=== ie_branch_ctrl ===
ie_branch_ctrl, drive-strength map:
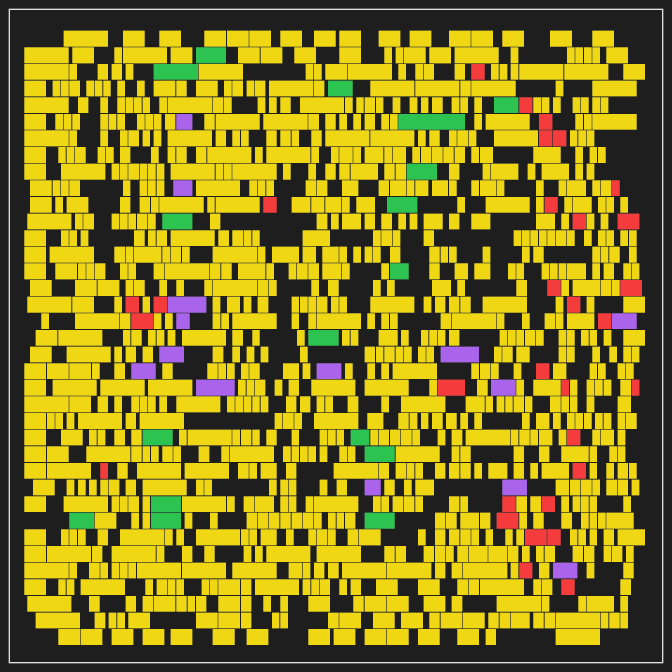
File: config.mk
export PLATFORM = sky130hd
export DESIGN_NAME = ie_branch_ctrl
export DESIGN_NICKNAME = d
export VERILOG_FILES = /design/src/rtl/ie_defs.sv /design/src/rtl/ie_branch_cond.sv /design/src/rtl/ie_branch_ctrl.sv
export SDC_FILE = /design/constraint.sdc
export NUM_CORES = 1
export LEC_CHECK = 0
export ABC_AREA = 1
export CORE_MARGIN = 2
export CORE_UTILIZATION = 55
export CTS_BUF_LIST = sky130_fd_sc_hd__clkbuf_2 sky130_fd_sc_hd__clkbuf_4 sky130_fd_sc_hd__clkbuf_8
export CTS_CLUSTER_DIAMETER = 50
export DETAILED_ROUTE_END_ITERATION = 8
export GPL_TIMING_DRIVEN = 0
export MAX_ROUTING_LAYER = met4
export PLACE_DENSITY_LB_ADDON = 0.15
export SYNTH_ARGS = -nofsm -noshare
export SYNTH_HDL_FRONTEND = slang
export SYNTH_SLANG_ARGS = --single-unit
File: constraint.sdc
create_clock -name clk -period 3.7 [get_ports clk]
set_clock_uncertainty 0.05 [all_clocks]
set_input_delay 0.37 -clock clk [delete_from_list [all_inputs] [get_ports clk]]
set_output_delay 0.37 -clock clk [all_outputs]
set_load 0.05 [all_outputs]
File: src/rtl/ie_defs.sv
// Shared definitions for the execution-stage control-flow sequencer:
// opcodes, status flag positions and the sequencer state encoding.
package ie_defs;

   localparam logic [7:0] OP_BCC = 8'h04;
   localparam logic [7:0] OP_BCS = 8'h05;
   localparam logic [7:0] OP_BEQ = 8'h06;
   localparam logic [7:0] OP_BMI = 8'h07;
   localparam logic [7:0] OP_BNE = 8'h08;
   localparam logic [7:0] OP_BPL = 8'h09;
   localparam logic [7:0] OP_BVC = 8'h0A;
   localparam logic [7:0] OP_BVS = 8'h0B;
   localparam logic [7:0] OP_JMP = 8'h1C;

   localparam int FLAG_N = 7;
   localparam int FLAG_V = 6;
   localparam int FLAG_Z = 1;
   localparam int FLAG_C = 0;

   typedef enum logic [2:0] {
      ST_IDLE   = 3'd0,
      ST_EVAL   = 3'd1,
      ST_ADD    = 3'd2,
      ST_FIX    = 3'd3,
      ST_IND_LO = 3'd4,
      ST_IND_HI = 3'd5,
      ST_DONE   = 3'd6
   } state_t;

endpackage

File: src/rtl/ie_branch_cond.sv
// Branch condition decoder: flags whether an opcode is a conditional branch
// and whether its condition holds for the given status register.
module ie_branch_cond
   import ie_defs::*;
(
   input  logic [7:0] opcode,
   input  logic [7:0] status,
   output logic       is_branch,
   output logic       cond_true
);

   // Bits 5:2 of P (D, I, B and the spare bit) never steer a branch.
   logic status_unused_s;
   assign status_unused_s = ^status[5:2];

   // Decode the opcode and test the single flag it depends on.
   always_comb begin
      is_branch = 1'b1;
      cond_true = 1'b0;
      case (opcode)
         OP_BCC:  cond_true = ~status[FLAG_C];
         OP_BCS:  cond_true =  status[FLAG_C];
         OP_BEQ:  cond_true =  status[FLAG_Z];
         OP_BNE:  cond_true = ~status[FLAG_Z];
         OP_BMI:  cond_true =  status[FLAG_N];
         OP_BPL:  cond_true = ~status[FLAG_N];
         OP_BVC:  cond_true = ~status[FLAG_V];
         OP_BVS:  cond_true =  status[FLAG_V];
         default: is_branch = 1'b0;
      endcase
   end

endmodule

File: src/rtl/ie_branch_ctrl.sv
// Multi-cycle control-flow sequencer: branch evaluation with page-cross
// timing, absolute/indirect JMP, and a single PC-write strobe on completion.
module ie_branch_ctrl
   import ie_defs::*;
#(
   parameter int ADDR_W       = 16,
   parameter bit IND_PAGE_BUG = 1'b1
) (
   input  logic              clk,
   input  logic              rst,
   input  logic              start,
   input  logic [7:0]        opcode,
   input  logic              jmp_ind,
   input  logic [7:0]        status,
   input  logic [ADDR_W-1:0] pc,
   input  logic [ADDR_W-1:0] operand,
   output logic [ADDR_W-1:0] mem_addr,
   output logic              mem_rd,
   input  logic              mem_ack,
   input  logic [7:0]        mem_data,
   output logic              busy,
   output logic              done,
   output logic              taken,
   output logic              pc_we,
   output logic [ADDR_W-1:0] new_pc,
   output logic [1:0]        extra_cyc,
   output logic              err
);

   state_t            state_r;
   state_t            state_nxt_s;
   logic [7:0]        opcode_r;
   logic              jmp_ind_r;
   logic [7:0]        status_r;
   logic [ADDR_W-1:0] pc_r;
   logic [ADDR_W-1:0] operand_r;
   logic [7:0]        lo_r;

   logic              is_branch_s;
   logic              cond_true_s;
   logic [ADDR_W-1:0] target_s;
   logic              same_page_s;
   logic [ADDR_W-1:0] hi_addr_s;
   logic [ADDR_W-1:0] ind_pc_s;

   logic              fin_taken_s;
   logic              fin_err_s;
   logic [ADDR_W-1:0] fin_pc_s;
   logic [1:0]        fin_extra_s;

   ie_branch_cond u_cond (
      .opcode    (opcode_r),
      .status    (status_r),
      .is_branch (is_branch_s),
      .cond_true (cond_true_s)
   );

   assign target_s    = pc_r + {{(ADDR_W-8){operand_r[7]}}, operand_r[7:0]};
   assign same_page_s = (target_s[ADDR_W-1:8] == pc_r[ADDR_W-1:8]);
   // NMOS parts never carry into the pointer's high byte when fetching the vector MSB.
   assign hi_addr_s   = IND_PAGE_BUG ? {operand_r[ADDR_W-1:8], operand_r[7:0] + 8'd1}
                                     : operand_r + {{(ADDR_W-1){1'b0}}, 1'b1};
   assign ind_pc_s    = ADDR_W'({mem_data, lo_r});

   // State register.
   always_ff @(posedge clk) begin
      if (!rst) begin
         state_r <= ST_IDLE;
      end else begin
         state_r <= state_nxt_s;
      end
   end

   // Next-state logic plus the result that is captured on entry to DONE.
   always_comb begin
      state_nxt_s = state_r;
      fin_taken_s = 1'b0;
      fin_err_s   = 1'b0;
      fin_pc_s    = pc_r;
      fin_extra_s = 2'd0;
      case (state_r)
         ST_IDLE: begin
            if (start) state_nxt_s = ST_EVAL;
            else       state_nxt_s = ST_IDLE;
         end
         ST_EVAL: begin
            if (is_branch_s) begin
               if (cond_true_s) state_nxt_s = ST_ADD;
               else             state_nxt_s = ST_DONE;
            end else if (opcode_r == OP_JMP) begin
               if (jmp_ind_r) begin
                  state_nxt_s = ST_IND_LO;
               end else begin
                  state_nxt_s = ST_DONE;
                  fin_taken_s = 1'b1;
                  fin_pc_s    = operand_r;
               end
            end else begin
               state_nxt_s = ST_DONE;
               fin_err_s   = 1'b1;
            end
         end
         ST_ADD: begin
            if (same_page_s) begin
               state_nxt_s = ST_DONE;
               fin_taken_s = 1'b1;
               fin_pc_s    = target_s;
               fin_extra_s = 2'd1;
            end else begin
               state_nxt_s = ST_FIX;
            end
         end
         ST_FIX: begin
            state_nxt_s = ST_DONE;
            fin_taken_s = 1'b1;
            fin_pc_s    = target_s;
            fin_extra_s = 2'd2;
         end
         ST_IND_LO: begin
            if (mem_ack) state_nxt_s = ST_IND_HI;
            else         state_nxt_s = ST_IND_LO;
         end
         ST_IND_HI: begin
            if (mem_ack) begin
               state_nxt_s = ST_DONE;
               fin_taken_s = 1'b1;
               fin_pc_s    = ind_pc_s;
            end else begin
               state_nxt_s = ST_IND_HI;
            end
         end
         ST_DONE:  state_nxt_s = ST_IDLE;
         default:  state_nxt_s = ST_IDLE;
      endcase
   end

   // Request capture and vector low-byte latch.
   always_ff @(posedge clk) begin
      if (!rst) begin
         opcode_r  <= 8'd0;
         jmp_ind_r <= 1'b0;
         status_r  <= 8'd0;
         pc_r      <= {ADDR_W{1'b0}};
         operand_r <= {ADDR_W{1'b0}};
         lo_r      <= 8'd0;
      end else begin
         if (state_r == ST_IDLE && start) begin
            opcode_r  <= opcode;
            jmp_ind_r <= jmp_ind;
            status_r  <= status;
            pc_r      <= pc;
            operand_r <= operand;
         end
         if (state_r == ST_IND_LO && mem_ack) begin
            lo_r <= mem_data;
         end
      end
   end

   // Registered outputs, derived from the state being entered.
   always_ff @(posedge clk) begin
      if (!rst) begin
         busy      <= 1'b0;
         done      <= 1'b0;
         pc_we     <= 1'b0;
         taken     <= 1'b0;
         err       <= 1'b0;
         new_pc    <= {ADDR_W{1'b0}};
         extra_cyc <= 2'd0;
         mem_rd    <= 1'b0;
         mem_addr  <= {ADDR_W{1'b0}};
      end else begin
         busy   <= (state_nxt_s != ST_IDLE);
         done   <= (state_nxt_s == ST_DONE);
         pc_we  <= (state_nxt_s == ST_DONE) && fin_taken_s;
         mem_rd <= (state_nxt_s == ST_IND_LO) || (state_nxt_s == ST_IND_HI);
         if (state_nxt_s == ST_DONE) begin
            taken     <= fin_taken_s;
            err       <= fin_err_s;
            new_pc    <= fin_pc_s;
            extra_cyc <= fin_extra_s;
         end
         if (state_nxt_s == ST_IND_LO) begin
            mem_addr <= operand_r;
         end else if (state_nxt_s == ST_IND_HI) begin
            mem_addr <= hi_addr_s;
         end
      end
   end

endmodule
==> results.cfg <==
; physical design summary
[place]
gp_congestion = 0.974

[worst_hold_path]
hold_class = reg -> reg

[die]
design.die.area_sq_um = 11400

[worst_setup_path]
worstSetupPathType = reg -> reg
critical_path.endpoint_type = flip-flop
timing.critical_path.mode_cell = nand2_1
cp_cell_sequence = ha_1, inv_1, fa_1, nor2_1, o21ai_1, nand2_1, nand2_1, nand2_1, nand2_1, nand3_1, nand2_1, nor2_4, nand4_2, nand3_4, nand3_4, buf_6, nor2_2, nor2_1
cp_buf_inv_count = 2
setup.reg_to_reg.worst_slack_ns = 0.23

[synthesis]
synth-warning-count = 0
synth.most_common_cell = nand2_1
seq_share_synth_pct = 33.1
synthesis.area_per_instance_sq_um = 6.43
synth_flops = 96

[final_timing]
timing.final.crit_period_ns = 3.47
timing.final.hold_violations = 0

[outcome]
result_of_the_run = finished, final reports clean

[detailed_routing]
route.detailed.vias_per_inst = 5.38

[cts]
post_cts.resized_instances = 0

[layout]
n_all_buffers = 128
clock_buffer_count = 11

[pwr]
internal-power_mw = 2.82
About 'drive-strength map' of ie_branch_ctrl:
Key: x6 and larger = green [cells 17]; x3 and x4 = purple [cells 14]; x1 and smaller = yellow [cells 951]; x2 = red [cells 31]

-- flip-flops by register name, summed over array words and instances (netlist names) --
signal	cells
opcode_r	8
done	1
new_pc	16
taken	1
operand_r	16
extra_cyc	2
mem_addr	16
pc_r	16
status_r	4
busy	1
err	1
lo_r	8
mem_rd	1
pc_we	1
state_r	3
jmp_ind_r	1
-- logic make-up (layout without fill, tap and decap cells) --
| group | after synthesis | count (layout) |
|---|---|---|
| compound gates | 193 | 193 |
| buf+inv | 154 | 265 |
| xor+xnor | 7 | 7 |
| fa+ha+maj | 17 | 17 |
| flops | 96 | 96 |
| simple gates | 435 | 435 |

=== time_nmr_end ===
==> src/rtl/time_nmr_end.sv <==
// Time-redundant voter: collects Redundancy copies of each ID-tagged item, votes,
// and forwards one result per group; enable_i=0 turns the block into a plain register slice.
module time_nmr_end #(
    parameter int unsigned DataWidth   = 8,
    parameter int unsigned IDSize      = 5,
    parameter int unsigned Redundancy  = 3,
    parameter int unsigned LockTimeout = 5
) (
    input  logic                 clk_i,
    input  logic                 rst_ni,
    input  logic                 enable_i,
    input  logic [DataWidth-1:0] data_i,
    input  logic [IDSize-1:0]    id_i,
    input  logic                 valid_i,
    output logic                 ready_o,
    output logic [DataWidth-1:0] data_o,
    output logic                 valid_o,
    input  logic                 ready_i,
    output logic                 lock_o,
    output logic                 fault_detected_o,
    output logic                 uncorrectable_o
);

    localparam int unsigned TmoW = $clog2(LockTimeout + 1);

    if (Redundancy != 2 && Redundancy != 3) begin : g_bad_redundancy
        $error("time_nmr_end: Redundancy must be 2 or 3");
    end

    logic                 out_vld_q, out_vld_d;
    logic [DataWidth-1:0] out_data_q, out_data_d;
    logic                 b0_vld_q, b0_vld_d, b1_vld_q, b1_vld_d;
    logic [IDSize-1:0]    b0_id_q, b0_id_d, b1_id_q, b1_id_d;
    logic [DataWidth-1:0] b0_data_q, b0_data_d, b1_data_q, b1_data_d;
    logic                 last_vld_q, last_vld_d;
    logic [IDSize-1:0]    last_id_q, last_id_d;
    logic [1:0]           cnt_q, cnt_d;
    logic [IDSize-1:0]    grp_id_q, grp_id_d;
    logic [TmoW-1:0]      tmo_q, tmo_d;
    logic                 fault_q, fault_d;
    logic                 unc_q, unc_d;

    logic                 acc, tmo_hit;
    logic                 m_x_b0, m_x_b1, m_b0_b1;
    logic                 res_vld, emit, win_fault, pair_fault;
    logic [IDSize-1:0]    res_id;
    logic [DataWidth-1:0] res_data;

    assign ready_o = ~out_vld_q | ready_i;
    assign acc     = valid_i & ready_o;
    assign lock_o  = enable_i & (cnt_q != 2'd0);
    assign tmo_hit = lock_o & (tmo_q == TmoW'(LockTimeout - 1));

    assign m_x_b0  = b0_vld_q & (id_i == b0_id_q) & (data_i == b0_data_q);
    assign m_x_b1  = (Redundancy == 3) & b1_vld_q & (id_i == b1_id_q) & (data_i == b1_data_q);
    assign m_b0_b1 = (Redundancy == 3) & b0_vld_q & b1_vld_q
                     & (b0_id_q == b1_id_q) & (b0_data_q == b1_data_q);

    assign res_vld  = m_x_b0 | m_x_b1 | m_b0_b1;
    assign res_id   = (m_x_b0 | m_x_b1) ? id_i : b0_id_q;
    assign res_data = (m_x_b0 | m_x_b1) ? data_i : b0_data_q;
    assign emit     = acc & enable_i & res_vld & (~last_vld_q | (res_id != last_id_q));

    // A corrected window: all three copies share the id but at least one disagrees.
    assign win_fault  = (Redundancy == 3) & b0_vld_q & b1_vld_q & (id_i == b0_id_q)
                        & (id_i == b1_id_q) & ~(m_x_b0 & m_x_b1);
    assign pair_fault = (Redundancy == 2) & b0_vld_q & (id_i == b0_id_q) & (data_i != b0_data_q);

    always_comb begin
        logic [1:0] cnt_base;
        logic [1:0] cnt_inc;
        out_vld_d  = out_vld_q & ~ready_i;
        out_data_d = out_data_q;
        b0_vld_d   = b0_vld_q;
        b0_id_d    = b0_id_q;
        b0_data_d  = b0_data_q;
        b1_vld_d   = b1_vld_q;
        b1_id_d    = b1_id_q;
        b1_data_d  = b1_data_q;
        last_vld_d = last_vld_q;
        last_id_d  = last_id_q;
        cnt_d      = cnt_q;
        grp_id_d   = grp_id_q;
        tmo_d      = lock_o ? tmo_q + TmoW'(1) : '0;
        fault_d    = 1'b0;
        unc_d      = 1'b0;
        cnt_base   = cnt_q;
        cnt_inc    = 2'd0;
        if (!enable_i) begin
            b0_vld_d   = 1'b0;
            b1_vld_d   = 1'b0;
            last_vld_d = 1'b0;
            cnt_d      = 2'd0;
            if (acc) begin
                out_vld_d  = 1'b1;
                out_data_d = data_i;
            end
        end else begin
            // Timeout closes the group first so a coincident accept opens a fresh one.
            if (tmo_hit) begin
                cnt_base = 2'd0;
                tmo_d    = '0;
                fault_d  = 1'b1;
                unc_d    = ~(last_vld_q & (last_id_q == grp_id_q));
            end
            if (acc) begin
                b1_vld_d  = b0_vld_q;
                b1_id_d   = b0_id_q;
                b1_data_d = b0_data_q;
                b0_vld_d  = 1'b1;
                b0_id_d   = id_i;
                b0_data_d = data_i;
                if (emit) begin
                    out_vld_d  = 1'b1;
                    out_data_d = res_data;
                    last_vld_d = 1'b1;
                    last_id_d  = res_id;
                end
                fault_d = fault_d | (emit & win_fault) | pair_fault;
                if ((cnt_base != 2'd0) && (id_i != grp_id_q)) begin
                    unc_d = unc_d | ~((last_vld_q & (last_id_q == grp_id_q))
                                      | (emit & (res_id == grp_id_q)));
                end
                cnt_inc = ((cnt_base == 2'd0) || (id_i != grp_id_q)) ? 2'd1 : cnt_base + 2'd1;
                if (cnt_inc == 2'(Redundancy)) begin
                    cnt_d = 2'd0;
                    unc_d = unc_d | ~((last_vld_q & (last_id_q == id_i))
                                      | (emit & (res_id == id_i)));
                end else begin
                    cnt_d = cnt_inc;
                end
                grp_id_d = id_i;
            end else begin
                cnt_d = cnt_base;
            end
        end
    end

    always_ff @(posedge clk_i or negedge rst_ni) begin
        if (!rst_ni) begin
            out_vld_q  <= 1'b0;
            out_data_q <= '0;
            b0_vld_q   <= 1'b0;
            b0_id_q    <= '0;
            b0_data_q  <= '0;
            b1_vld_q   <= 1'b0;
            b1_id_q    <= '0;
            b1_data_q  <= '0;
            last_vld_q <= 1'b0;
            last_id_q  <= '0;
            cnt_q      <= 2'd0;
            grp_id_q   <= '0;
            tmo_q      <= '0;
            fault_q    <= 1'b0;
            unc_q      <= 1'b0;
        end else begin
            out_vld_q  <= out_vld_d;
            out_data_q <= out_data_d;
            b0_vld_q   <= b0_vld_d;
            b0_id_q    <= b0_id_d;
            b0_data_q  <= b0_data_d;
            b1_vld_q   <= b1_vld_d;
            b1_id_q    <= b1_id_d;
            b1_data_q  <= b1_data_d;
            last_vld_q <= last_vld_d;
            last_id_q  <= last_id_d;
            cnt_q      <= cnt_d;
            grp_id_q   <= grp_id_d;
            tmo_q      <= tmo_d;
            fault_q    <= fault_d;
            unc_q      <= unc_d;
        end
    end

    assign valid_o          = out_vld_q;
    assign data_o           = out_data_q;
    assign fault_detected_o = fault_q;
    assign uncorrectable_o  = unc_q;

endmodule

==> config.mk <==
export PLATFORM = sky130hd
export DESIGN_NAME = time_nmr_end
export DESIGN_NICKNAME = d
export VERILOG_FILES = /design/src/rtl/time_nmr_end.sv
export SDC_FILE = /design/constraint.sdc
export NUM_CORES = 1
export LEC_CHECK = 0
export ABC_CLOCK_PERIOD_IN_PS = 6600
export CORE_MARGIN = 3
export CORE_UTILIZATION = 62
export CTS_BUF_LIST = sky130_fd_sc_hd__clkbuf_16
export DETAILED_ROUTE_END_ITERATION = 8
export PLACE_DENSITY_LB_ADDON = 0.15
export SLEW_MARGIN = 30
export SYNTH_ARGS = -nofsm -noshare
export SYNTH_HDL_FRONTEND = slang
export SYNTH_SLANG_ARGS = --single-unit
==> constraint.sdc <==
create_clock -name clk_i -period 6.6 [get_ports clk_i]
set_clock_uncertainty 0.15 [all_clocks]
set_input_delay 0.66 -clock clk_i [delete_from_list [all_inputs] [get_ports clk_i]]
set_output_delay 0.66 -clock clk_i [all_outputs]
set_load 0.05 [all_outputs]
time_nmr_end, drive-strength map:
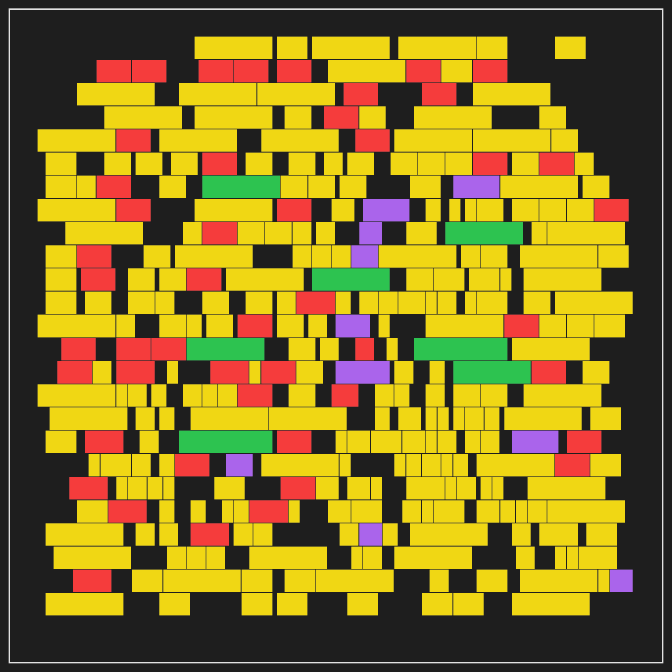
Key: x1 and smaller = yellow [cells 246]; x3 and x4 = purple [cells 10]; x2 = red [cells 48]; x6 and larger = green [cells 7]

time_nmr_end, clock network drawn from the DEF:
Bar = 20 um.
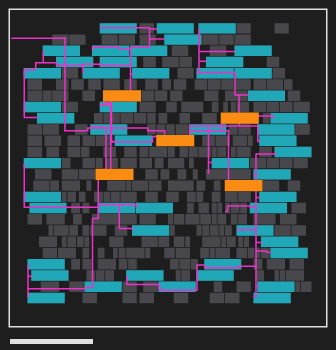
Key: clock-net drivers = orange [count 5]; flip-flops = cyan [count 50]; clock wires = magenta [length 570 um]
Position of the flops: all over the die.
clock group total power: 0.324 mW
proportion of power drawn by the clock network: 31.4%
clk latency of the worst-skew pair: 0.28 ns

time_nmr_end, signal metal coverage by tile:
15 x 15 tiles, from dark blue (low) to red (high), scaled to the fullest tile. Values are wire area over tile area, all layers added.
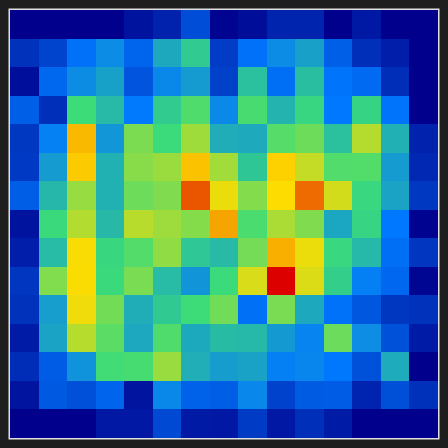
The densest ninth of the die: middle. The fullest tile reaches 0.53. The emptiest ninth of the die: bottom right.
GR Util All Layers: 24.6%
wire length after detailed routing: 6.63 mm
total number of vias: 2222

==> results.cfg <==
; physical design summary
[synthesis]
synth_flops = 50
synth.cellmix.simpleShare_pct = 14.8
yosys.area.top_type_share_pct = 40.6
ff_type = dfrtp_1
nets_in_the_synthesized_netlist = 310
top_logic_kind = multiplexers
synth.area.mux_share_pct = 16.6

[cts]
cts.clk_slew.worst_paths_ns = 0.06
cts.hold.buffers_added = 0
post_cts.resized_instances = 0

[global_routing]
antenna_violations_before_repair = 0

[die]
core-area_sq_um = 4750
die_y_um = 76.5

[layout]
layout.comb_gates.multi_input = 216
regArea_sq_um = 1250

[worst_setup_path]
worst-endpoint-arrival_ns = 2.61
regToRegStartpoint = grp_id_q[4]
crit-reg2reg-capture = last_id_q[1]

[detailed_routing]
route.detailed.vias_per_inst = 5.88
ant_nets = 0

[place]
dpl_wire_length_mm = 4.80
gp_congestion = 0.840

[outcome]
result_of_the_run = finished, final reports clean

[flow_run]
max_cap_violations = 0
[worst max-delay path: stages]
cell	delay, ns
clkdlybuf4s50_1	0.85
o21a_1	0.27
clkdlybuf4s50_1	0.82
[power breakdown]
part	switching, mW	internal (mW)	total (mW)	leakage [nW]
logic	0.145	0.140	0.285	0.753
clock network	0.108	0.216	0.324	0.0915
registers	0.0658	0.358	0.423	0.613
total	0.320	0.713	1.03	1.46
[layer usage]
layer	vias up	GRT usage [%]	routed length [um]
met5	-	0	0
met2	47	41.5	3400
met1	1098	32.1	2920
li1	1064	-	-
met4	0	8.15	104
met3	13	4.26	206

=== ram_port_arbiter ===
File: config.mk
export PLATFORM = sky130hd
export DESIGN_NAME = ram_port_arbiter
export DESIGN_NICKNAME = d
export VERILOG_FILES = /design/src/rtl/ram_arb_pkg.sv /design/src/rtl/ram_port_arbiter.sv
export SDC_FILE = /design/constraint.sdc
export NUM_CORES = 1
export LEC_CHECK = 0
export ABC_AREA = 1
export CORE_ASPECT_RATIO = 0.6
export CORE_MARGIN = 2
export CORE_UTILIZATION = 36
export CTS_BUF_LIST = sky130_fd_sc_hd__clkbuf_2 sky130_fd_sc_hd__clkbuf_4 sky130_fd_sc_hd__clkbuf_8
export CTS_CLUSTER_SIZE = 14
export DETAILED_ROUTE_END_ITERATION = 6
export GPL_ROUTABILITY_DRIVEN = 0
export PLACE_DENSITY_LB_ADDON = 0.2
export SKIP_CTS_REPAIR_TIMING = 1
export SLEW_MARGIN = 10
export SYNTH_ARGS = -nofsm -noshare
export SYNTH_HDL_FRONTEND = slang
export SYNTH_SLANG_ARGS = --single-unit
export TNS_END_PERCENT = 5
File: constraint.sdc
create_clock -name clk -period 1.5 [get_ports clk]
set_input_delay 0.45 -clock clk [delete_from_list [all_inputs] [get_ports clk]]
set_output_delay 0.45 -clock clk [all_outputs]
set_load 0.05 [all_outputs]
File: src/rtl/ram_arb_pkg.sv
// Shared types and the byte-lane merge helper for the instruction/data RAM port arbiter.
package ram_arb_pkg;

  typedef enum logic [0:0] {
    ST_IDLE = 1'b0,
    ST_RMW  = 1'b1
  } state_e;

  typedef enum logic [1:0] {
    OWN_NONE  = 2'd0,
    OWN_INSTR = 2'd1,
    OWN_DATA  = 2'd2
  } owner_e;

  // Byte lanes with be=1 take new_word, the rest keep old_word.
  function automatic logic [31:0] be_merge(input logic [31:0] old_word,
                                           input logic [31:0] new_word,
                                           input logic [3:0]  be);
    logic [31:0] merged;
    for (int i = 0; i < 4; i++) begin
      merged[8*i +: 8] = be[i] ? new_word[8*i +: 8] : old_word[8*i +: 8];
    end
    return merged;
  endfunction

endpackage

File: src/rtl/ram_port_arbiter.sv
// Shares one single-port synchronous-read RAM between fetch and data ports; sub-word stores
// become a read cycle followed by a merged write cycle.
module ram_port_arbiter
  import ram_arb_pkg::*;
#(
  parameter int ADDR_W = 14,
  parameter int ARB_RR = 1
) (
  input  logic              clk,
  input  logic              rstn,
  input  logic              instr_req_i,
  input  logic [ADDR_W-1:0] instr_addr_i,
  output logic              instr_gnt_o,
  output logic              instr_rvalid_o,
  output logic [31:0]       instr_rdata_o,
  input  logic              data_req_i,
  input  logic              data_we_i,
  input  logic [3:0]        data_be_i,
  input  logic [ADDR_W-1:0] data_addr_i,
  input  logic [31:0]       data_wdata_i,
  output logic              data_gnt_o,
  output logic              data_rvalid_o,
  output logic [31:0]       data_rdata_o,
  output logic              ram_we_o,
  output logic [ADDR_W-1:0] ram_addr_o,
  output logic [31:0]       ram_din_o,
  input  logic [31:0]       ram_dout_i
);

  state_e            state_reg, state_next;
  owner_e            owner_reg, owner_next;
  logic              last_data_reg, last_data_next;
  logic [ADDR_W-1:0] rmw_addr_reg;
  logic [3:0]        rmw_be_reg;
  logic [31:0]       rmw_wdata_reg;

  logic idle, in_rmw, data_wins, grant_instr, grant_data, partial_store, full_store;

  // Holding reset low also blocks grants, so nothing reaches the RAM while in reset.
  always_comb begin
    idle          = rstn && (state_reg == ST_IDLE);
    in_rmw        = rstn && (state_reg == ST_RMW);
    data_wins     = (ARB_RR == 0) || !last_data_reg;
    grant_data    = idle && data_req_i && (!instr_req_i || data_wins);
    grant_instr   = idle && instr_req_i && !grant_data;
    full_store    = data_we_i && (data_be_i == 4'hF);
    partial_store = data_we_i && (data_be_i != 4'hF) && (data_be_i != 4'h0);
  end

  assign instr_gnt_o    = grant_instr;
  assign data_gnt_o     = grant_data;
  assign instr_rvalid_o = (owner_reg == OWN_INSTR);
  assign data_rvalid_o  = (owner_reg == OWN_DATA);
  assign instr_rdata_o  = ram_dout_i;
  assign data_rdata_o   = ram_dout_i;

  // The RMW write cycle merges against the word read back during the grant cycle.
  always_comb begin
    ram_we_o   = 1'b0;
    ram_addr_o = '0;
    ram_din_o  = '0;
    if (in_rmw) begin
      ram_we_o   = 1'b1;
      ram_addr_o = rmw_addr_reg;
      ram_din_o  = be_merge(ram_dout_i, rmw_wdata_reg, rmw_be_reg);
    end else if (grant_data) begin
      ram_addr_o = data_addr_i;
      if (full_store) begin
        ram_we_o  = 1'b1;
        ram_din_o = data_wdata_i;
      end
    end else if (grant_instr) begin
      ram_addr_o = instr_addr_i;
    end
  end

  always_comb begin
    state_next     = ST_IDLE;
    owner_next     = OWN_NONE;
    last_data_next = last_data_reg;
    if (state_reg == ST_RMW) begin
      owner_next = OWN_DATA;
    end else if (grant_data) begin
      last_data_next = 1'b1;
      if (partial_store) state_next = ST_RMW;
      else               owner_next = OWN_DATA;
    end else if (grant_instr) begin
      last_data_next = 1'b0;
      owner_next     = OWN_INSTR;
    end
  end

  always_ff @(posedge clk or negedge rstn) begin
    if (!rstn) begin
      state_reg     <= ST_IDLE;
      owner_reg     <= OWN_NONE;
      last_data_reg <= 1'b0;
      rmw_addr_reg  <= '0;
      rmw_be_reg    <= '0;
      rmw_wdata_reg <= '0;
    end else begin
      state_reg     <= state_next;
      owner_reg     <= owner_next;
      last_data_reg <= last_data_next;
      if (grant_data) begin
        rmw_addr_reg  <= data_addr_i;
        rmw_be_reg    <= data_be_i;
        rmw_wdata_reg <= data_wdata_i;
      end
    end
  end

endmodule

==> results.cfg <==
; physical design summary
[outcome]
result_of_the_run = finished with violations
failed_checks = setup timing

[synthesis]
adders_majority_by_area_pct = 0
synthesized_netlist_cell_count = 506
xor_area_share_pct = 0
synth_flops = 54

[place]
dpl_wire_length_mm = 11.6

[worst_setup_path]
critPathLaunch = state_reg
cp_cell_sequence = nand2_2, clkbuf_16, a21oi_1, o21ai_0, o21ai_4, buf_12
crit_path_start_kind = flip-flop

[layout]
final_cell_mix = buf_12 (126), nand2_1 (104), buf_4 (62), clkdlybuf4s50_1 (60), dfrtp_1 (50)
layout_top_cell_excl_fill_tap = buf_12
area_growth_pct = 128

[die]
core-area_sq_um = 9980
tapCellCount = 135

[pwr]
combinationalPower_mw = 2.86
total_power_mw = 5.68

[final_timing]
finalWorstSetupSlack_ns = -0.622
timing.slew.headroom_pct = 67.0
finalSetupViolCount = 51
timing.final.hold_violations = 0

[detailed_routing]
ant_nets = 0
routed.top_layer = met4
drt_drc_violations_left = 0

[global_routing]
use_met2_pct = 46.5
number_of_global_route_vias_before_repair = 4604

[cts]
cts.htree.levels = 2
-- synthesized netlist by cell type (all sizes together) --
library cell / count
nor3: 2
nand4: 1
nand2: 112
a21oi: 32
dfrtp: 54
o21ai: 97
buf: 86
clkbuf: 13
nand3: 62
inv: 39
nor2: 8
-- cell families after synthesis --
| kind of cell | after synthesis |
|---|---|
| AOI/OAI and AO/OA | 129 |
| buffers and inverters | 138 |
| DFF | 54 |
| and+or+nand+nor | 185 |
ram_port_arbiter, where the registers sit:
Bar = 50 um. Other sequential cells in the stronger gray, the rest of the logic in the fainter gray.
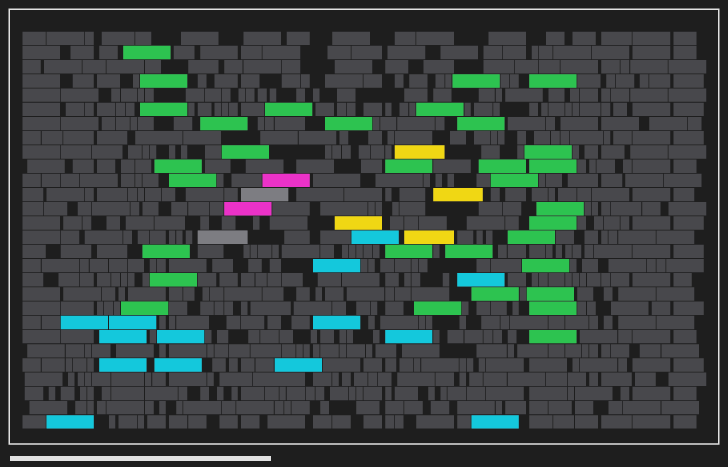
Key: owner_reg = magenta [sequential cells 2]; rmw_wdata_reg = green [sequential cells 32]; rmw_addr_reg = cyan [sequential cells 14]; rmw_be_reg = yellow [sequential cells 4, where middle]
Another 2 sequential cells are not colored.

ram_port_arbiter, signal metal coverage by tile:
27 x 17 tiles, from dark blue (low) to red (high), scaled to the fullest tile. Values are wire area over tile area, all layers added.
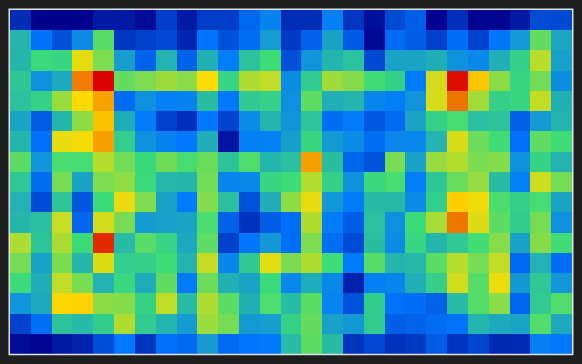
The mean over all tiles is 0.25. 30% of the tiles are over half the peak. 1.5% of the tiles are nearly empty.
wire length after detailed routing: 17.0 mm
post-DR wirelength/cell: 19.6 um
total number of vias: 4525

ram_port_arbiter, clock network drawn from the DEF:
Bar = 50 um.
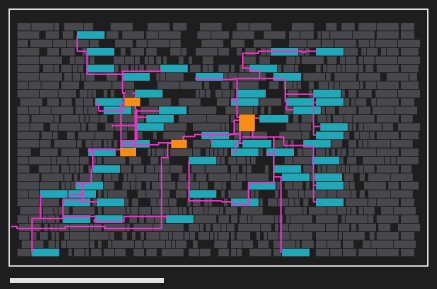
Key: clock-net drivers = orange [count 5]; flip-flops = cyan [count 54]; clock wires = magenta [length 710 um]
There are 6 routed clock nets.
Final Skew: 0.0147 ns
clk latency of the worst-skew pair: 0.32 ns
proportion of power drawn by the clock network: 15.6%
clock group total power: 0.887 mW


=== multi_btn_debouncer ===
multi_btn_debouncer, where the registers sit:
Bar = 50 um. Other sequential cells in the stronger gray, the rest of the logic in the fainter gray.
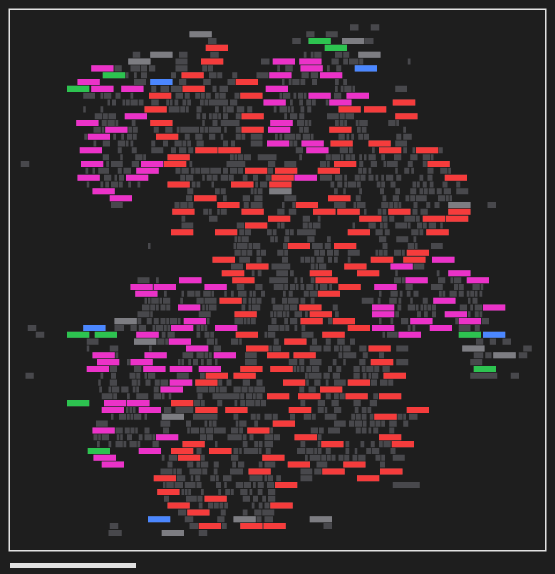
multi_btn_debouncer, cell outlines without signal wires:
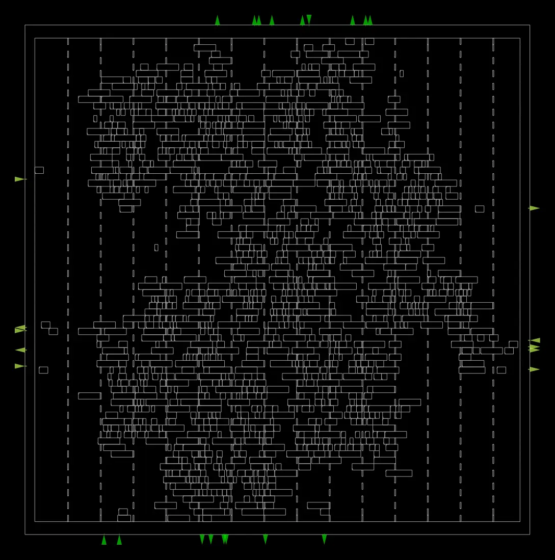
[config.mk]
export PLATFORM = sky130hd
export DESIGN_NAME = multi_btn_debouncer
export DESIGN_NICKNAME = d
export VERILOG_FILES = /design/src/rtl/sberday_btn_pkg.sv /design/src/rtl/debounce_ch.sv /design/src/rtl/multi_btn_debouncer.sv
export SDC_FILE = /design/constraint.sdc
export NUM_CORES = 1
export LEC_CHECK = 0
export CAP_MARGIN = 20
export CORE_AREA = 4 4 209 211
export CTS_BUF_LIST = sky130_fd_sc_hd__clkbuf_8
export DETAILED_ROUTE_END_ITERATION = 6
export DIE_AREA = 0 0 213 215
export SYNTH_ARGS = -nofsm -noshare
export SYNTH_HDL_FRONTEND = slang
export SYNTH_SLANG_ARGS = --single-unit
[constraint.sdc]
create_clock -name clk -period 4.6 [get_ports clk]
set_input_delay 0.46 -clock clk [delete_from_list [all_inputs] [get_ports clk]]
set_output_delay 0.46 -clock clk [all_outputs]
set_load 0.01 [all_outputs]
[src/rtl/sberday_btn_pkg.sv]
// Shared definitions for the board button debouncer: channel map and default filter lengths.
// CNT_W_SIM shortens the filter so simulations settle in tens of cycles instead of 2^16.
package sberday_btn_pkg;

  typedef enum int unsigned {
    BTN_C = 0,
    BTN_U = 1,
    BTN_L = 2,
    BTN_R = 3,
    BTN_D = 4
  } btn_ch_e;

  localparam int N_CH_DEF        = 5;
  localparam int CNT_W_DEF       = 16;
  localparam int LONG_W_DEF      = 26;
  localparam int SYNC_STAGES_DEF = 2;
  localparam int CNT_W_SIM       = 4;

  // Cycles from a clean pin edge to the debounced level change.
  function automatic int debounce_latency(input int cnt_w, input int sync_stages);
    return sync_stages + (1 << cnt_w);
  endfunction

endpackage

[src/rtl/debounce_ch.sv]
// One debounce channel: synchroniser, agreement filter, press/release/long-press pulses.
// Latency SYNC_STAGES + 2^CNT_W cycles pin-to-state; no backpressure, pulses are single-cycle registered.
module debounce_ch #(
  parameter int   CNT_W       = 16,
  parameter int   LONG_W      = 26,
  parameter int   SYNC_STAGES = 2,
  parameter logic ACT_LOW     = 1'b0
) (
  input  logic clk,
  input  logic rst_n,
  input  logic raw,
  output logic state,
  output logic press,
  output logic rel,
  output logic long_press
);

  localparam logic [CNT_W-1:0]  CNT_MAX  = {CNT_W{1'b1}};
  localparam logic [LONG_W-1:0] HOLD_MAX = {LONG_W{1'b1}};
  localparam logic [LONG_W-1:0] HOLD_PRE = HOLD_MAX - 1'b1;

  logic [SYNC_STAGES-1:0] sync_q;
  logic                   norm;
  logic [CNT_W-1:0]       cnt;
  logic [LONG_W-1:0]      hold_cnt;

  // Reset loads the idle pin level so an active-low input does not look pressed.
  always_ff @(posedge clk or negedge rst_n) begin
    if (!rst_n) begin
      sync_q <= {SYNC_STAGES{ACT_LOW}};
    end else begin
      sync_q <= {sync_q[SYNC_STAGES-2:0], raw};
    end
  end

  assign norm = sync_q[SYNC_STAGES-1] ^ ACT_LOW;

  always_ff @(posedge clk or negedge rst_n) begin
    if (!rst_n) begin
      state <= 1'b0;
      cnt   <= '0;
      press <= 1'b0;
      rel   <= 1'b0;
    end else begin
      press <= 1'b0;
      rel   <= 1'b0;
      if (norm == state) begin
        cnt <= '0;
      end else if (cnt != CNT_MAX) begin
        cnt <= cnt + 1'b1;
      end else begin
        state <= norm;
        cnt   <= '0;
        press <= norm;
        rel   <= ~norm;
      end
    end
  end

  // Saturating hold counter; the pulse fires on the step into MAX, so once per hold.
  always_ff @(posedge clk or negedge rst_n) begin
    if (!rst_n) begin
      hold_cnt   <= '0;
      long_press <= 1'b0;
    end else begin
      long_press <= 1'b0;
      if (!state) begin
        hold_cnt <= '0;
      end else if (hold_cnt != HOLD_MAX) begin
        hold_cnt   <= hold_cnt + 1'b1;
        long_press <= (hold_cnt == HOLD_PRE);
      end
    end
  end

endmodule

[src/rtl/multi_btn_debouncer.sv]
// N-channel button debouncer: one debounce_ch per pin, polarity mask mapped per channel.
// Latency SYNC_STAGES + 2^CNT_W cycles; no backpressure, all outputs registered.
module multi_btn_debouncer
  import sberday_btn_pkg::*;
#(
  parameter int              N_CH         = N_CH_DEF,
  parameter int              CNT_W        = CNT_W_DEF,
  parameter int              LONG_W       = LONG_W_DEF,
  parameter int              SYNC_STAGES  = SYNC_STAGES_DEF,
  parameter logic [N_CH-1:0] ACT_LOW_MASK = '0
) (
  input  logic            clk,
  input  logic            rst_n,
  input  logic [N_CH-1:0] btn_raw,
  output logic [N_CH-1:0] btn_state,
  output logic [N_CH-1:0] btn_press,
  output logic [N_CH-1:0] btn_release,
  output logic [N_CH-1:0] btn_long
);

  for (genvar i = 0; i < N_CH; i++) begin : g_ch
    debounce_ch #(
      .CNT_W       (CNT_W),
      .LONG_W      (LONG_W),
      .SYNC_STAGES (SYNC_STAGES),
      .ACT_LOW     (ACT_LOW_MASK[i])
    ) u_ch (
      .clk        (clk),
      .rst_n      (rst_n),
      .raw        (btn_raw[i]),
      .state      (btn_state[i]),
      .press      (btn_press[i]),
      .rel        (btn_release[i]),
      .long_press (btn_long[i])
    );
  end

endmodule

==> results.cfg <==
; physical design summary
[cts]
clk_root_buffer_cell = clkbuf_8

[layout]
fraction_of_final_layout_cells_with_drive_strength_greater_than_1_pct = 8.99
n_all_buffers = 33
layout.buffer.nonclock.area_share_pct = 2.51
area_share_clock_buf_inv_pct = 7.03

[worst_setup_path]
crit_fanout = 34
crit-reg2reg-capture = g_ch[4].u_ch.hold_cnt[25]
worstSetupPathType = reg -> out
critical_path.endpoint_type = output port
worst-endpoint-arrival_ns = 2.17
cp_buf_inv_count = 1

[pwr]
seqPwrFrac_pct = 48.2
internal-power_mw = 3.46

[worst_hold_path]
min_delay_worst_endpoint = g_ch[4].u_ch.sync_q[1]
hold_class = reg -> reg

[outcome]
result_of_the_run = finished, final reports clean

[flow_run]
max_cap_violations = 0

[synthesis]
most_instantiated_cells_after_synthesis = dfrtp_1 (240), nor2_1 (138), nand2_1 (95), nand3_1 (75), xnor2_1 (72)
synthesized_netlist_cell_count = 1253
yosys.area.top_type_share_pct = 48.5
synth_flops = 240

[final_timing]
timing.final.hold_violations = 0
finalSetupViolCount = 0

[detailed_routing]
wl_per_cell_um = 13.0

[global_routing]
number_of_global_route_vias_before_repair = 8814
grt.total_usage_pct = 10.6

[place]
dp.cells = 1759
dpl_worst_slack_ns = 2.37
About 'where the registers sit' of multi_btn_debouncer:
Key: g_ch.u_ch.cnt = magenta [sequential cells 80]; g_ch.u_ch.hold_cnt = red [sequential cells 130]; g_ch.u_ch.rel = blue [sequential cells 5, where all over the die]; g_ch.u_ch.sync_q = green [sequential cells 10, where all over the die]
Another 15 sequential cells are not colored.
Storage cell area: 6010 sq um
sequential power: 2.14 mW
flop share of the area: 42.8%
Final Util: 33.6%

About 'cell outlines without signal wires' of multi_btn_debouncer:
number of core rows: 75
tapcell count: 539
flip-flops: 240
Layout Cells excl Fill: 1842

==> flip-flops by register name, summed over array words and instances, names as in the netlist <==
register              cells
g_ch.u_ch.hold_cnt      130
g_ch.u_ch.cnt            80
g_ch.u_ch.sync_q         10
g_ch.u_ch.long_press      5
g_ch.u_ch.press           5
g_ch.u_ch.rel             5
g_ch.u_ch.state           5
==> metal layers <==
layer	vias up	track usage (%)	routed length, um
met5	-	0	0
met4	0	3.61	574
met3	44	2.25	917
met2	125	16.8	10900
met1	4309	14.5	11500
li1	4427	-	-

=== pc_sequencer ===
`config.mk`:
```
export PLATFORM = sky130hd
export DESIGN_NAME = pc_sequencer
export DESIGN_NICKNAME = d
export VERILOG_FILES = /design/src/rtl/pc_sequencer.sv
export SDC_FILE = /design/constraint.sdc
export NUM_CORES = 1
export LEC_CHECK = 0
export ABC_CLOCK_PERIOD_IN_PS = 2150
export CAP_MARGIN = 20
export CORE_ASPECT_RATIO = 1.1
export CORE_UTILIZATION = 37
export CTS_BUF_LIST = sky130_fd_sc_hd__clkbuf_4
export DETAILED_ROUTE_END_ITERATION = 16
export PLACE_DENSITY = 0.75
export SYNTH_ARGS = -nofsm -noshare
export SYNTH_HDL_FRONTEND = slang
export SYNTH_SLANG_ARGS = --single-unit
export TNS_END_PERCENT = 30
```
`constraint.sdc`:
```
create_clock -name clk -period 2.15 [get_ports clk]
set_input_delay 0.3225 -clock clk [delete_from_list [all_inputs] [get_ports clk]]
set_output_delay 0.3225 -clock clk [all_outputs]
set_load 0.05 [all_outputs]
```
`src/rtl/pc_sequencer.sv`:
```
// Program counter and instruction-fetch sequencer: selects reset/redirect/held/incremented PC,
// drives the instruction-memory request and flushes IF/ID after an accepted redirect.
module pc_sequencer #(
    parameter logic [31:0] RESET_VECTOR = 32'h0000_0000,
    parameter int unsigned FLUSH_CYCLES = 2
) (
    input  logic        clk,
    input  logic        rst,
    input  logic        stall_i,
    input  logic        br_taken_i,
    input  logic [31:0] br_target_i,
    input  logic        jmp_i,
    input  logic [31:0] jmp_target_i,
    output logic        imem_req_o,
    output logic [31:0] imem_addr_o,
    input  logic        imem_ack_i,
    output logic [31:0] pc_o,
    output logic [31:0] pc_plus4_o,
    output logic        flush_o,
    output logic        misalign_o
);

    typedef enum logic [1:0] {
        BOOT  = 2'd0,
        RUN   = 2'd1,
        FLUSH = 2'd2,
        HALT  = 2'd3
    } state_t;

    localparam logic [2:0] FLUSH_LOAD = 3'(FLUSH_CYCLES);

    state_t      state_reg, state_next;
    logic [31:0] pc_reg, pc_next;
    logic [2:0]  cnt_reg, cnt_next;
    logic        misalign_reg, misalign_next;

    logic        redirect;
    logic [31:0] target;
    logic [31:0] pc_inc;

    assign redirect = jmp_i | br_taken_i;
    assign target   = jmp_i ? jmp_target_i : br_target_i;
    assign pc_inc   = pc_reg + 32'd4;

    always_ff @(posedge clk) begin
        if (rst) begin
            state_reg    <= BOOT;
            pc_reg       <= {RESET_VECTOR[31:2], 2'b00};
            cnt_reg      <= 3'd0;
            misalign_reg <= 1'b0;
        end else begin
            state_reg    <= state_next;
            pc_reg       <= pc_next;
            cnt_reg      <= cnt_next;
            misalign_reg <= misalign_next;
        end
    end

    always_comb begin
        state_next    = state_reg;
        pc_next       = pc_reg;
        cnt_next      = cnt_reg;
        misalign_next = 1'b0;
        case (state_reg)
            BOOT: state_next = RUN;
            RUN, FLUSH: begin
                // A redirect wins over stall, ack and the flush countdown alike.
                if (redirect) begin
                    if (target[1:0] == 2'b00) begin
                        pc_next    = target;
                        state_next = FLUSH;
                        cnt_next   = FLUSH_LOAD;
                    end else begin
                        misalign_next = 1'b1;
                        state_next    = HALT;
                    end
                end else if (state_reg == RUN) begin
                    if (imem_ack_i && !stall_i) begin
                        pc_next = pc_inc;
                    end
                end else begin
                    cnt_next = cnt_reg - 3'd1;
                    if (cnt_reg <= 3'd1) begin
                        state_next = RUN;
                        cnt_next   = 3'd0;
                    end
                end
            end
            HALT: state_next = HALT;
            default: state_next = BOOT;
        endcase
    end

    assign imem_req_o  = (state_reg == RUN);
    assign imem_addr_o = pc_reg;
    assign pc_o        = pc_reg;
    assign pc_plus4_o  = pc_inc;
    assign flush_o     = (state_reg == FLUSH);
    assign misalign_o  = misalign_reg;

endmodule

```
pc_sequencer, where the registers sit:
Bar = 20 um. Other sequential cells in the stronger gray, the rest of the logic in the fainter gray.
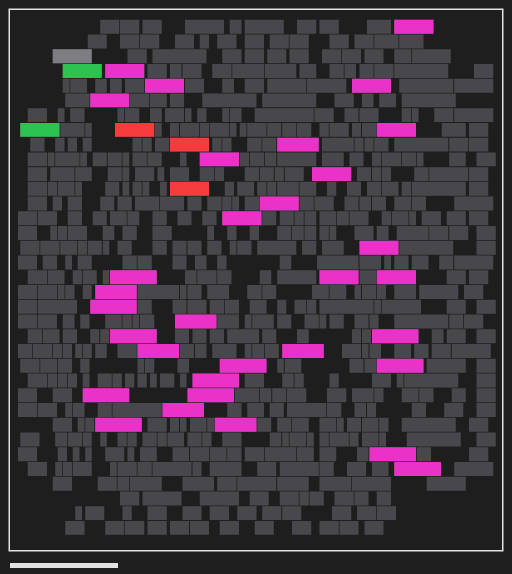
Key: imem_addr_o = magenta [sequential cells 32]; cnt_reg = red [sequential cells 3]; state_reg = green [sequential cells 2]
Another 1 sequential cells are not colored.

pc_sequencer, drive-strength map:
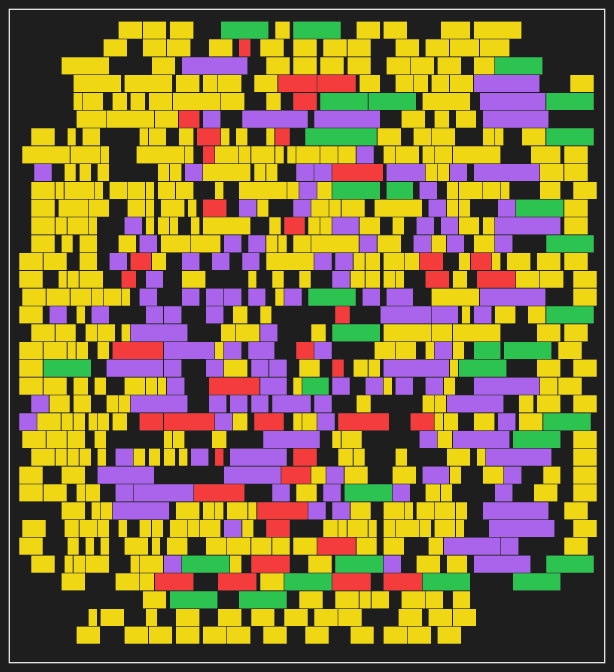
Key: x2 = red [cells 39]; x1 and smaller = yellow [cells 423]; x3 and x4 = purple [cells 119]; x6 and larger = green [cells 31]

==> results.cfg <==
; physical design summary
[outcome]
failed_checks = setup timing
result_of_the_run = finished with violations

[global_routing]
antenna_violations_before_repair = 0
wire_length_of_the_first_global_routing_pass_mm = 19.2

[worst_hold_path]
worstHoldPathCells = 2

[final_timing]
timing.hold.ws_ns = 0.352
max_freq_mhz = 386
finalWorstSetupSlack_ns = -0.438
final-max-slew-violation-count = 0
finalSetupViolCount = 17

[cts]
post_cts.resized_instances = 13
cts.clk_slew.worst_paths_ns = 0.12

[place]
buffers_on_ports = 168

[synthesis]
seq_share_synth_pct = 23.7
synth.area.mux_share_pct = 0.936
synth.cellmix.simpleShare_pct = 22.5

[layout]
largest_register_ffs = 32
design_area_sq_um = 6090

[worst_setup_path]
critical_path.endpoint_type = output port

[detailed_routing]
wl_per_cell_um = 16.8

[flow_run]
openroad.warnings = 33
pc_sequencer, signal metal coverage by tile:
18 x 20 tiles, from dark blue (low) to red (high), scaled to the fullest tile. Values are wire area over tile area, all layers added.
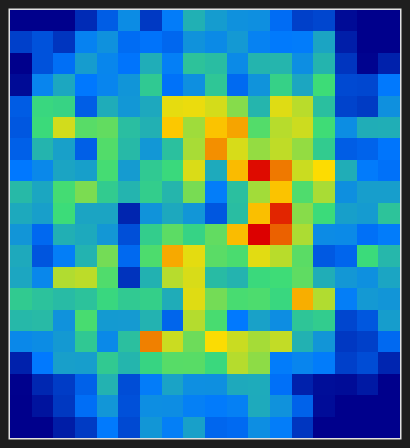
The mean over all tiles is 0.22. The densest ninth of the die: middle. The fullest tile reaches 0.60. 5.8% of the tiles are nearly empty.

layout by cell type, fill, tap and decap left out, types with 12 or more instances in the layout:
cell	synthesis	routed
dfxtp_4	0	12
inv_1	18	17
clkdlybuf4s50_1	0	134
nand2_1	21	19
nand2b_1	12	12
buf_12	0	27
dfxtp_1	38	19
nand3_1	16	14
a21oi_1	35	34
nor2_1	28	25
buf_4	34	77
o21ai_0	25	25
worst max-delay path: cells and delay by family, from the launching register on:
kind,cells,cell delay [ns]
DFF,1,0.36
xor gates and xnor gates,1,0.19
buffers and inverters,1,0.15
and+or+nand+nor,3,1.21

=== reg_file_dump ===
reg_file_dump, cell outlines without signal wires:
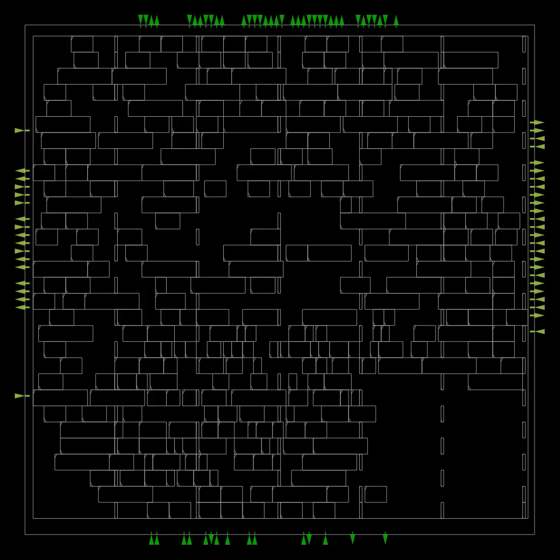
===== src/rtl/reg_dbg_pkg.sv =====
// Shared types and constants for the register-file debug readout path.
package reg_dbg_pkg;

    localparam int unsigned NUM_REGS  = 32;
    localparam int unsigned REG_IDX_W = 5;

    typedef logic [REG_IDX_W-1:0] reg_idx_t;

    typedef enum logic [1:0] {
        IDLE,
        READ,
        SEND,
        DONE
    } dump_state_t;

endpackage


===== src/rtl/reg_file_dump.sv =====
// Debug readout engine: walks registers first..last through one combinational
// read port and streams value+index beats over a valid/ready handshake.
module reg_file_dump
    import reg_dbg_pkg::*;
#(
    parameter int unsigned NUM_REGS   = reg_dbg_pkg::NUM_REGS,
    parameter int unsigned DATA_WIDTH = 32,
    parameter int unsigned IDX_WIDTH  = reg_dbg_pkg::REG_IDX_W
) (
    input  logic                  clk,
    input  logic                  rst,
    input  logic                  start,
    input  logic                  abort,
    input  logic [IDX_WIDTH-1:0]  first_reg,
    input  logic [IDX_WIDTH-1:0]  last_reg,
    output logic [IDX_WIDTH-1:0]  rd_reg,
    input  logic [DATA_WIDTH-1:0] rd_data,
    output logic                  out_valid,
    input  logic                  out_ready,
    output logic [DATA_WIDTH-1:0] out_data,
    output logic [IDX_WIDTH-1:0]  out_idx,
    output logic                  out_last,
    output logic                  busy,
    output logic                  done,
    output logic                  range_err
);

    localparam logic [IDX_WIDTH-1:0] MAX_IDX = IDX_WIDTH'(NUM_REGS - 1);

    dump_state_t          state;
    logic [IDX_WIDTH-1:0] idx;
    logic [IDX_WIDTH-1:0] last;

    // The read index simply follows the walk counter in every state.
    assign rd_reg = idx;

    always_ff @(posedge clk or posedge rst) begin
        if (rst) begin
            state     <= IDLE;
            idx       <= '0;
            last      <= '0;
            out_valid <= 1'b0;
            out_data  <= '0;
            out_idx   <= '0;
            out_last  <= 1'b0;
            busy      <= 1'b0;
            done      <= 1'b0;
            range_err <= 1'b0;
        end else begin
            done      <= 1'b0;
            range_err <= 1'b0;
            case (state)
                IDLE: begin
                    if (start && !abort) begin
                        if (first_reg <= last_reg) begin
                            idx   <= first_reg;
                            last  <= last_reg;
                            busy  <= 1'b1;
                            state <= READ;
                        end else begin
                            range_err <= 1'b1;
                        end
                    end
                end
                READ: begin
                    if (abort) begin
                        out_valid <= 1'b0;
                        out_last  <= 1'b0;
                        busy      <= 1'b0;
                        state     <= IDLE;
                    end else begin
                        out_data  <= rd_data;
                        out_idx   <= idx;
                        // MAX_IDX term keeps the counter from ever wrapping.
                        out_last  <= (idx == last) || (idx == MAX_IDX);
                        out_valid <= 1'b1;
                        state     <= SEND;
                    end
                end
                SEND: begin
                    if (abort) begin
                        out_valid <= 1'b0;
                        out_last  <= 1'b0;
                        busy      <= 1'b0;
                        state     <= IDLE;
                    end else if (out_ready) begin
                        out_valid <= 1'b0;
                        if (out_last) begin
                            done  <= 1'b1;
                            state <= DONE;
                        end else begin
                            idx   <= idx + 1'b1;
                            state <= READ;
                        end
                    end
                end
                DONE: begin
                    out_last <= 1'b0;
                    busy     <= 1'b0;
                    state    <= IDLE;
                end
                default: begin
                    busy  <= 1'b0;
                    state <= IDLE;
                end
            endcase
        end
    end

endmodule

===== config.mk =====
export PLATFORM = sky130hd
export DESIGN_NAME = reg_file_dump
export DESIGN_NICKNAME = d
export VERILOG_FILES = /design/src/rtl/reg_dbg_pkg.sv /design/src/rtl/reg_file_dump.sv
export SDC_FILE = /design/constraint.sdc
export NUM_CORES = 1
export LEC_CHECK = 0
export CORE_UTILIZATION = 35
export DETAILED_ROUTE_END_ITERATION = 8
export GPL_ROUTABILITY_DRIVEN = 0
export PLACE_DENSITY = 0.75
export SYNTH_ARGS = -nofsm -noshare
export SYNTH_HDL_FRONTEND = slang
export SYNTH_SLANG_ARGS = --single-unit

===== constraint.sdc =====
create_clock -name clk -period 2.36 [get_ports clk]
set_input_delay 0.472 -clock clk [delete_from_list [all_inputs] [get_ports clk]]
set_output_delay 0.472 -clock clk [all_outputs]
set_load 0.01 [all_outputs]

==> results.cfg <==
; physical design summary
[global_routing]
use_met2_pct = 25.6
grt.total_usage_pct = 15.2

[final_timing]
final-max-slew-violation-count = 0
timing.final.hold_violations = 0

[synthesis]
synth.yosys.num_cells = 189
yosys.area.top_type_share_pct = 54.5
top_logic_kind = multiplexers
synth.area.mux_share_pct = 20.9
syn-cell-area_sq_um = 2480

[cts]
clock_tree_from_tritoncts = done
tritoncts.num_buffers = 5
clk_lat_worst_skew_ns = 0.30
cts.hold.buffers_added = 0

[detailed_routing]
initial_drt_markers = 52
met3_wirelength_um = 317

[layout]
clock_buffer_count = 5
area_growth_pct = 51.6

[worst_setup_path]
crit_path_start_kind = input pin
setup.reg_to_reg.worst_slack_ns = 0.45
crit-reg2reg-capture = rd_reg[4]

[outcome]
result_of_the_run = finished, final reports clean
About 'cell outlines without signal wires' of reg_file_dump:
Final Util: 55.1%
core region area: 6830 sq um
filler instances: 594
tapcell count: 96
Layout Cells excl Fill: 393

==> logic make-up (layout without fill, tap and decap cells) <==
kind of cell | Yosys count | in the layout
AND/OR/NAND/NOR | 26 | 26
adder cells (fa/ha/maj) | 11 | 11
AND-OR/OR-AND | 26 | 26
flip-flops | 54 | 54
XOR/XNOR | 5 | 5
multiplexers | 46 | 46
buffers and inverters | 21 | 129
==> power by group <==
group	total (mW)	switching [mW]	internal [mW]	leakage, nW
registers	1.68	0.305	1.38	0.644
clock network	0.603	0.290	0.313	0.0579
logic	2.22	0.847	1.37	0.899
total	4.50	1.44	3.06	1.60

=== conv_result_drain_streamer ===
conv_result_drain_streamer, where the registers sit:
Bar = 20 um. Other sequential cells in the stronger gray, the rest of the logic in the fainter gray.
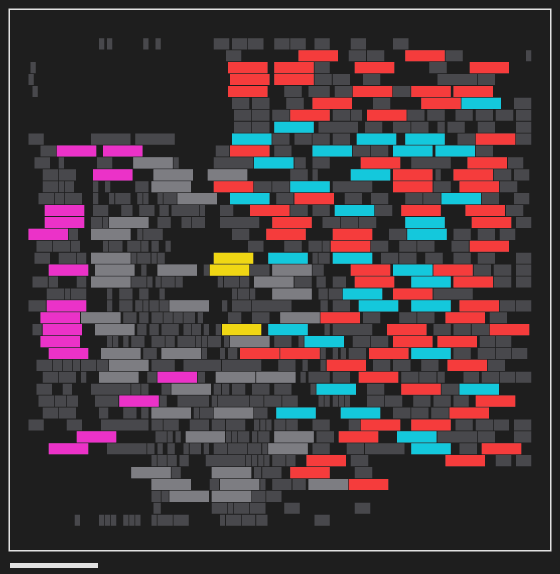
conv_result_drain_streamer, clock network drawn from the DEF:
Bar = 20 um.
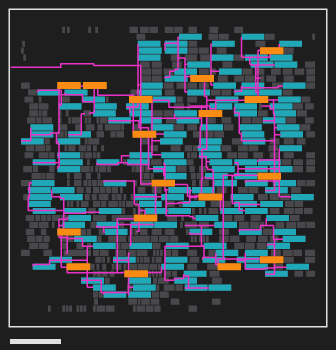
<file path="config.mk">
export PLATFORM = sky130hd
export DESIGN_NAME = conv_result_drain_streamer
export DESIGN_NICKNAME = d
export VERILOG_FILES = /design/src/rtl/conv_drain_pkg.sv /design/src/rtl/drain_word_fifo.sv /design/src/rtl/conv_result_drain_streamer.sv
export SDC_FILE = /design/constraint.sdc
export NUM_CORES = 1
export LEC_CHECK = 0
export CAP_MARGIN = 20
export CORE_MARGIN = 4
export CORE_UTILIZATION = 51
export CTS_CLUSTER_SIZE = 40
export DETAILED_ROUTE_END_ITERATION = 6
export PLACE_DENSITY = 0.85
export SYNTH_ARGS = -nofsm -noshare
export SYNTH_HDL_FRONTEND = slang
export SYNTH_SLANG_ARGS = --single-unit
</file>
<file path="constraint.sdc">
create_clock -name clk -period 3.3 [get_ports clk]
set_input_delay 0.33 -clock clk [delete_from_list [all_inputs] [get_ports clk]]
set_output_delay 0.33 -clock clk [all_outputs]
set_load 0.01 [all_outputs]
</file>
<file path="src/rtl/conv_drain_pkg.sv">
// Shared types and constants for the conv result drain streamer.
package conv_drain_pkg;

    // Controller states, in the order a run walks through them.
    typedef enum logic [2:0] {
        IDLE      = 3'd0,
        START     = 3'd1,
        WAIT_DONE = 3'd2,
        DRAIN     = 3'd3,
        FLUSH     = 3'd4,
        DONE      = 3'd5
    } drain_state_e;

    localparam int DEF_NUM_ELEM = 32768;
    localparam int DEF_ELEM_W   = 4;
    localparam int DEF_PACK     = 8;
    localparam int WORD_W       = DEF_PACK * DEF_ELEM_W;
    localparam int NUM_WORDS    = DEF_NUM_ELEM / DEF_PACK;
    localparam int FIFO_DEPTH   = 2;

    // Output-FIFO entries that are committed: stored words plus groups still in flight.
    function automatic logic [2:0] occupancy(input logic [1:0] fifo_count,
                                             input logic [1:0] reserved);
        return {1'b0, fifo_count} + {1'b0, reserved};
    endfunction

endpackage

</file>
<file path="src/rtl/drain_word_fifo.sv">
// Two-entry FIFO of {tlast, packed word}; the head entry drives the output stream directly.
module drain_word_fifo
    import conv_drain_pkg::*;
#(
    parameter int DATA_W = WORD_W
) (
    input  logic              clk,
    input  logic              resetn,
    input  logic              push,
    input  logic [DATA_W-1:0] push_data,
    input  logic              push_last,
    input  logic              pop,
    output logic              full,
    output logic              empty,
    output logic [1:0]        count,
    output logic [DATA_W-1:0] out_data,
    output logic              out_last
);

    localparam logic [1:0] DEPTH_CNT = 2'(FIFO_DEPTH);

    logic [DATA_W-1:0] mem_data_r [FIFO_DEPTH];
    logic              mem_last_r [FIFO_DEPTH];
    logic              wr_ptr_r;
    logic              rd_ptr_r;
    logic [1:0]        count_r;
    logic              do_push_s;
    logic              do_pop_s;

    assign full      = (count_r == DEPTH_CNT);
    assign empty     = (count_r == 2'd0);
    assign count     = count_r;
    assign do_pop_s  = pop & ~empty;
    assign do_push_s = push & (~full | do_pop_s);
    assign out_data  = mem_data_r[rd_ptr_r];
    assign out_last  = mem_last_r[rd_ptr_r] & ~empty;

    // Pointer and occupancy bookkeeping; a simultaneous push and pop leaves the count unchanged.
    always_ff @(posedge clk or negedge resetn) begin
        if (!resetn) begin
            wr_ptr_r <= 1'b0;
            rd_ptr_r <= 1'b0;
            count_r  <= 2'd0;
        end else begin
            if (do_push_s) begin
                wr_ptr_r <= ~wr_ptr_r;
            end
            if (do_pop_s) begin
                rd_ptr_r <= ~rd_ptr_r;
            end
            case ({do_push_s, do_pop_s})
                2'b10:   count_r <= count_r + 2'd1;
                2'b01:   count_r <= count_r - 2'd1;
                default: count_r <= count_r;
            endcase
        end
    end

    // Entry storage, cleared on reset so the idle stream shows zeros.
    always_ff @(posedge clk or negedge resetn) begin
        if (!resetn) begin
            for (int i = 0; i < FIFO_DEPTH; i++) begin
                mem_data_r[i] <= '0;
                mem_last_r[i] <= 1'b0;
            end
        end else if (do_push_s) begin
            mem_data_r[wr_ptr_r] <= push_data;
            mem_last_r[wr_ptr_r] <= push_last;
        end
    end

endmodule

</file>
<file path="src/rtl/conv_result_drain_streamer.sv">
// Starts the accelerator, waits for done, then reads every result element, packs PACK
// elements per word and streams the words out losslessly with tlast on the final word.
module conv_result_drain_streamer
    import conv_drain_pkg::*;
#(
    parameter int NUM_ELEM = DEF_NUM_ELEM,
    parameter int ELEM_W   = DEF_ELEM_W,
    parameter int PACK     = DEF_PACK,
    parameter int ADDR_W   = 32,
    parameter int RD_LAT   = 1
) (
    input  logic                     clk,
    input  logic                     resetn,
    input  logic                     go,
    output logic                     busy,
    output logic                     acc_start,
    input  logic                     acc_done,
    output logic [ADDR_W-1:0]        rd_addr,
    input  logic [ELEM_W-1:0]        rd_data,
    output logic [PACK*ELEM_W-1:0]   m_tdata,
    output logic                     m_tvalid,
    input  logic                     m_tready,
    output logic                     m_tlast,
    output logic                     drain_done
);

    localparam int DATA_W = PACK * ELEM_W;
    localparam int LANE_W = $clog2(PACK);
    localparam int CNT_W  = $clog2(NUM_ELEM + 1);
    localparam logic [CNT_W-1:0]  ELEM_TOTAL = CNT_W'(NUM_ELEM);
    localparam logic [ADDR_W-1:0] LAST_ADDR  = ADDR_W'(NUM_ELEM - 1);
    localparam logic [LANE_W-1:0] LAST_LANE  = LANE_W'(PACK - 1);

    if ((NUM_ELEM % PACK) != 0) begin : g_bad_num_elem
        $error("NUM_ELEM must be a multiple of PACK");
    end
    if (RD_LAT < 1) begin : g_bad_rd_lat
        $error("RD_LAT must be at least 1");
    end
    if (PACK < 2) begin : g_bad_pack
        $error("PACK must be at least 2");
    end

    drain_state_e      state_r;
    drain_state_e      state_nxt;
    logic              busy_r;
    logic              acc_start_r;
    logic              drain_done_r;

    // Read issue: rd_addr_r/issue_r describe the read presented this cycle.
    logic [ADDR_W-1:0] rd_addr_r;
    logic              issue_r;
    logic [LANE_W-1:0] issue_lane_r;
    logic [CNT_W-1:0]  elem_cnt_r;
    logic [1:0]        resv_r;
    logic [CNT_W-1:0]  cnt_after_s;
    logic [LANE_W-1:0] lane_after_s;
    logic              issue_nxt_s;
    logic              group_start_s;
    logic              last_issue_s;
    logic [2:0]        fifo_cnt_nxt_s;
    logic [1:0]        resv_rel_s;
    logic              go_accept_s;

    // Read-return pipeline and packing.
    logic [RD_LAT-1:0] vld_pipe_r;
    logic [RD_LAT-1:0] last_pipe_r;
    logic [LANE_W-1:0] lane_pipe_r [RD_LAT];
    logic [DATA_W-1:0] pack_r;
    logic              push_pend_r;
    logic              push_last_r;
    logic              cap_s;
    logic [LANE_W-1:0] cap_lane_s;

    // Output FIFO interface.
    logic              fifo_push_s;
    logic              fifo_full_s;
    logic              fifo_empty_s;
    logic [1:0]        fifo_count_s;
    logic [DATA_W-1:0] fifo_data_s;
    logic              fifo_last_s;
    logic              pop_s;

    assign busy         = busy_r;
    assign acc_start    = acc_start_r;
    assign drain_done   = drain_done_r;
    assign rd_addr      = rd_addr_r;
    assign m_tdata      = fifo_data_s;
    assign m_tlast      = fifo_last_s;
    assign m_tvalid     = ~fifo_empty_s;
    assign pop_s        = ~fifo_empty_s & m_tready;
    assign go_accept_s  = (state_r == IDLE) & go;
    assign last_issue_s = issue_r & (rd_addr_r == LAST_ADDR);
    assign cap_s        = vld_pipe_r[RD_LAT-1];
    assign cap_lane_s   = lane_pipe_r[RD_LAT-1];
    assign fifo_push_s  = push_pend_r & (~fifo_full_s | pop_s);

    // Controller next-state: one start pulse, wait for done, drain, flush, report.
    always_comb begin
        state_nxt = state_r;
        case (state_r)
            IDLE: begin
                if (go) begin
                    state_nxt = START;
                end else begin
                    state_nxt = IDLE;
                end
            end
            START: begin
                state_nxt = WAIT_DONE;
            end
            WAIT_DONE: begin
                if (acc_done) begin
                    state_nxt = DRAIN;
                end else begin
                    state_nxt = WAIT_DONE;
                end
            end
            DRAIN: begin
                if (last_issue_s) begin
                    state_nxt = FLUSH;
                end else begin
                    state_nxt = DRAIN;
                end
            end
            FLUSH: begin
                if (pop_s && fifo_last_s) begin
                    state_nxt = DONE;
                end else begin
                    state_nxt = FLUSH;
                end
            end
            DONE: begin
                state_nxt = IDLE;
            end
            default: begin
                state_nxt = IDLE;
            end
        endcase
    end

    // Decide next cycle's read: groups continue back to back, and a new group needs a free
    // output entry counting this cycle's push/pop and the groups still being read.
    always_comb begin
        cnt_after_s  = elem_cnt_r;
        lane_after_s = issue_lane_r;
        if (issue_r) begin
            cnt_after_s = elem_cnt_r + CNT_W'(1);
            if (issue_lane_r == LAST_LANE) begin
                lane_after_s = '0;
            end else begin
                lane_after_s = issue_lane_r + LANE_W'(1);
            end
        end else begin
            cnt_after_s  = elem_cnt_r;
            lane_after_s = issue_lane_r;
        end
        fifo_cnt_nxt_s = {1'b0, fifo_count_s} + {2'b00, fifo_push_s} - {2'b00, pop_s};
        resv_rel_s     = resv_r - {1'b0, fifo_push_s};
        group_start_s  = (lane_after_s == '0);
        issue_nxt_s    = (state_nxt == DRAIN) && (cnt_after_s < ELEM_TOTAL) &&
                         (!group_start_s ||
                          (occupancy(fifo_cnt_nxt_s[1:0], resv_rel_s) < 3'd2));
    end

    // Controller state register.
    always_ff @(posedge clk or negedge resetn) begin
        if (!resetn) begin
            state_r <= IDLE;
        end else begin
            state_r <= state_nxt;
        end
    end

    // Status outputs registered from the next state so they line up with the state itself.
    always_ff @(posedge clk or negedge resetn) begin
        if (!resetn) begin
            busy_r       <= 1'b0;
            acc_start_r  <= 1'b0;
            drain_done_r <= 1'b0;
        end else begin
            busy_r       <= (state_nxt == START) || (state_nxt == WAIT_DONE) ||
                            (state_nxt == DRAIN) || (state_nxt == FLUSH);
            acc_start_r  <= (state_nxt == START);
            drain_done_r <= (state_nxt == DONE);
        end
    end

    // Read address and element/lane counters; rd_addr only moves when a read is issued.
    always_ff @(posedge clk or negedge resetn) begin
        if (!resetn) begin
            rd_addr_r    <= '0;
            issue_r      <= 1'b0;
            issue_lane_r <= '0;
            elem_cnt_r   <= '0;
        end else if (go_accept_s) begin
            rd_addr_r    <= '0;
            issue_r      <= 1'b0;
            issue_lane_r <= '0;
            elem_cnt_r   <= '0;
        end else begin
            issue_r      <= issue_nxt_s;
            issue_lane_r <= lane_after_s;
            elem_cnt_r   <= cnt_after_s;
            if (issue_nxt_s) begin
                rd_addr_r <= ADDR_W'(cnt_after_s);
            end
        end
    end

    // Output-entry reservations: taken when a group starts, released when its word is pushed.
    always_ff @(posedge clk or negedge resetn) begin
        if (!resetn) begin
            resv_r <= 2'd0;
        end else begin
            resv_r <= resv_rel_s + {1'b0, (issue_nxt_s & group_start_s)};
        end
    end

    // Carry issue valid, lane and last-element flag alongside the buffer read latency.
    always_ff @(posedge clk or negedge resetn) begin
        if (!resetn) begin
            vld_pipe_r  <= '0;
            last_pipe_r <= '0;
            for (int i = 0; i < RD_LAT; i++) begin
                lane_pipe_r[i] <= '0;
            end
        end else begin
            vld_pipe_r[0]  <= issue_r;
            last_pipe_r[0] <= last_issue_s;
            lane_pipe_r[0] <= issue_lane_r;
            for (int i = 1; i < RD_LAT; i++) begin
                vld_pipe_r[i]  <= vld_pipe_r[i-1];
                last_pipe_r[i] <= last_pipe_r[i-1];
                lane_pipe_r[i] <= lane_pipe_r[i-1];
            end
        end
    end

    // Capture returning elements into their lane; a completed word is pushed the next cycle.
    always_ff @(posedge clk or negedge resetn) begin
        if (!resetn) begin
            pack_r      <= '0;
            push_pend_r <= 1'b0;
            push_last_r <= 1'b0;
        end else begin
            push_pend_r <= cap_s & (cap_lane_s == LAST_LANE);
            push_last_r <= cap_s & (cap_lane_s == LAST_LANE) & last_pipe_r[RD_LAT-1];
            if (cap_s) begin
                for (int k = 0; k < PACK; k++) begin
                    if (cap_lane_s == LANE_W'(k)) begin
                        pack_r[k*ELEM_W +: ELEM_W] <= rd_data;
                    end
                end
            end
        end
    end

    drain_word_fifo #(
        .DATA_W(DATA_W)
    ) u_fifo (
        .clk       (clk),
        .resetn    (resetn),
        .push      (fifo_push_s),
        .push_data (pack_r),
        .push_last (push_last_r),
        .pop       (pop_s),
        .full      (fifo_full_s),
        .empty     (fifo_empty_s),
        .count     (fifo_count_s),
        .out_data  (fifo_data_s),
        .out_last  (fifo_last_s)
    );

endmodule

</file>
==> results.cfg <==
; physical design summary
[layout]
final_cell_mix = dfrtp_1 (153), mux2_2 (135), clkdlybuf4s50_1 (60), nor2_1 (31), nand2_1 (30)
layout.comb_gates.multi_input = 329
fraction_of_final_layout_cells_with_drive_strength_greater_than_1_pct = 31.4
area_share_clock_buf_inv_pct = 6.88
layout.buffer.nonclock.area_share_pct = 8.95
reg.largest.list = u_fifo.mem_data_r x64, pack_r x32

[cts]
clk_lat_worst_skew_ns = 0.42
cts.hold.buffers_added = 0

[synthesis]
synthesized_netlist_cell_count = 518
synth.yosys.num_cells = 518
adders_majority_by_area_pct = 1.77

[global_routing]
met3_usage_pct = 5.76
grt.total_usage_pct = 18.9
antenna_violations_before_repair = 0

[detailed_routing]
routed.top_layer = met4
drt_drc_violations_left = 0

[worst_setup_path]
cp_cell_sequence = o21ai_0, inv_1, ha_1, inv_1, ha_1, xor2_1, xnor2_1, fa_1, nand2_1, nand3_1, nand4b_4, buf_12, mux2_2
reg2reg_depth = 13
critPathLaunch = u_fifo.count[1]

[outcome]
result_of_the_run = finished, final reports clean

[place]
dp.cells = 744

[die]
core-area_sq_um = 12800
die-width_um = 123

[pwr]
total_power_mw = 3.78

[final_timing]
timing.final.hold_violations = 0
final_skew_ns = 0.00878
Notes on 'where the registers sit' of conv_result_drain_streamer above:
Key: u_fifo.mem_data_r = red [sequential cells 64]; issue_lane_r = yellow [sequential cells 3]; pack_r = cyan [sequential cells 32]; rd_addr = magenta [sequential cells 16]
Another 38 sequential cells are not colored.
flop share of the area: 47.0%
sequential power: 1.89 mW

Notes on 'clock network drawn from the DEF' of conv_result_drain_streamer above:
Key: clock wires = magenta [length 1710 um]; flip-flops = cyan [count 153]; clock-net drivers = orange [count 17]
There are 18 routed clock nets.

==> power by group <==
part           switching, mW  total (mW)  leakage, nW  internal, mW
sequential           0.00810        1.89         1.95          1.89
clock                  0.736        1.81        0.274          1.08
combinational         0.0583      0.0773         1.68        0.0190
==> cells by family after synthesis <==
| family | Yosys count |
|---|---|
| buffers and inverters | 51 |
| AND-OR/OR-AND | 13 |
| other | 1 |
| AND/OR/NAND/NOR | 122 |
| multiplexers | 147 |
| adder cells (fa/ha/maj) | 9 |
| XOR/XNOR | 22 |
| flip-flops | 153 |

=== alu_cmd_parser ===
alu_cmd_parser, clock network drawn from the DEF:
Bar = 20 um.
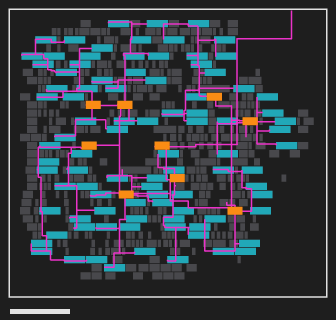
$ cat config.mk
export PLATFORM = sky130hd
export DESIGN_NAME = alu_cmd_parser
export DESIGN_NICKNAME = d
export VERILOG_FILES = /design/src/rtl/alu_cmd_parser.sv
export SDC_FILE = /design/constraint.sdc
export NUM_CORES = 1
export LEC_CHECK = 0
export CAP_MARGIN = 15
export CORE_ASPECT_RATIO = 0.9
export CORE_MARGIN = 3
export CORE_UTILIZATION = 40
export CTS_CLUSTER_DIAMETER = 120
export DETAILED_ROUTE_END_ITERATION = 12
export GPL_ROUTABILITY_DRIVEN = 1
export PLACE_DENSITY = 0.76
export SKIP_LAST_GASP = 1
export SLEW_MARGIN = 20
export SYNTH_ARGS = -nofsm -noshare
export SYNTH_HDL_FRONTEND = slang
export SYNTH_SLANG_ARGS = --single-unit
$ cat constraint.sdc
create_clock -name clk_i -period 4.9 [get_ports clk_i]
set_clock_uncertainty 0.2 [all_clocks]
set_input_delay 1.225 -clock clk_i [delete_from_list [all_inputs] [get_ports clk_i]]
set_output_delay 1.225 -clock clk_i [all_outputs]
set_load 0.1 [all_outputs]
$ cat src/rtl/alu_cmd_parser.sv
`default_nettype none
// ============================================================================
// Module   : alu_cmd_parser
// Brief    : Assembles opcode + little-endian A/B operand bytes from a byte
//            stream into one registered ALU command, flagging bad/stalled frames.
// Revision : 1.0
// ============================================================================
module alu_cmd_parser #(
   parameter int WIDTH          = 32,
   parameter int TIMEOUT_CYCLES = 12000
) (
   input  logic             clk_i,
   input  logic             rst_i,
   input  logic [7:0]       rx_data_i,
   input  logic             rx_valid_i,
   output logic             rx_ready_o,
   output logic [2:0]       cmd_op_o,
   output logic [WIDTH-1:0] cmd_a_o,
   output logic [WIDTH-1:0] cmd_b_o,
   output logic             cmd_valid_o,
   input  logic             cmd_ready_i,
   output logic             err_opcode_o,
   output logic             err_timeout_o
);

   localparam int BYTES = WIDTH / 8;
   localparam int CNT_W = $clog2(BYTES + 1);
   localparam int TO_W  = $clog2(TIMEOUT_CYCLES);
   localparam logic [CNT_W-1:0] LAST_BYTE = CNT_W'(BYTES - 1);
   localparam logic [TO_W-1:0]  TO_LAST   = TO_W'(TIMEOUT_CYCLES - 1);

   typedef enum logic [2:0] {
      ST_IDLE = 3'd0,
      ST_OP_A = 3'd1,
      ST_OP_B = 3'd2,
      ST_HOLD = 3'd3,
      ST_DROP = 3'd4
   } state_t;

   state_t           state_q, state_d;
   logic [CNT_W-1:0] byte_cnt_q, byte_cnt_d;
   logic [TO_W-1:0]  to_cnt_q, to_cnt_d;
   logic             drop_half_q, drop_half_d;
   logic [2:0]       op_q, op_d;
   logic [WIDTH-1:0] a_q, a_d;
   logic [WIDTH-1:0] b_q, b_d;
   logic             rx_ready_q, rx_ready_d;
   logic             cmd_valid_q, cmd_valid_d;
   logic             err_op_q, err_op_d;
   logic             err_to_q, err_to_d;

   logic             accept;
   logic             to_expired;
   logic [WIDTH-1:0] a_shift;
   logic [WIDTH-1:0] b_shift;

   assign accept     = rx_valid_i && rx_ready_q;
   assign to_expired = (to_cnt_q == TO_LAST) && !accept;

   // New bytes enter at the top so the first byte ends up in bits [7:0].
   generate
      if (BYTES == 1) begin : g_single_byte
         assign a_shift = rx_data_i;
         assign b_shift = rx_data_i;
      end else begin : g_multi_byte
         assign a_shift = {rx_data_i, a_q[WIDTH-1:8]};
         assign b_shift = {rx_data_i, b_q[WIDTH-1:8]};
      end
   endgenerate

   always_comb begin
      state_d     = state_q;
      byte_cnt_d  = byte_cnt_q;
      to_cnt_d    = '0;
      drop_half_d = drop_half_q;
      op_d        = op_q;
      a_d         = a_q;
      b_d         = b_q;
      err_op_d    = 1'b0;
      err_to_d    = 1'b0;

      case (state_q)
         ST_IDLE: begin
            if (accept) begin
               byte_cnt_d = '0;
               if (rx_data_i[7:3] == 5'd0) begin
                  op_d    = rx_data_i[2:0];
                  state_d = ST_OP_A;
               end else begin
                  err_op_d    = 1'b1;
                  drop_half_d = 1'b0;
                  state_d     = ST_DROP;
               end
            end
         end
         ST_OP_A: begin
            if (accept) begin
               a_d = a_shift;
               if (byte_cnt_q == LAST_BYTE) begin
                  byte_cnt_d = '0;
                  state_d    = ST_OP_B;
               end else begin
                  byte_cnt_d = byte_cnt_q + 1'b1;
               end
            end else if (to_expired) begin
               err_to_d   = 1'b1;
               byte_cnt_d = '0;
               state_d    = ST_IDLE;
            end else begin
               to_cnt_d = to_cnt_q + 1'b1;
            end
         end
         ST_OP_B: begin
            if (accept) begin
               b_d = b_shift;
               if (byte_cnt_q == LAST_BYTE) begin
                  byte_cnt_d = '0;
                  state_d    = ST_HOLD;
               end else begin
                  byte_cnt_d = byte_cnt_q + 1'b1;
               end
            end else if (to_expired) begin
               err_to_d   = 1'b1;
               byte_cnt_d = '0;
               state_d    = ST_IDLE;
            end else begin
               to_cnt_d = to_cnt_q + 1'b1;
            end
         end
         ST_HOLD: begin
            if (cmd_valid_q && cmd_ready_i) begin
               state_d = ST_IDLE;
            end
         end
         ST_DROP: begin
            // Two passes of BYTES bytes keep the counter within its width.
            if (accept) begin
               if (byte_cnt_q == LAST_BYTE) begin
                  byte_cnt_d = '0;
                  if (drop_half_q) begin
                     drop_half_d = 1'b0;
                     state_d     = ST_IDLE;
                  end else begin
                     drop_half_d = 1'b1;
                  end
               end else begin
                  byte_cnt_d = byte_cnt_q + 1'b1;
               end
            end else if (to_expired) begin
               byte_cnt_d  = '0;
               drop_half_d = 1'b0;
               state_d     = ST_IDLE;
            end else begin
               to_cnt_d = to_cnt_q + 1'b1;
            end
         end
         default: begin
            byte_cnt_d  = '0;
            drop_half_d = 1'b0;
            state_d     = ST_IDLE;
         end
      endcase

      rx_ready_d  = (state_d != ST_HOLD);
      cmd_valid_d = (state_d == ST_HOLD);
   end

   always_ff @(posedge clk_i) begin
      if (rst_i) begin
         state_q     <= ST_IDLE;
         byte_cnt_q  <= '0;
         to_cnt_q    <= '0;
         drop_half_q <= 1'b0;
         op_q        <= '0;
         a_q         <= '0;
         b_q         <= '0;
         rx_ready_q  <= 1'b0;
         cmd_valid_q <= 1'b0;
         err_op_q    <= 1'b0;
         err_to_q    <= 1'b0;
      end else begin
         state_q     <= state_d;
         byte_cnt_q  <= byte_cnt_d;
         to_cnt_q    <= to_cnt_d;
         drop_half_q <= drop_half_d;
         op_q        <= op_d;
         a_q         <= a_d;
         b_q         <= b_d;
         rx_ready_q  <= rx_ready_d;
         cmd_valid_q <= cmd_valid_d;
         err_op_q    <= err_op_d;
         err_to_q    <= err_to_d;
      end
   end

   assign rx_ready_o    = rx_ready_q;
   assign cmd_op_o      = op_q;
   assign cmd_a_o       = a_q;
   assign cmd_b_o       = b_q;
   assign cmd_valid_o   = cmd_valid_q;
   assign err_opcode_o  = err_op_q;
   assign err_timeout_o = err_to_q;

endmodule
`default_nettype wire
==> results.cfg <==
; physical design summary
[die]
core-area_sq_um = 8650
design.die.area_sq_um = 10100

[global_routing]
met3_usage_pct = 5.21
grt.overflow.total = 0
wire_length_of_the_first_global_routing_pass_mm = 13.1
grt_use_met1_pct = 19.2

[outcome]
result_of_the_run = finished, final reports clean

[detailed_routing]
totalWireLength_mm = 8.02
met3_wirelength_um = 337
length_of_the_first_detailed_routing_pass_in_iterations = 5

[final_timing]
final-max-slew-violation-count = 0
worst_pin_slew_ns = 1.05
timing.final.hold_violations = 0

[place]
dp.cells = 610

[synthesis]
synthesis.area_per_instance_sq_um = 8.19
Notes on 'clock network drawn from the DEF' of alu_cmd_parser above:
Key: clock wires = magenta [length 1010 um]; clock-net drivers = orange [count 9]; flip-flops = cyan [count 92]
There are 10 routed clock nets. Position of the flops: all over the die.

## area by class of cell
type	instances	area share, %
sequential	92	39.7
multi-input combinational	310	33.7
timing repair buffer	85	18.2
tap	119	3.21
clock buffer	9	2.67
clock inverter	6	2.08
inverter	5	0.405
## state kept, by name, summed over array words and instances, names as in the netlist
name,count
to_cnt_q,14
drop_half_q,1
rx_ready_o,1
cmd_op_o,3
cmd_a_o,32
cmd_b_o,32
cmd_valid_o,1
err_opcode_o,1
err_timeout_o,1
byte_cnt_q,3
state_q,3

=== pipeline_stage ===
pipeline_stage, clock network drawn from the DEF:
Bar = 50 um.
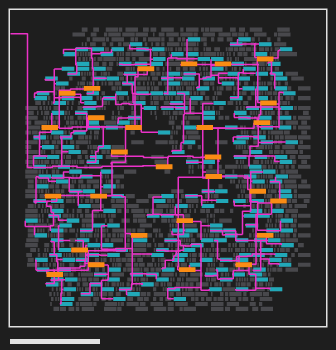
==> config.mk <==
export PLATFORM = sky130hd
export DESIGN_NAME = pipeline_stage
export DESIGN_NICKNAME = d
export VERILOG_FILES = /design/src/rtl/pipeline_pkg.sv /design/src/rtl/pipeline_sat_cnt.sv /design/src/rtl/pipeline_stage.sv
export SDC_FILE = /design/constraint.sdc
export NUM_CORES = 1
export LEC_CHECK = 0
export CAP_MARGIN = 20
export CORE_MARGIN = 8
export CORE_UTILIZATION = 45
export DETAILED_ROUTE_END_ITERATION = 7
export PLACE_DENSITY = 0.8
export SYNTH_ARGS = -nofsm -noshare
export SYNTH_HDL_FRONTEND = slang
export SYNTH_SLANG_ARGS = --single-unit
==> constraint.sdc <==
create_clock -name clk_i -period 2.4 [get_ports clk_i]
set_input_delay 0.48 -clock clk_i [delete_from_list [all_inputs] [get_ports clk_i]]
set_output_delay 0.48 -clock clk_i [all_outputs]
set_load 0.05 [all_outputs]
==> src/rtl/pipeline_pkg.sv <==
// ============================================================================
// pipeline_pkg : shared state encoding and statistics width for pipeline_stage
// Revision 1.0 : initial release
// ============================================================================
`default_nettype none

package pipeline_pkg;

  localparam int STAT_W = 16;

  typedef enum logic [1:0] {
    EMPTY = 2'd0,
    ONE   = 2'd1,
    TWO   = 2'd2
  } state_t;

  function automatic logic [1:0] state_count(input state_t s);
    logic [1:0] n;
    n = 2'd0;
    case (s)
      ONE:     n = 2'd1;
      TWO:     n = 2'd2;
      default: n = 2'd0;
    endcase
    return n;
  endfunction

endpackage

`default_nettype wire

==> src/rtl/pipeline_sat_cnt.sv <==
// ============================================================================
// pipeline_sat_cnt : up-counter that sticks at all-ones, cleared by rst_i only
// Revision 1.0 : initial release
// ============================================================================
`default_nettype none

module pipeline_sat_cnt
  import pipeline_pkg::*;
#(
  parameter int W = STAT_W
) (
  input  logic         clk_i,
  input  logic         rst_i,
  input  logic         inc_i,
  output logic [W-1:0] cnt_o
);

  logic [W-1:0] cnt_q;
  logic [W-1:0] cnt_d;

  always_comb begin
    cnt_d = cnt_q;
    if (inc_i && (cnt_q != {W{1'b1}})) begin
      cnt_d = cnt_q + {{(W-1){1'b0}}, 1'b1};
    end
  end

  always_ff @(posedge clk_i) begin
    if (rst_i) begin
      cnt_q <= '0;
    end else begin
      cnt_q <= cnt_d;
    end
  end

  assign cnt_o = cnt_q;

endmodule

`default_nettype wire

==> src/rtl/pipeline_stage.sv <==
// ============================================================================
// pipeline_stage : two-entry skid-buffered valid/ready stage with flush.
// Optional stall/bubble statistics when PIPELINE_STAGE_STATS_EN is defined.
// Revision 1.0 : initial release
// ============================================================================
`default_nettype none

module pipeline_stage
  import pipeline_pkg::*;
#(
  parameter int PAYLOAD_W   = 128,
  parameter bit BUBBLE_ZERO = 1'b1
) (
  input  logic                 clk_i,
  input  logic                 rst_i,
  input  logic                 in_valid_i,
  output logic                 in_ready_o,
  input  logic [PAYLOAD_W-1:0] in_data_i,
  output logic                 out_valid_o,
  input  logic                 out_ready_i,
  output logic [PAYLOAD_W-1:0] out_data_o,
  input  logic                 flush_i,
  output logic [1:0]           count_o
`ifdef PIPELINE_STAGE_STATS_EN
  ,
  output logic [STAT_W-1:0]    stall_cnt_o,
  output logic [STAT_W-1:0]    bubble_cnt_o
`endif
);

  state_t               state_q;
  state_t               state_d;
  logic [PAYLOAD_W-1:0] main_q;
  logic [PAYLOAD_W-1:0] main_d;
  logic [PAYLOAD_W-1:0] skid_q;
  logic [PAYLOAD_W-1:0] skid_d;
  logic                 in_xfer;
  logic                 out_xfer;

  // Handshake outputs decode only the state register, so in_ready_o never
  // depends combinationally on out_ready_i.
  assign out_valid_o = (state_q != EMPTY);
  assign in_ready_o  = (state_q != TWO);
  assign count_o     = state_count(state_q);

  assign in_xfer  = in_valid_i && in_ready_o;
  assign out_xfer = out_valid_o && out_ready_i;

  always_comb begin
    state_d = state_q;
    main_d  = main_q;
    skid_d  = skid_q;
    if (flush_i) begin
      state_d = EMPTY;
      main_d  = '0;
      skid_d  = '0;
    end else begin
      case (state_q)
        EMPTY: begin
          if (in_xfer) begin
            state_d = ONE;
            main_d  = in_data_i;
          end
        end
        ONE: begin
          if (in_xfer && out_xfer) begin
            main_d = in_data_i;
          end else if (in_xfer) begin
            state_d = TWO;
            skid_d  = in_data_i;
          end else if (out_xfer) begin
            state_d = EMPTY;
          end
        end
        TWO: begin
          if (out_xfer) begin
            state_d = ONE;
            main_d  = skid_q;
          end
        end
        default: begin
          state_d = EMPTY;
        end
      endcase
    end
  end

  always_ff @(posedge clk_i) begin
    if (rst_i) begin
      state_q <= EMPTY;
      main_q  <= '0;
      skid_q  <= '0;
    end else begin
      state_q <= state_d;
      main_q  <= main_d;
      skid_q  <= skid_d;
    end
  end

  // main_q is left stale after a drain to EMPTY; gate it when required.
  generate
    if (BUBBLE_ZERO) begin : g_bubble_zero
      assign out_data_o = out_valid_o ? main_q : '0;
    end else begin : g_bubble_keep
      assign out_data_o = main_q;
    end
  endgenerate

`ifdef PIPELINE_STAGE_STATS_EN
  logic stall_inc;
  logic bubble_inc;

  assign stall_inc  = out_valid_o && !out_ready_i;
  assign bubble_inc = !out_valid_o && out_ready_i;

  pipeline_sat_cnt #(
    .W (STAT_W)
  ) u_stall_cnt (
    .clk_i (clk_i),
    .rst_i (rst_i),
    .inc_i (stall_inc),
    .cnt_o (stall_cnt_o)
  );

  pipeline_sat_cnt #(
    .W (STAT_W)
  ) u_bubble_cnt (
    .clk_i (clk_i),
    .rst_i (rst_i),
    .inc_i (bubble_inc),
    .cnt_o (bubble_cnt_o)
  );
`endif

endmodule

`default_nettype wire

==> results.cfg <==
; physical design summary
[flow_run]
openroad.warnings = 26

[detailed_routing]
wl_met2_mm = 18.6
ant_nets = 0
initial_drt_markers = 1384

[final_timing]
worst_pin_slew_ns = 0.470
setup_repair_after_global_routing_missed_its_margin = false
finalSetupViolCount = 0

[synthesis]
number_of_synthesized_flops_with_an_enable_pin = 0
xor_area_share_pct = 0
synth-warning-count = 0
synthDominantAreaCellType = dfxtp_1

[pwr]
powerDensity_nw_per_um2 = 597

[cts]
cts_setup_buffers = 1
clockBufferDepth = 3
cts_num_sinks = 258

[layout]
fin_util_pct = 67.0
layout.buffer.nonclock.area_share_pct = 27.4
finish.cell_count_without_fillers = 1994
final_cell_mix = nand2_1 (513), dfxtp_1 (257), buf_12 (155), clkdlybuf4s50_1 (132)

[place]
gp_congestion = 0.848
buffers_on_ports = 264

[worst_setup_path]
crit-reg2reg-capture = main_q[15]
cpMaxStageDelayCell = inv_4
slowest_delay_ns = 0.42
critical_path_cell_count = 3
worst-endpoint-arrival_ns = 1.83

[worst_hold_path]
hold_start = skid_q[0]
hold_class = reg -> reg

[outcome]
result_of_the_run = finished, final reports clean
## Picture notes: 'clock network drawn from the DEF' of pipeline_stage
Key: clock wires = magenta [length 3140 um]; clock-net drivers = orange [count 28]; flip-flops = cyan [count 258]
Position of the flops: all over the die. There are 29 routed clock nets.

state kept, by name, indices dropped and copies added (netlist names):
signal / count
main_q: 128
state_q: 2
skid_q: 128
metrics by stage:
step | total power [mW] | hold slack (ns)
floorplan | 5.13 | 0.437
global placement | 5.71 | 0.438
detailed placement | 5.73 | 0.441
CTS | 10.1 | 0.450
global route | 10.4 | 0.471
finish | 10.0 | 0.448
where the power goes:
group	internal, mW	switching (mW)	total [mW]
registers	4.40	0.0626	4.46
logic	0.571	0.623	1.19
clock network	2.62	1.74	4.36

=== multicycle_ctrl ===
multicycle_ctrl, where the registers sit:
Bar = 20 um. Other cells in gray.
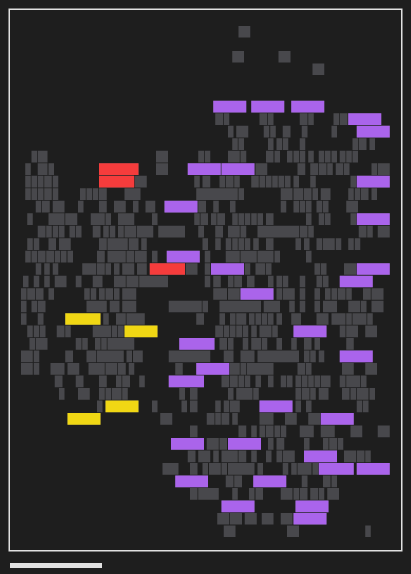
multicycle_ctrl, cell outlines without signal wires:
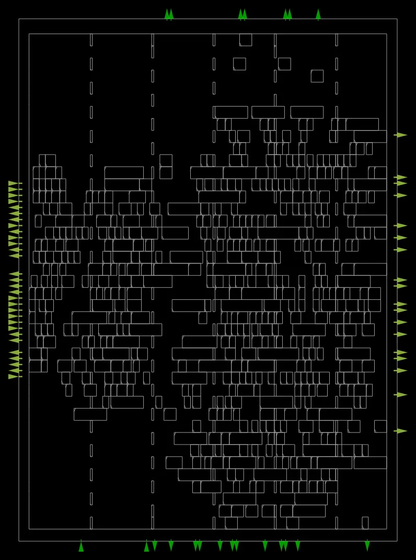
==> config.mk <==
export PLATFORM = sky130hd
export DESIGN_NAME = multicycle_ctrl
export DESIGN_NICKNAME = d
export VERILOG_FILES = /design/src/rtl/multicycle_ctrl.sv
export SDC_FILE = /design/constraint.sdc
export NUM_CORES = 1
export LEC_CHECK = 0
export ABC_AREA = 1
export CORE_ASPECT_RATIO = 1.4
export CORE_MARGIN = 2
export CORE_UTILIZATION = 30
export DETAILED_ROUTE_END_ITERATION = 8
export DONT_BUFFER_PORTS = 1
export HOLD_SLACK_MARGIN = 0.12
export PLACE_DENSITY_LB_ADDON = 0.3
export SYNTH_ARGS = -nofsm -noshare
export SYNTH_HDL_FRONTEND = slang
export SYNTH_SLANG_ARGS = --single-unit
==> constraint.sdc <==
create_clock -name clk -period 1.8 [get_ports clk]
set_clock_uncertainty 0.1 [all_clocks]
set_input_delay 0.18 -clock clk [delete_from_list [all_inputs] [get_ports clk]]
set_output_delay 0.18 -clock clk [all_outputs]
set_load 0.01 [all_outputs]
==> src/rtl/multicycle_ctrl.sv <==
// ============================================================================
// multicycle_ctrl: IF/ID/EX/MEM/WB sequencer for the shared-memory CPU core
// Revision: 1.0
// ============================================================================
`default_nettype none

module multicycle_ctrl #(
    parameter logic [5:0] OP_LWRR = 6'b110011,
    parameter int         CNT_W   = 32
) (
    input  logic             clk,
    input  logic             reset,
    input  logic [5:0]       op,
    input  logic [5:0]       func,
    input  logic             zero,
    input  logic             mem_ready,
    output logic             PCWrite,
    output logic             IRWrite,
    output logic             PCSrc,
    output logic             PCj,
    output logic             jr,
    output logic             RegWrite,
    output logic             RegDst,
    output logic             jalsave,
    output logic             MemtoReg,
    output logic             LWRR,
    output logic             MemWrite,
    output logic             mem_req,
    output logic             ALUsrc,
    output logic             sign,
    output logic [2:0]       ALUControl,
    output logic [2:0]       state,
    output logic [CNT_W-1:0] instret,
    output logic             illegal
);

    typedef enum logic [2:0] {
        S_IF  = 3'd0,
        S_ID  = 3'd1,
        S_EX  = 3'd2,
        S_MEM = 3'd3,
        S_WB  = 3'd4
    } state_t;

    typedef enum logic [3:0] {
        C_NONE = 4'd0,
        C_ADDU = 4'd1,
        C_SUBU = 4'd2,
        C_JR   = 4'd3,
        C_ORI  = 4'd4,
        C_LUI  = 4'd5,
        C_LW   = 4'd6,
        C_SW   = 4'd7,
        C_BEQ  = 4'd8,
        C_JAL  = 4'd9,
        C_LWRR = 4'd10
    } class_t;

    localparam logic [2:0] ALU_ADD = 3'b000;
    localparam logic [2:0] ALU_SUB = 3'b001;
    localparam logic [2:0] ALU_OR  = 3'b010;
    localparam logic [2:0] ALU_LUI = 3'b011;

    localparam logic [CNT_W-1:0] CNT_ONE = {{(CNT_W-1){1'b0}}, 1'b1};

    state_t cur_state, nxt_state;
    class_t cls, dec;
    logic   retire;
    logic   pc_wr, ir_wr, reg_wr, mem_wr, req;

    always_comb begin
        dec = C_NONE;
        case (op)
            6'b000000: begin
                case (func)
                    6'b100001: dec = C_ADDU;
                    6'b100011: dec = C_SUBU;
                    6'b001000: dec = C_JR;
                    default:   dec = C_NONE;
                endcase
            end
            6'b001101: dec = C_ORI;
            6'b001111: dec = C_LUI;
            6'b100011: dec = C_LW;
            6'b101011: dec = C_SW;
            6'b000100: dec = C_BEQ;
            6'b000011: dec = C_JAL;
            default:   dec = (op == OP_LWRR) ? C_LWRR : C_NONE;
        endcase
    end

    always_ff @(posedge clk) begin
        if (!reset) begin
            cur_state <= S_IF;
            cls       <= C_NONE;
            instret   <= '0;
        end else begin
            cur_state <= nxt_state;
            if (cur_state == S_ID)
                cls <= dec;
            if (retire)
                instret <= instret + CNT_ONE;
        end
    end

    always_comb begin
        nxt_state  = cur_state;
        retire     = 1'b0;
        pc_wr      = 1'b0;
        ir_wr      = 1'b0;
        reg_wr     = 1'b0;
        mem_wr     = 1'b0;
        req        = 1'b0;
        PCSrc      = 1'b0;
        PCj        = 1'b0;
        jr         = 1'b0;
        RegDst     = 1'b0;
        jalsave    = 1'b0;
        MemtoReg   = 1'b0;
        LWRR       = 1'b0;
        ALUsrc     = 1'b0;
        sign       = 1'b0;
        ALUControl = ALU_ADD;
        illegal    = 1'b0;
        case (cur_state)
            S_IF: begin
                req   = 1'b1;
                ir_wr = mem_ready;
                pc_wr = mem_ready;
                if (mem_ready)
                    nxt_state = S_ID;
            end
            S_ID: begin
                sign = 1'b1;
                if (dec == C_JAL) begin
                    nxt_state = S_WB;
                end else if (dec == C_NONE) begin
                    illegal   = 1'b1;
                    nxt_state = S_IF;
                end else begin
                    nxt_state = S_EX;
                end
            end
            S_EX: begin
                case (cls)
                    C_ADDU: nxt_state = S_WB;
                    C_SUBU: begin
                        ALUControl = ALU_SUB;
                        nxt_state  = S_WB;
                    end
                    C_ORI: begin
                        ALUControl = ALU_OR;
                        ALUsrc     = 1'b1;
                        nxt_state  = S_WB;
                    end
                    C_LUI: begin
                        ALUControl = ALU_LUI;
                        ALUsrc     = 1'b1;
                        nxt_state  = S_WB;
                    end
                    C_LW, C_SW, C_LWRR: begin
                        ALUsrc    = 1'b1;
                        sign      = 1'b1;
                        nxt_state = S_MEM;
                    end
                    C_BEQ: begin
                        ALUControl = ALU_SUB;
                        PCSrc      = 1'b1;
                        pc_wr      = zero;
                        sign       = 1'b1;
                        retire     = 1'b1;
                        nxt_state  = S_IF;
                    end
                    C_JR: begin
                        jr        = 1'b1;
                        pc_wr     = 1'b1;
                        retire    = 1'b1;
                        nxt_state = S_IF;
                    end
                    default: nxt_state = S_IF;
                endcase
            end
            S_MEM: begin
                req    = 1'b1;
                ALUsrc = 1'b1;
                mem_wr = (cls == C_SW) && mem_ready;
                if (mem_ready) begin
                    if (cls == C_SW) begin
                        retire    = 1'b1;
                        nxt_state = S_IF;
                    end else begin
                        nxt_state = S_WB;
                    end
                end
            end
            S_WB: begin
                reg_wr    = 1'b1;
                retire    = 1'b1;
                nxt_state = S_IF;
                case (cls)
                    C_ADDU, C_SUBU: RegDst = 1'b1;
                    C_ORI: begin
                        ALUsrc     = 1'b1;
                        ALUControl = ALU_OR;
                    end
                    C_LUI: begin
                        ALUsrc     = 1'b1;
                        ALUControl = ALU_LUI;
                    end
                    C_LW: MemtoReg = 1'b1;
                    C_LWRR: begin
                        // Address path stays live so the rotate amount is valid
                        MemtoReg = 1'b1;
                        LWRR     = 1'b1;
                        ALUsrc   = 1'b1;
                    end
                    C_JAL: begin
                        jalsave = 1'b1;
                        PCj     = 1'b1;
                        pc_wr   = 1'b1;
                    end
                    default: ;
                endcase
            end
            default: nxt_state = S_IF;
        endcase
    end

    // Reset abandons an in-flight instruction without touching PC, GRF or DM
    assign PCWrite  = pc_wr & reset;
    assign IRWrite  = ir_wr & reset;
    assign RegWrite = reg_wr & reset;
    assign MemWrite = mem_wr & reset;
    assign mem_req  = req & reset;
    assign state    = cur_state;

endmodule

`default_nettype wire

==> results.cfg <==
; physical design summary
[outcome]
result_of_the_run = finished, final reports clean

[worst_setup_path]
critical_path.endpoint_type = output port
crit_fanout = 5
timing.critical_path.required_ns = 1.52

[worst_hold_path]
min_delay_worst_endpoint = cls[2]
hold_class = in -> reg

[flow_run]
max_cap_violations = 0

[detailed_routing]
wl_met2_mm = 4.77
routed.top_layer = met4
initial_drt_markers = 228

[synthesis]
synthesized_netlist_cell_count = 474
seq_share_synth_pct = 28.2
synth.yosys.num_cells = 474
synth-warning-count = 0

[final_timing]
timing.hold.ws_ns = 0.130

[cts]
tritoncts.num_buffers = 5
post_cts.resized_instances = 14

[global_routing]
largest_net_degree_at_the_start_of_global_routing = 29
grt_use_met1_pct = 18.8
wire_length_of_the_first_global_routing_pass_mm = 14.7

[layout]
fraction_of_final_layout_cells_with_drive_strength_greater_than_1_pct = 21.1
multiInputGateArea_sq_um = 1810
n_all_buffers = 61
final_cell_mix = nand2_1 (156), nor2_1 (61), buf_4 (56), inv_1 (52), a21oi_1 (37)
finish.cell_count_without_fillers = 638
n_antenna_cell = 0

[die]
pin_count = 69
die_y_um = 118

[place]
placement.cell_area_sq_um = 3260
About 'where the registers sit' of multicycle_ctrl:
Key: cls = yellow [sequential cells 4]; state = red [sequential cells 3]; instret = purple [sequential cells 32]
Storage cell area: 792 sq um
Final Util: 39.8%
sequential power: 0.882 mW
flop share of the area: 22.1%

About 'cell outlines without signal wires' of multicycle_ctrl:
filler instances: 974
core region area: 8980 sq um
tapcell count: 107
number of core rows: 41

==> power by group through the flow <==
stage	clock network [mW]	logic [mW]	registers, mW
global placement	0	0.130	0.899
detailed placement	0	0.131	0.899
floorplan	0	0.0947	0.899
CTS	0.880	0.145	0.880
finish	0.866	0.156	0.882
global route	0.921	0.175	0.883
==> flip-flops by register name, summed over array words and instances (netlist names) <==
| register | cells |
|---|---|
| instret | 32 |
| cls | 4 |
| state | 3 |
==> worst max-delay path, cell delays in order, from the launching register on <==
cell and delay [ns]:
dfxtp_2 0.36, nor3_4 0.23, inv_1 0.16, nor3_4 0.18, nor3b_1 0.09, a21oi_2 0.20

=== apb_req_arbiter ===
apb_req_arbiter, cell outlines without signal wires:
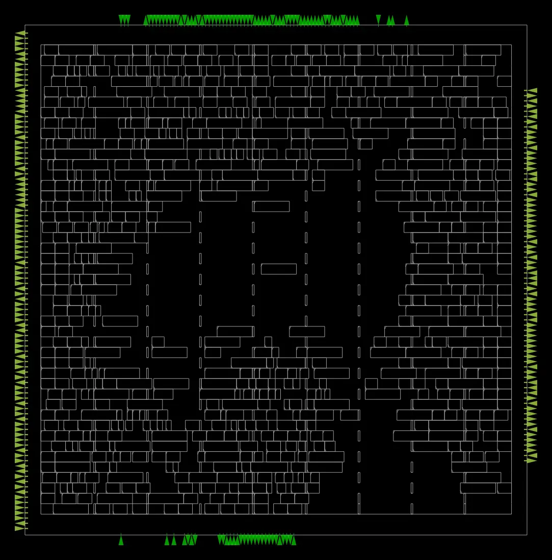
apb_req_arbiter, signal metal coverage by tile:
26 x 27 tiles, from dark blue (low) to red (high), scaled to the fullest tile. Values are wire area over tile area, all layers added.
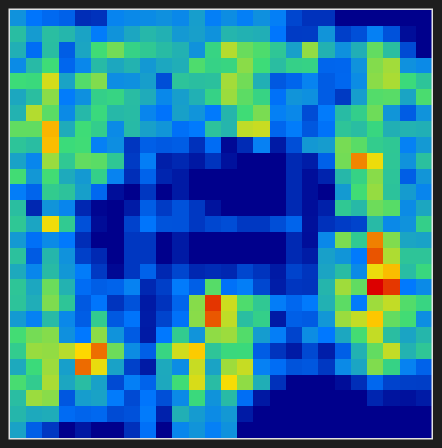
apb_req_arbiter, clock network drawn from the DEF:
Bar = 50 um.
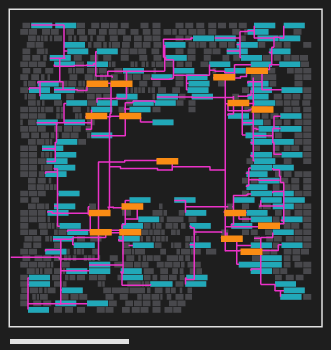
===== config.mk =====
export PLATFORM = sky130hd
export DESIGN_NAME = apb_req_arbiter
export DESIGN_NICKNAME = d
export VERILOG_FILES = /design/src/rtl/apb_req_arbiter.sv
export SDC_FILE = /design/constraint.sdc
export NUM_CORES = 1
export LEC_CHECK = 0
export CORE_AREA = 4 4 127 129
export CTS_CLUSTER_SIZE = 8
export DETAILED_ROUTE_END_ITERATION = 16
export DIE_AREA = 0 0 131 133
export PLACE_DENSITY = 0.83
export REMOVE_ABC_BUFFERS = 1
export SETUP_SLACK_MARGIN = 0.2
export SYNTH_ARGS = -nofsm -noshare
export SYNTH_HDL_FRONTEND = slang
export SYNTH_SLANG_ARGS = --single-unit
export TNS_END_PERCENT = 100

===== constraint.sdc =====
create_clock -name PCLK -period 3.7 [get_ports PCLK]
set_input_delay 0.555 -clock PCLK [delete_from_list [all_inputs] [get_ports PCLK]]
set_output_delay 0.555 -clock PCLK [all_outputs]
set_load 0.01 [all_outputs]

===== src/rtl/apb_req_arbiter.sv =====
// Two-requester APB master: round-robin arbitration in front of one APB bus.
// Each requester gets a one-cycle done pulse carrying the error status, and its
// own read-data register that holds between completions.
module apb_req_arbiter #(
  parameter int unsigned ADDRWIDTH = 16,
  parameter int unsigned TIMEOUT   = 255
) (
  input  logic                 PCLK,
  input  logic                 PRESET,
  // requester 0
  input  logic                 req0,
  input  logic [ADDRWIDTH-1:0] addr0,
  input  logic                 write0,
  input  logic [31:0]          wdata0,
  output logic [31:0]          rdata0,
  output logic                 done0,
  output logic                 err0,
  // requester 1
  input  logic                 req1,
  input  logic [ADDRWIDTH-1:0] addr1,
  input  logic                 write1,
  input  logic [31:0]          wdata1,
  output logic [31:0]          rdata1,
  output logic                 done1,
  output logic                 err1,
  // APB master
  output logic                 PSEL,
  output logic                 PENABLE,
  output logic [ADDRWIDTH-1:0] PADDR,
  output logic                 PWRITE,
  output logic [31:0]          PWDATA,
  output logic [3:0]           PSTRB,
  output logic [2:0]           PPROT,
  input  logic [31:0]          PRDATA,
  input  logic                 PREADY,
  input  logic                 PSLVERR,
  // status
  output logic                 busy,
  output logic [1:0]           grant
);

  localparam int unsigned CntW = (TIMEOUT > 1) ? $clog2(TIMEOUT + 1) : 1;
  // Value of the wait counter in the ACCESS cycle that would be the TIMEOUT-th wait.
  localparam logic [CntW-1:0] TimeoutLast = CntW'(TIMEOUT - 1);

  typedef enum logic [1:0] {StIdle, StSetup, StAccess, StDone} state_e;

  state_e                 state_q, state_d;
  logic                   owner_q, owner_d;   // current owner, doubles as last grant
  logic [CntW-1:0]        wait_q, wait_d;
  logic [ADDRWIDTH-1:0]   paddr_q, paddr_d;
  logic                   pwrite_q, pwrite_d;
  logic [31:0]            pwdata_q, pwdata_d;
  logic [3:0]             pstrb_q, pstrb_d;
  logic [1:0][31:0]       rdata_q, rdata_d;
  logic [1:0]             err_q, err_d;

  logic winner;
  logic timeout_hit;

  // Tie goes to whoever was not granted last; a lone request simply wins.
  assign winner      = (req0 && req1) ? ~owner_q : req1;
  assign timeout_hit = (TIMEOUT != 0) && (wait_q == TimeoutLast);

  // Next-state, arbitration and completion capture.
  always_comb begin
    state_d  = state_q;
    owner_d  = owner_q;
    wait_d   = wait_q;
    paddr_d  = paddr_q;
    pwrite_d = pwrite_q;
    pwdata_d = pwdata_q;
    pstrb_d  = pstrb_q;
    rdata_d  = rdata_q;
    err_d    = err_q;
    unique case (state_q)
      StIdle: begin
        if (req0 || req1) begin
          state_d  = StSetup;
          owner_d  = winner;
          wait_d   = '0;
          paddr_d  = winner ? addr1  : addr0;
          pwrite_d = winner ? write1 : write0;
          pwdata_d = winner ? wdata1 : wdata0;
          pstrb_d  = (winner ? write1 : write0) ? 4'hF : 4'h0;
        end
      end
      StSetup: state_d = StAccess;
      StAccess: begin
        // PREADY wins over a timeout landing in the same cycle.
        if (PREADY) begin
          state_d = StDone;
          if (!pwrite_q) rdata_d[owner_q] = PRDATA;
          err_d[owner_q] = PSLVERR;
        end else if (timeout_hit) begin
          state_d          = StDone;
          rdata_d[owner_q] = '0;
          err_d[owner_q]   = 1'b1;
        end else begin
          wait_d = wait_q + 1'b1;
        end
      end
      StDone:  state_d = StIdle;
      default: state_d = StIdle;
    endcase
  end

  // State and datapath registers with asynchronous reset.
  always_ff @(posedge PCLK or posedge PRESET) begin
    if (PRESET) begin
      state_q  <= StIdle;
      owner_q  <= 1'b1;
      wait_q   <= '0;
      paddr_q  <= '0;
      pwrite_q <= 1'b0;
      pwdata_q <= '0;
      pstrb_q  <= '0;
      rdata_q  <= '0;
      err_q    <= '0;
    end else begin
      state_q  <= state_d;
      owner_q  <= owner_d;
      wait_q   <= wait_d;
      paddr_q  <= paddr_d;
      pwrite_q <= pwrite_d;
      pwdata_q <= pwdata_d;
      pstrb_q  <= pstrb_d;
      rdata_q  <= rdata_d;
      err_q    <= err_d;
    end
  end

  // Outputs decoded from state; err is only visible alongside done.
  always_comb begin
    PSEL    = (state_q == StSetup) || (state_q == StAccess);
    PENABLE = (state_q == StAccess);
    busy    = (state_q != StIdle);
    grant   = busy ? (owner_q ? 2'b10 : 2'b01) : 2'b00;
    done0   = (state_q == StDone) && !owner_q;
    done1   = (state_q == StDone) && owner_q;
    err0    = done0 && err_q[0];
    err1    = done1 && err_q[1];
  end

  assign PADDR  = paddr_q;
  assign PWRITE = pwrite_q;
  assign PWDATA = pwdata_q;
  assign PSTRB  = pstrb_q;
  assign PPROT  = 3'b000;
  assign rdata0 = rdata_q[0];
  assign rdata1 = rdata_q[1];

endmodule

==> results.cfg <==
; physical design summary
[outcome]
result_of_the_run = finished, final reports clean

[layout]
final.fill_count = 1166
n_all_buffers = 272
final_cell_mix = clkdlybuf4s50_1 (261), dfrtp_1 (125), a22o_1 (64), nand2_1 (51), mux2i_1 (50)
seqAreaFraction_pct = 36.1

[synthesis]
seq_share_synth_pct = 57.6
ys_area_sq_um = 5480
syn-cell-area_sq_um = 5480
synth.area.mux_share_pct = 9.34
synth.yosys.num_cells = 452

[final_timing]
worst_pin_slew_ns = 1.31
timing.hold.ws_ns = 0.486

[detailed_routing]
wl_per_cell_um = 17.9
route.detailed.vias_per_inst = 5.13
m1WireLength_mm = 6.22

[worst_setup_path]
critPathLaunch = state_q[0]
critical_path_cell_count = 5
crit_end = rdata0[26]
timing.critical_path.required_ns = 4.03

[pwr]
max-vdd-ir-drop_mv = 0.405
netSwitchingFraction_pct = 33.2

[global_routing]
grt_use_met1_pct = 22.2
wire_length_of_the_first_global_routing_pass_mm = 25.7

[die]
placement_rows = 45

[cts]
cts.htree.levels = 4
## Picture notes: 'cell outlines without signal wires' of apb_req_arbiter
tapcell count: 188
Layout Cells excl Fill: 906

## Picture notes: 'signal metal coverage by tile' of apb_req_arbiter
17% of the tiles are over half the peak. The fullest tile reaches 0.52. The mean over all tiles is 0.15. The emptiest ninth of the die: middle. 13% of the tiles are nearly empty.

## Picture notes: 'clock network drawn from the DEF' of apb_req_arbiter
Key: clock-net drivers = orange [count 17]; clock wires = magenta [length 1630 um]; flip-flops = cyan [count 126]
There are 18 routed clock nets.
proportion of power drawn by the clock network: 23.1%
clk latency of the worst-skew pair: 0.41 ns

synthesized netlist by cell type (2+ instances only):
cell type and n:
a21boi_0 3, a21oi_1 3, a21oi_2 2, a22o_1 64, a2bb2oi_1 3, a31oi_1 6, a41oi_1 3, and2_1 4
and3_1 2, buf_2 7, buf_4 11, buf_6 14, clkbuf_1 8, dfrtp_1 125, ha_1 5, inv_1 7
mux2i_1 50, nand2_1 51, nand3_1 5, nor2_1 3, nor2b_1 2, nor3_1 4, o21ai_0 11, o21ai_1 40
o21ai_2 4

=== qed_dup_scheduler ===
qed_dup_scheduler, clock network drawn from the DEF:
Bar = 20 um.
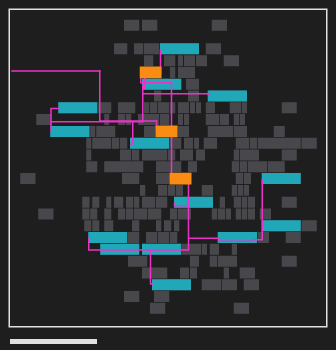
qed_dup_scheduler, where the registers sit:
Bar = 20 um. Other sequential cells in the stronger gray, the rest of the logic in the fainter gray.
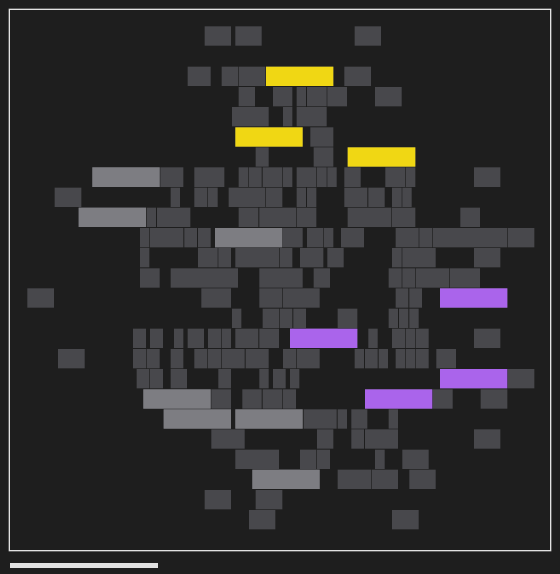
**src/rtl/qed_pkg.sv**
```systemverilog
// Shared definitions for the SQED duplicate scheduler.
// Contents:
//   STATE_W        - width of the FSM state field
//   DEF_MAX_INST   - default originals recorded before a forced switch to DUP
//   DEF_PIPE_DEPTH - default drain length in cycles
//   state_t        - scheduler FSM states
package qed_pkg;

    localparam int STATE_W        = 3;
    localparam int DEF_MAX_INST   = 8;
    localparam int DEF_PIPE_DEPTH = 5;

    typedef enum logic [STATE_W-1:0] {
        IDLE  = 3'd0,
        ORIG  = 3'd1,
        DUP   = 3'd2,
        DRAIN = 3'd3,
        CHECK = 3'd4
    } state_t;

endpackage

```
**src/rtl/qed_drain_timer.sv**
```systemverilog
// Pipeline drain timer: loadable down-counter with a done indication.
// Ports:
//   clk   - clock, rising edge
//   rst_n - asynchronous reset, active-low
//   clr   - synchronous clear to zero (abort)
//   load  - load PIPE_DEPTH-1 (start of drain)
//   en    - count down while high (drain in progress)
//   done  - high on the final cycle of the drain window
module qed_drain_timer
    import qed_pkg::*;
#(
    parameter int PIPE_DEPTH = DEF_PIPE_DEPTH
) (
    input  logic clk,
    input  logic rst_n,
    input  logic clr,
    input  logic load,
    input  logic en,
    output logic done
);

    localparam int TW = (PIPE_DEPTH > 1) ? $clog2(PIPE_DEPTH) : 1;
    localparam logic [TW-1:0] LOAD_VAL = TW'(PIPE_DEPTH - 1);

    logic [TW-1:0] cnt;

    // Counting down from PIPE_DEPTH-1 to 0 gives the same PIPE_DEPTH-cycle
    // window as an up-count 0..PIPE_DEPTH-1, with a cheaper terminal test.
    always_ff @(posedge clk or negedge rst_n) begin
        if (!rst_n) begin
            cnt <= '0;
        end else if (clr) begin
            cnt <= '0;
        end else if (load) begin
            cnt <= LOAD_VAL;
        end else if (en && cnt != '0) begin
            cnt <= cnt - 1'b1;
        end
    end

    assign done = en & (cnt == '0);

endmodule

```
**src/rtl/qed_dup_scheduler.sv**
```systemverilog
// SQED sequencing controller: runs originals, replays duplicates from the
// QED i-cache, drains the pipeline and flags the consistency-check point.
// Ports:
//   clk, rst                 - clock (rising) / async active-low reset
//   qed_en                   - QED mode enable (level)
//   dup_req                  - request to begin duplicate replay
//   stall_IF                 - fetch stalled; nothing counted this cycle
//   ifu_vld, inst_is_qed     - valid, duplicable original instruction
//   qic_vld                  - QED i-cache has a duplicate to issue
//   ena, exec_dup            - instruction-mux enable / duplicate select
//   hold_fetch               - request IFU stall during drain/check
//   orig_cnt, dup_cnt        - originals recorded / duplicates issued
//   qed_ready                - counts equal and pipeline drained
//   state                    - current FSM state (debug)
module qed_dup_scheduler
    import qed_pkg::*;
#(
    parameter int MAX_INST   = DEF_MAX_INST,
    parameter int PIPE_DEPTH = DEF_PIPE_DEPTH,
    parameter int CNT_W      = $clog2(MAX_INST + 1)
) (
    input  logic               clk,
    input  logic               rst,
    input  logic               qed_en,
    input  logic               dup_req,
    input  logic               stall_IF,
    input  logic               ifu_vld,
    input  logic               inst_is_qed,
    input  logic               qic_vld,
    output logic               ena,
    output logic               exec_dup,
    output logic               hold_fetch,
    output logic [CNT_W-1:0]   orig_cnt,
    output logic [CNT_W-1:0]   dup_cnt,
    output logic               qed_ready,
    output logic [STATE_W-1:0] state
);

    state_t           state_q, state_d;
    logic [CNT_W-1:0] orig_q, orig_d, dup_q, dup_d;
    logic [CNT_W-1:0] orig_inc, dup_inc;
    logic             accept_o, accept_d, dup_room;
    logic             timer_load, timer_clr, timer_done;

    assign accept_o = ifu_vld & inst_is_qed & ~stall_IF;
    assign accept_d = qic_vld & ~stall_IF;
    // A duplicate beyond the recorded originals is never counted.
    assign dup_room = dup_q < orig_q;
    assign orig_inc = orig_q + CNT_W'(accept_o);
    assign dup_inc  = dup_q + CNT_W'(accept_d & dup_room);

    always_ff @(posedge clk or negedge rst) begin
        if (!rst) begin
            state_q <= IDLE;
            orig_q  <= '0;
            dup_q   <= '0;
        end else begin
            state_q <= state_d;
            orig_q  <= orig_d;
            dup_q   <= dup_d;
        end
    end

    // Transition decisions use the post-increment counts so the count is
    // final in the same cycle the state changes.
    always_comb begin
        state_d    = state_q;
        orig_d     = orig_q;
        dup_d      = dup_q;
        timer_load = 1'b0;
        timer_clr  = 1'b0;
        if (state_q != IDLE && !qed_en) begin
            state_d   = IDLE;
            orig_d    = '0;
            dup_d     = '0;
            timer_clr = 1'b1;
        end else begin
            case (state_q)
                IDLE: begin
                    if (qed_en) state_d = ORIG;
                end
                ORIG: begin
                    orig_d = orig_inc;
                    if ((dup_req && (orig_q != '0 || accept_o)) ||
                        orig_inc == CNT_W'(MAX_INST)) begin
                        state_d = DUP;
                    end
                end
                DUP: begin
                    dup_d = dup_inc;
                    if (dup_inc == orig_q) begin
                        state_d    = DRAIN;
                        timer_load = 1'b1;
                    end
                end
                DRAIN: begin
                    if (timer_done) state_d = CHECK;
                end
                CHECK: begin
                end
                default: begin
                    state_d   = IDLE;
                    orig_d    = '0;
                    dup_d     = '0;
                    timer_clr = 1'b1;
                end
            endcase
        end
    end

    always_comb begin
        ena        = 1'b0;
        exec_dup   = 1'b0;
        hold_fetch = 1'b0;
        qed_ready  = 1'b0;
        case (state_q)
            ORIG:  ena = 1'b1;
            DUP: begin
                ena      = 1'b1;
                exec_dup = 1'b1;
            end
            DRAIN: begin
                ena        = 1'b1;
                exec_dup   = 1'b1;
                hold_fetch = 1'b1;
            end
            CHECK: begin
                ena        = 1'b1;
                hold_fetch = 1'b1;
                qed_ready  = 1'b1;
            end
            default: begin
            end
        endcase
    end

    qed_drain_timer #(
        .PIPE_DEPTH(PIPE_DEPTH)
    ) u_drain_timer (
        .clk  (clk),
        .rst_n(rst),
        .clr  (timer_clr),
        .load (timer_load),
        .en   (state_q == DRAIN),
        .done (timer_done)
    );

    assign orig_cnt = orig_q;
    assign dup_cnt  = dup_q;
    assign state    = state_q;

endmodule

```
**config.mk**
```make
export PLATFORM = sky130hd
export DESIGN_NAME = qed_dup_scheduler
export DESIGN_NICKNAME = d
export VERILOG_FILES = /design/src/rtl/qed_pkg.sv /design/src/rtl/qed_drain_timer.sv /design/src/rtl/qed_dup_scheduler.sv
export SDC_FILE = /design/constraint.sdc
export NUM_CORES = 1
export LEC_CHECK = 0
export CORE_MARGIN = 2
export CORE_UTILIZATION = 25
export DETAILED_ROUTE_END_ITERATION = 8
export MAX_ROUTING_LAYER = met4
export PLACE_DENSITY = 0.5
export SLEW_MARGIN = 0
export SYNTH_ARGS = -nofsm -noshare
export SYNTH_HDL_FRONTEND = slang
export SYNTH_SLANG_ARGS = --single-unit
export TNS_END_PERCENT = 20
```
**constraint.sdc**
```tcl
create_clock -name clk -period 3 [get_ports clk]
set_input_delay 0.9 -clock clk [delete_from_list [all_inputs] [get_ports clk]]
set_output_delay 0.9 -clock clk [all_outputs]
set_load 0.01 [all_outputs]
```
==> results.cfg <==
; physical design summary
[synthesis]
synthesis.area_per_instance_sq_um = 8.24
synthDominantAreaCellType = dfrtp_1
ff_type = dfrtp_1
number_of_synthesized_flops_with_an_enable_pin = 0
yosys.area.top_type_share_pct = 29.5
syn-cell-area_sq_um = 1190

[cts]
clockBufferDepth = 2

[layout]
n_antenna_cell = 0
clock_buffer_count = 4
layout_top_cell_excl_fill_tap = clkdlybuf4s50_1
layout.comb_gates.multi_input = 113
multiInputGateArea_sq_um = 795

[final_timing]
finalSetupViolCount = 0
timing.slew.headroom_pct = 51.1
timing.final.hold_violations = 0
worst_pin_slew_ns = 0.731

[global_routing]
antenna_violations_before_repair = 0
largest_net_degree_at_the_start_of_global_routing = 21
grt_busiest_layer = met2

[pwr]
clockPowerShare_pct = 14.0
switchingPower_mw = 0.572

[worst_setup_path]
crit_end = u_drain_timer.cnt[1]
crit_fanout = 2

[die]
die_y_um = 72.9
die-width_um = 72.9
pin_count = 23

[outcome]
result_of_the_run = finished, final reports clean
## Picture notes: 'clock network drawn from the DEF' of qed_dup_scheduler
Key: flip-flops = cyan [count 14]; clock-net drivers = orange [count 3]; clock wires = magenta [length 236 um]
There are 4 routed clock nets.

## Picture notes: 'where the registers sit' of qed_dup_scheduler
Key: orig_cnt = purple [sequential cells 4]; state = yellow [sequential cells 3]
Another 7 sequential cells are not colored.
sequential power: 0.312 mW
Storage cell area: 350 sq um

==> metrics by stage <==
stage / area, sq um / setup WS [ns] / setup TNS, ns / std cells
detailed placement: 1520 / -0.271 / -0.858 / 225
finish: 1620 / 0.0620 / 0 / 229
global route: 1620 / -0.0135 / -0.0135 / 229
floorplan: 1190 / 0.284 / 0 / 144
global placement: 1520 / -0.176 / -0.555 / 225
CTS: 1580 / 0.0149 / 0 / 229
==> state kept, by name, indices dropped and copies added (netlist names) <==
register	count
dup_cnt	4
orig_cnt	4
state	3
u_drain_timer.cnt	3


==> gallery <==
Drive-strength map.
image #1
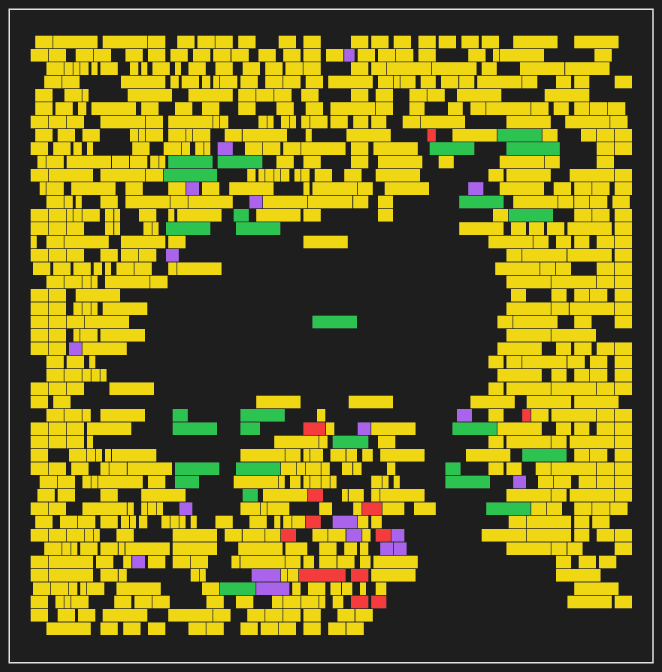
image #2
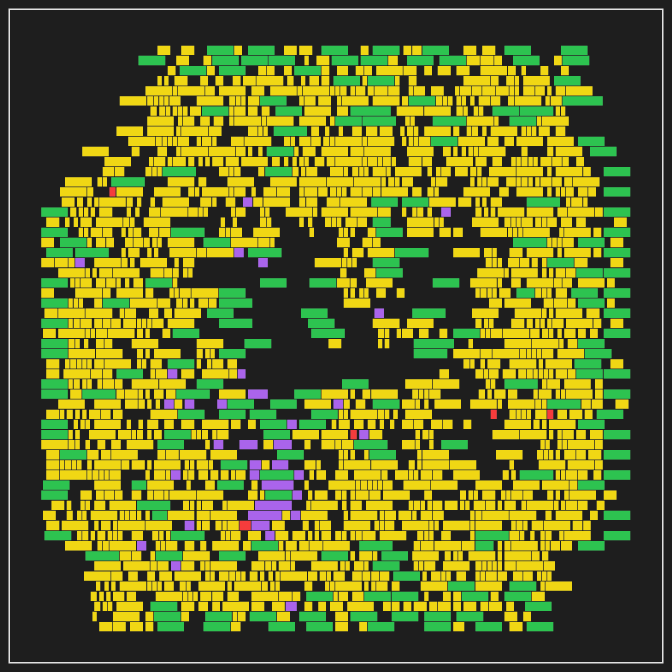
image #3
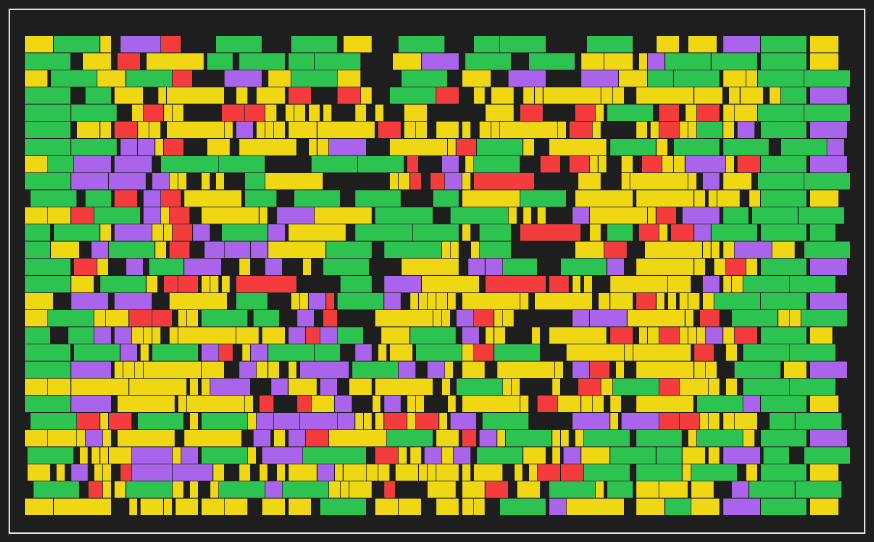
image #4
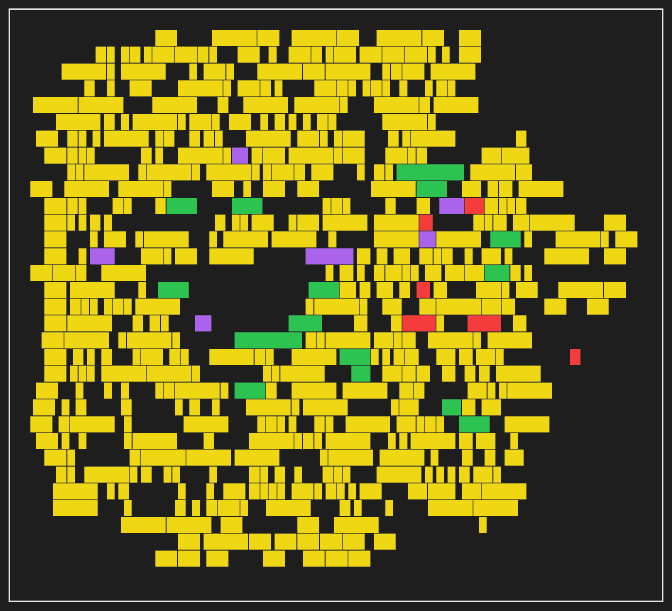
image #5
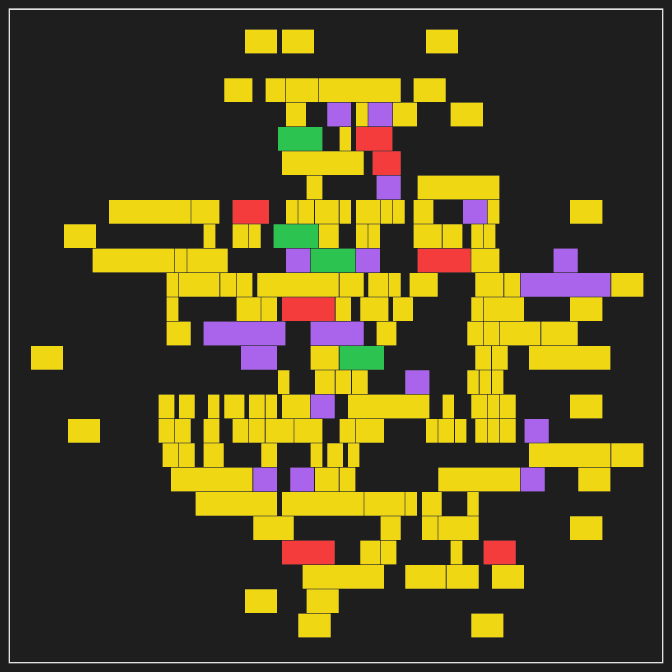
image #6
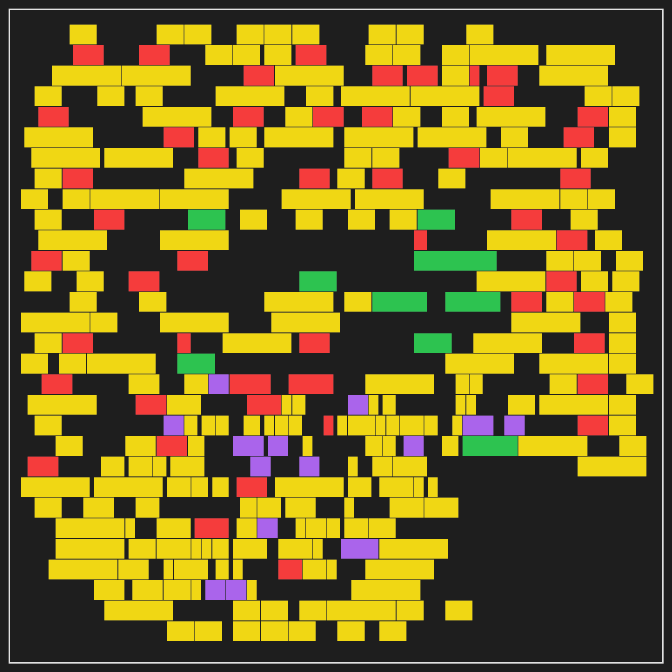
alu_cmd_parser is image #4.
pipeline_stage is image #2.
reg_file_dump is image #6.
ram_port_arbiter is image #3.
apb_req_arbiter is image #1.
qed_dup_scheduler is image #5.


## Gallery

Where the registers sit.
shot_01.png
Bar = 20 um. Other sequential cells in the stronger gray, the rest of the logic in the fainter gray.
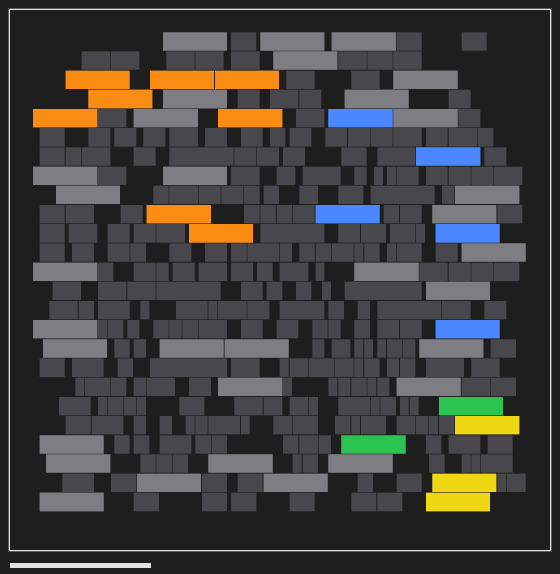
shot_02.png
Bar = 20 um. Other sequential cells in the stronger gray, the rest of the logic in the fainter gray.
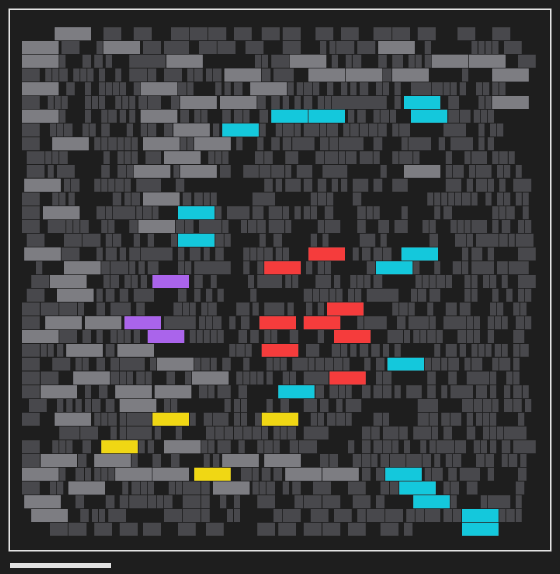
- most sequential cells: shot_02.png
shot_02.png: ie_branch_ctrl
shot_01.png: time_nmr_end

Power and IR drop assume default switching activity.
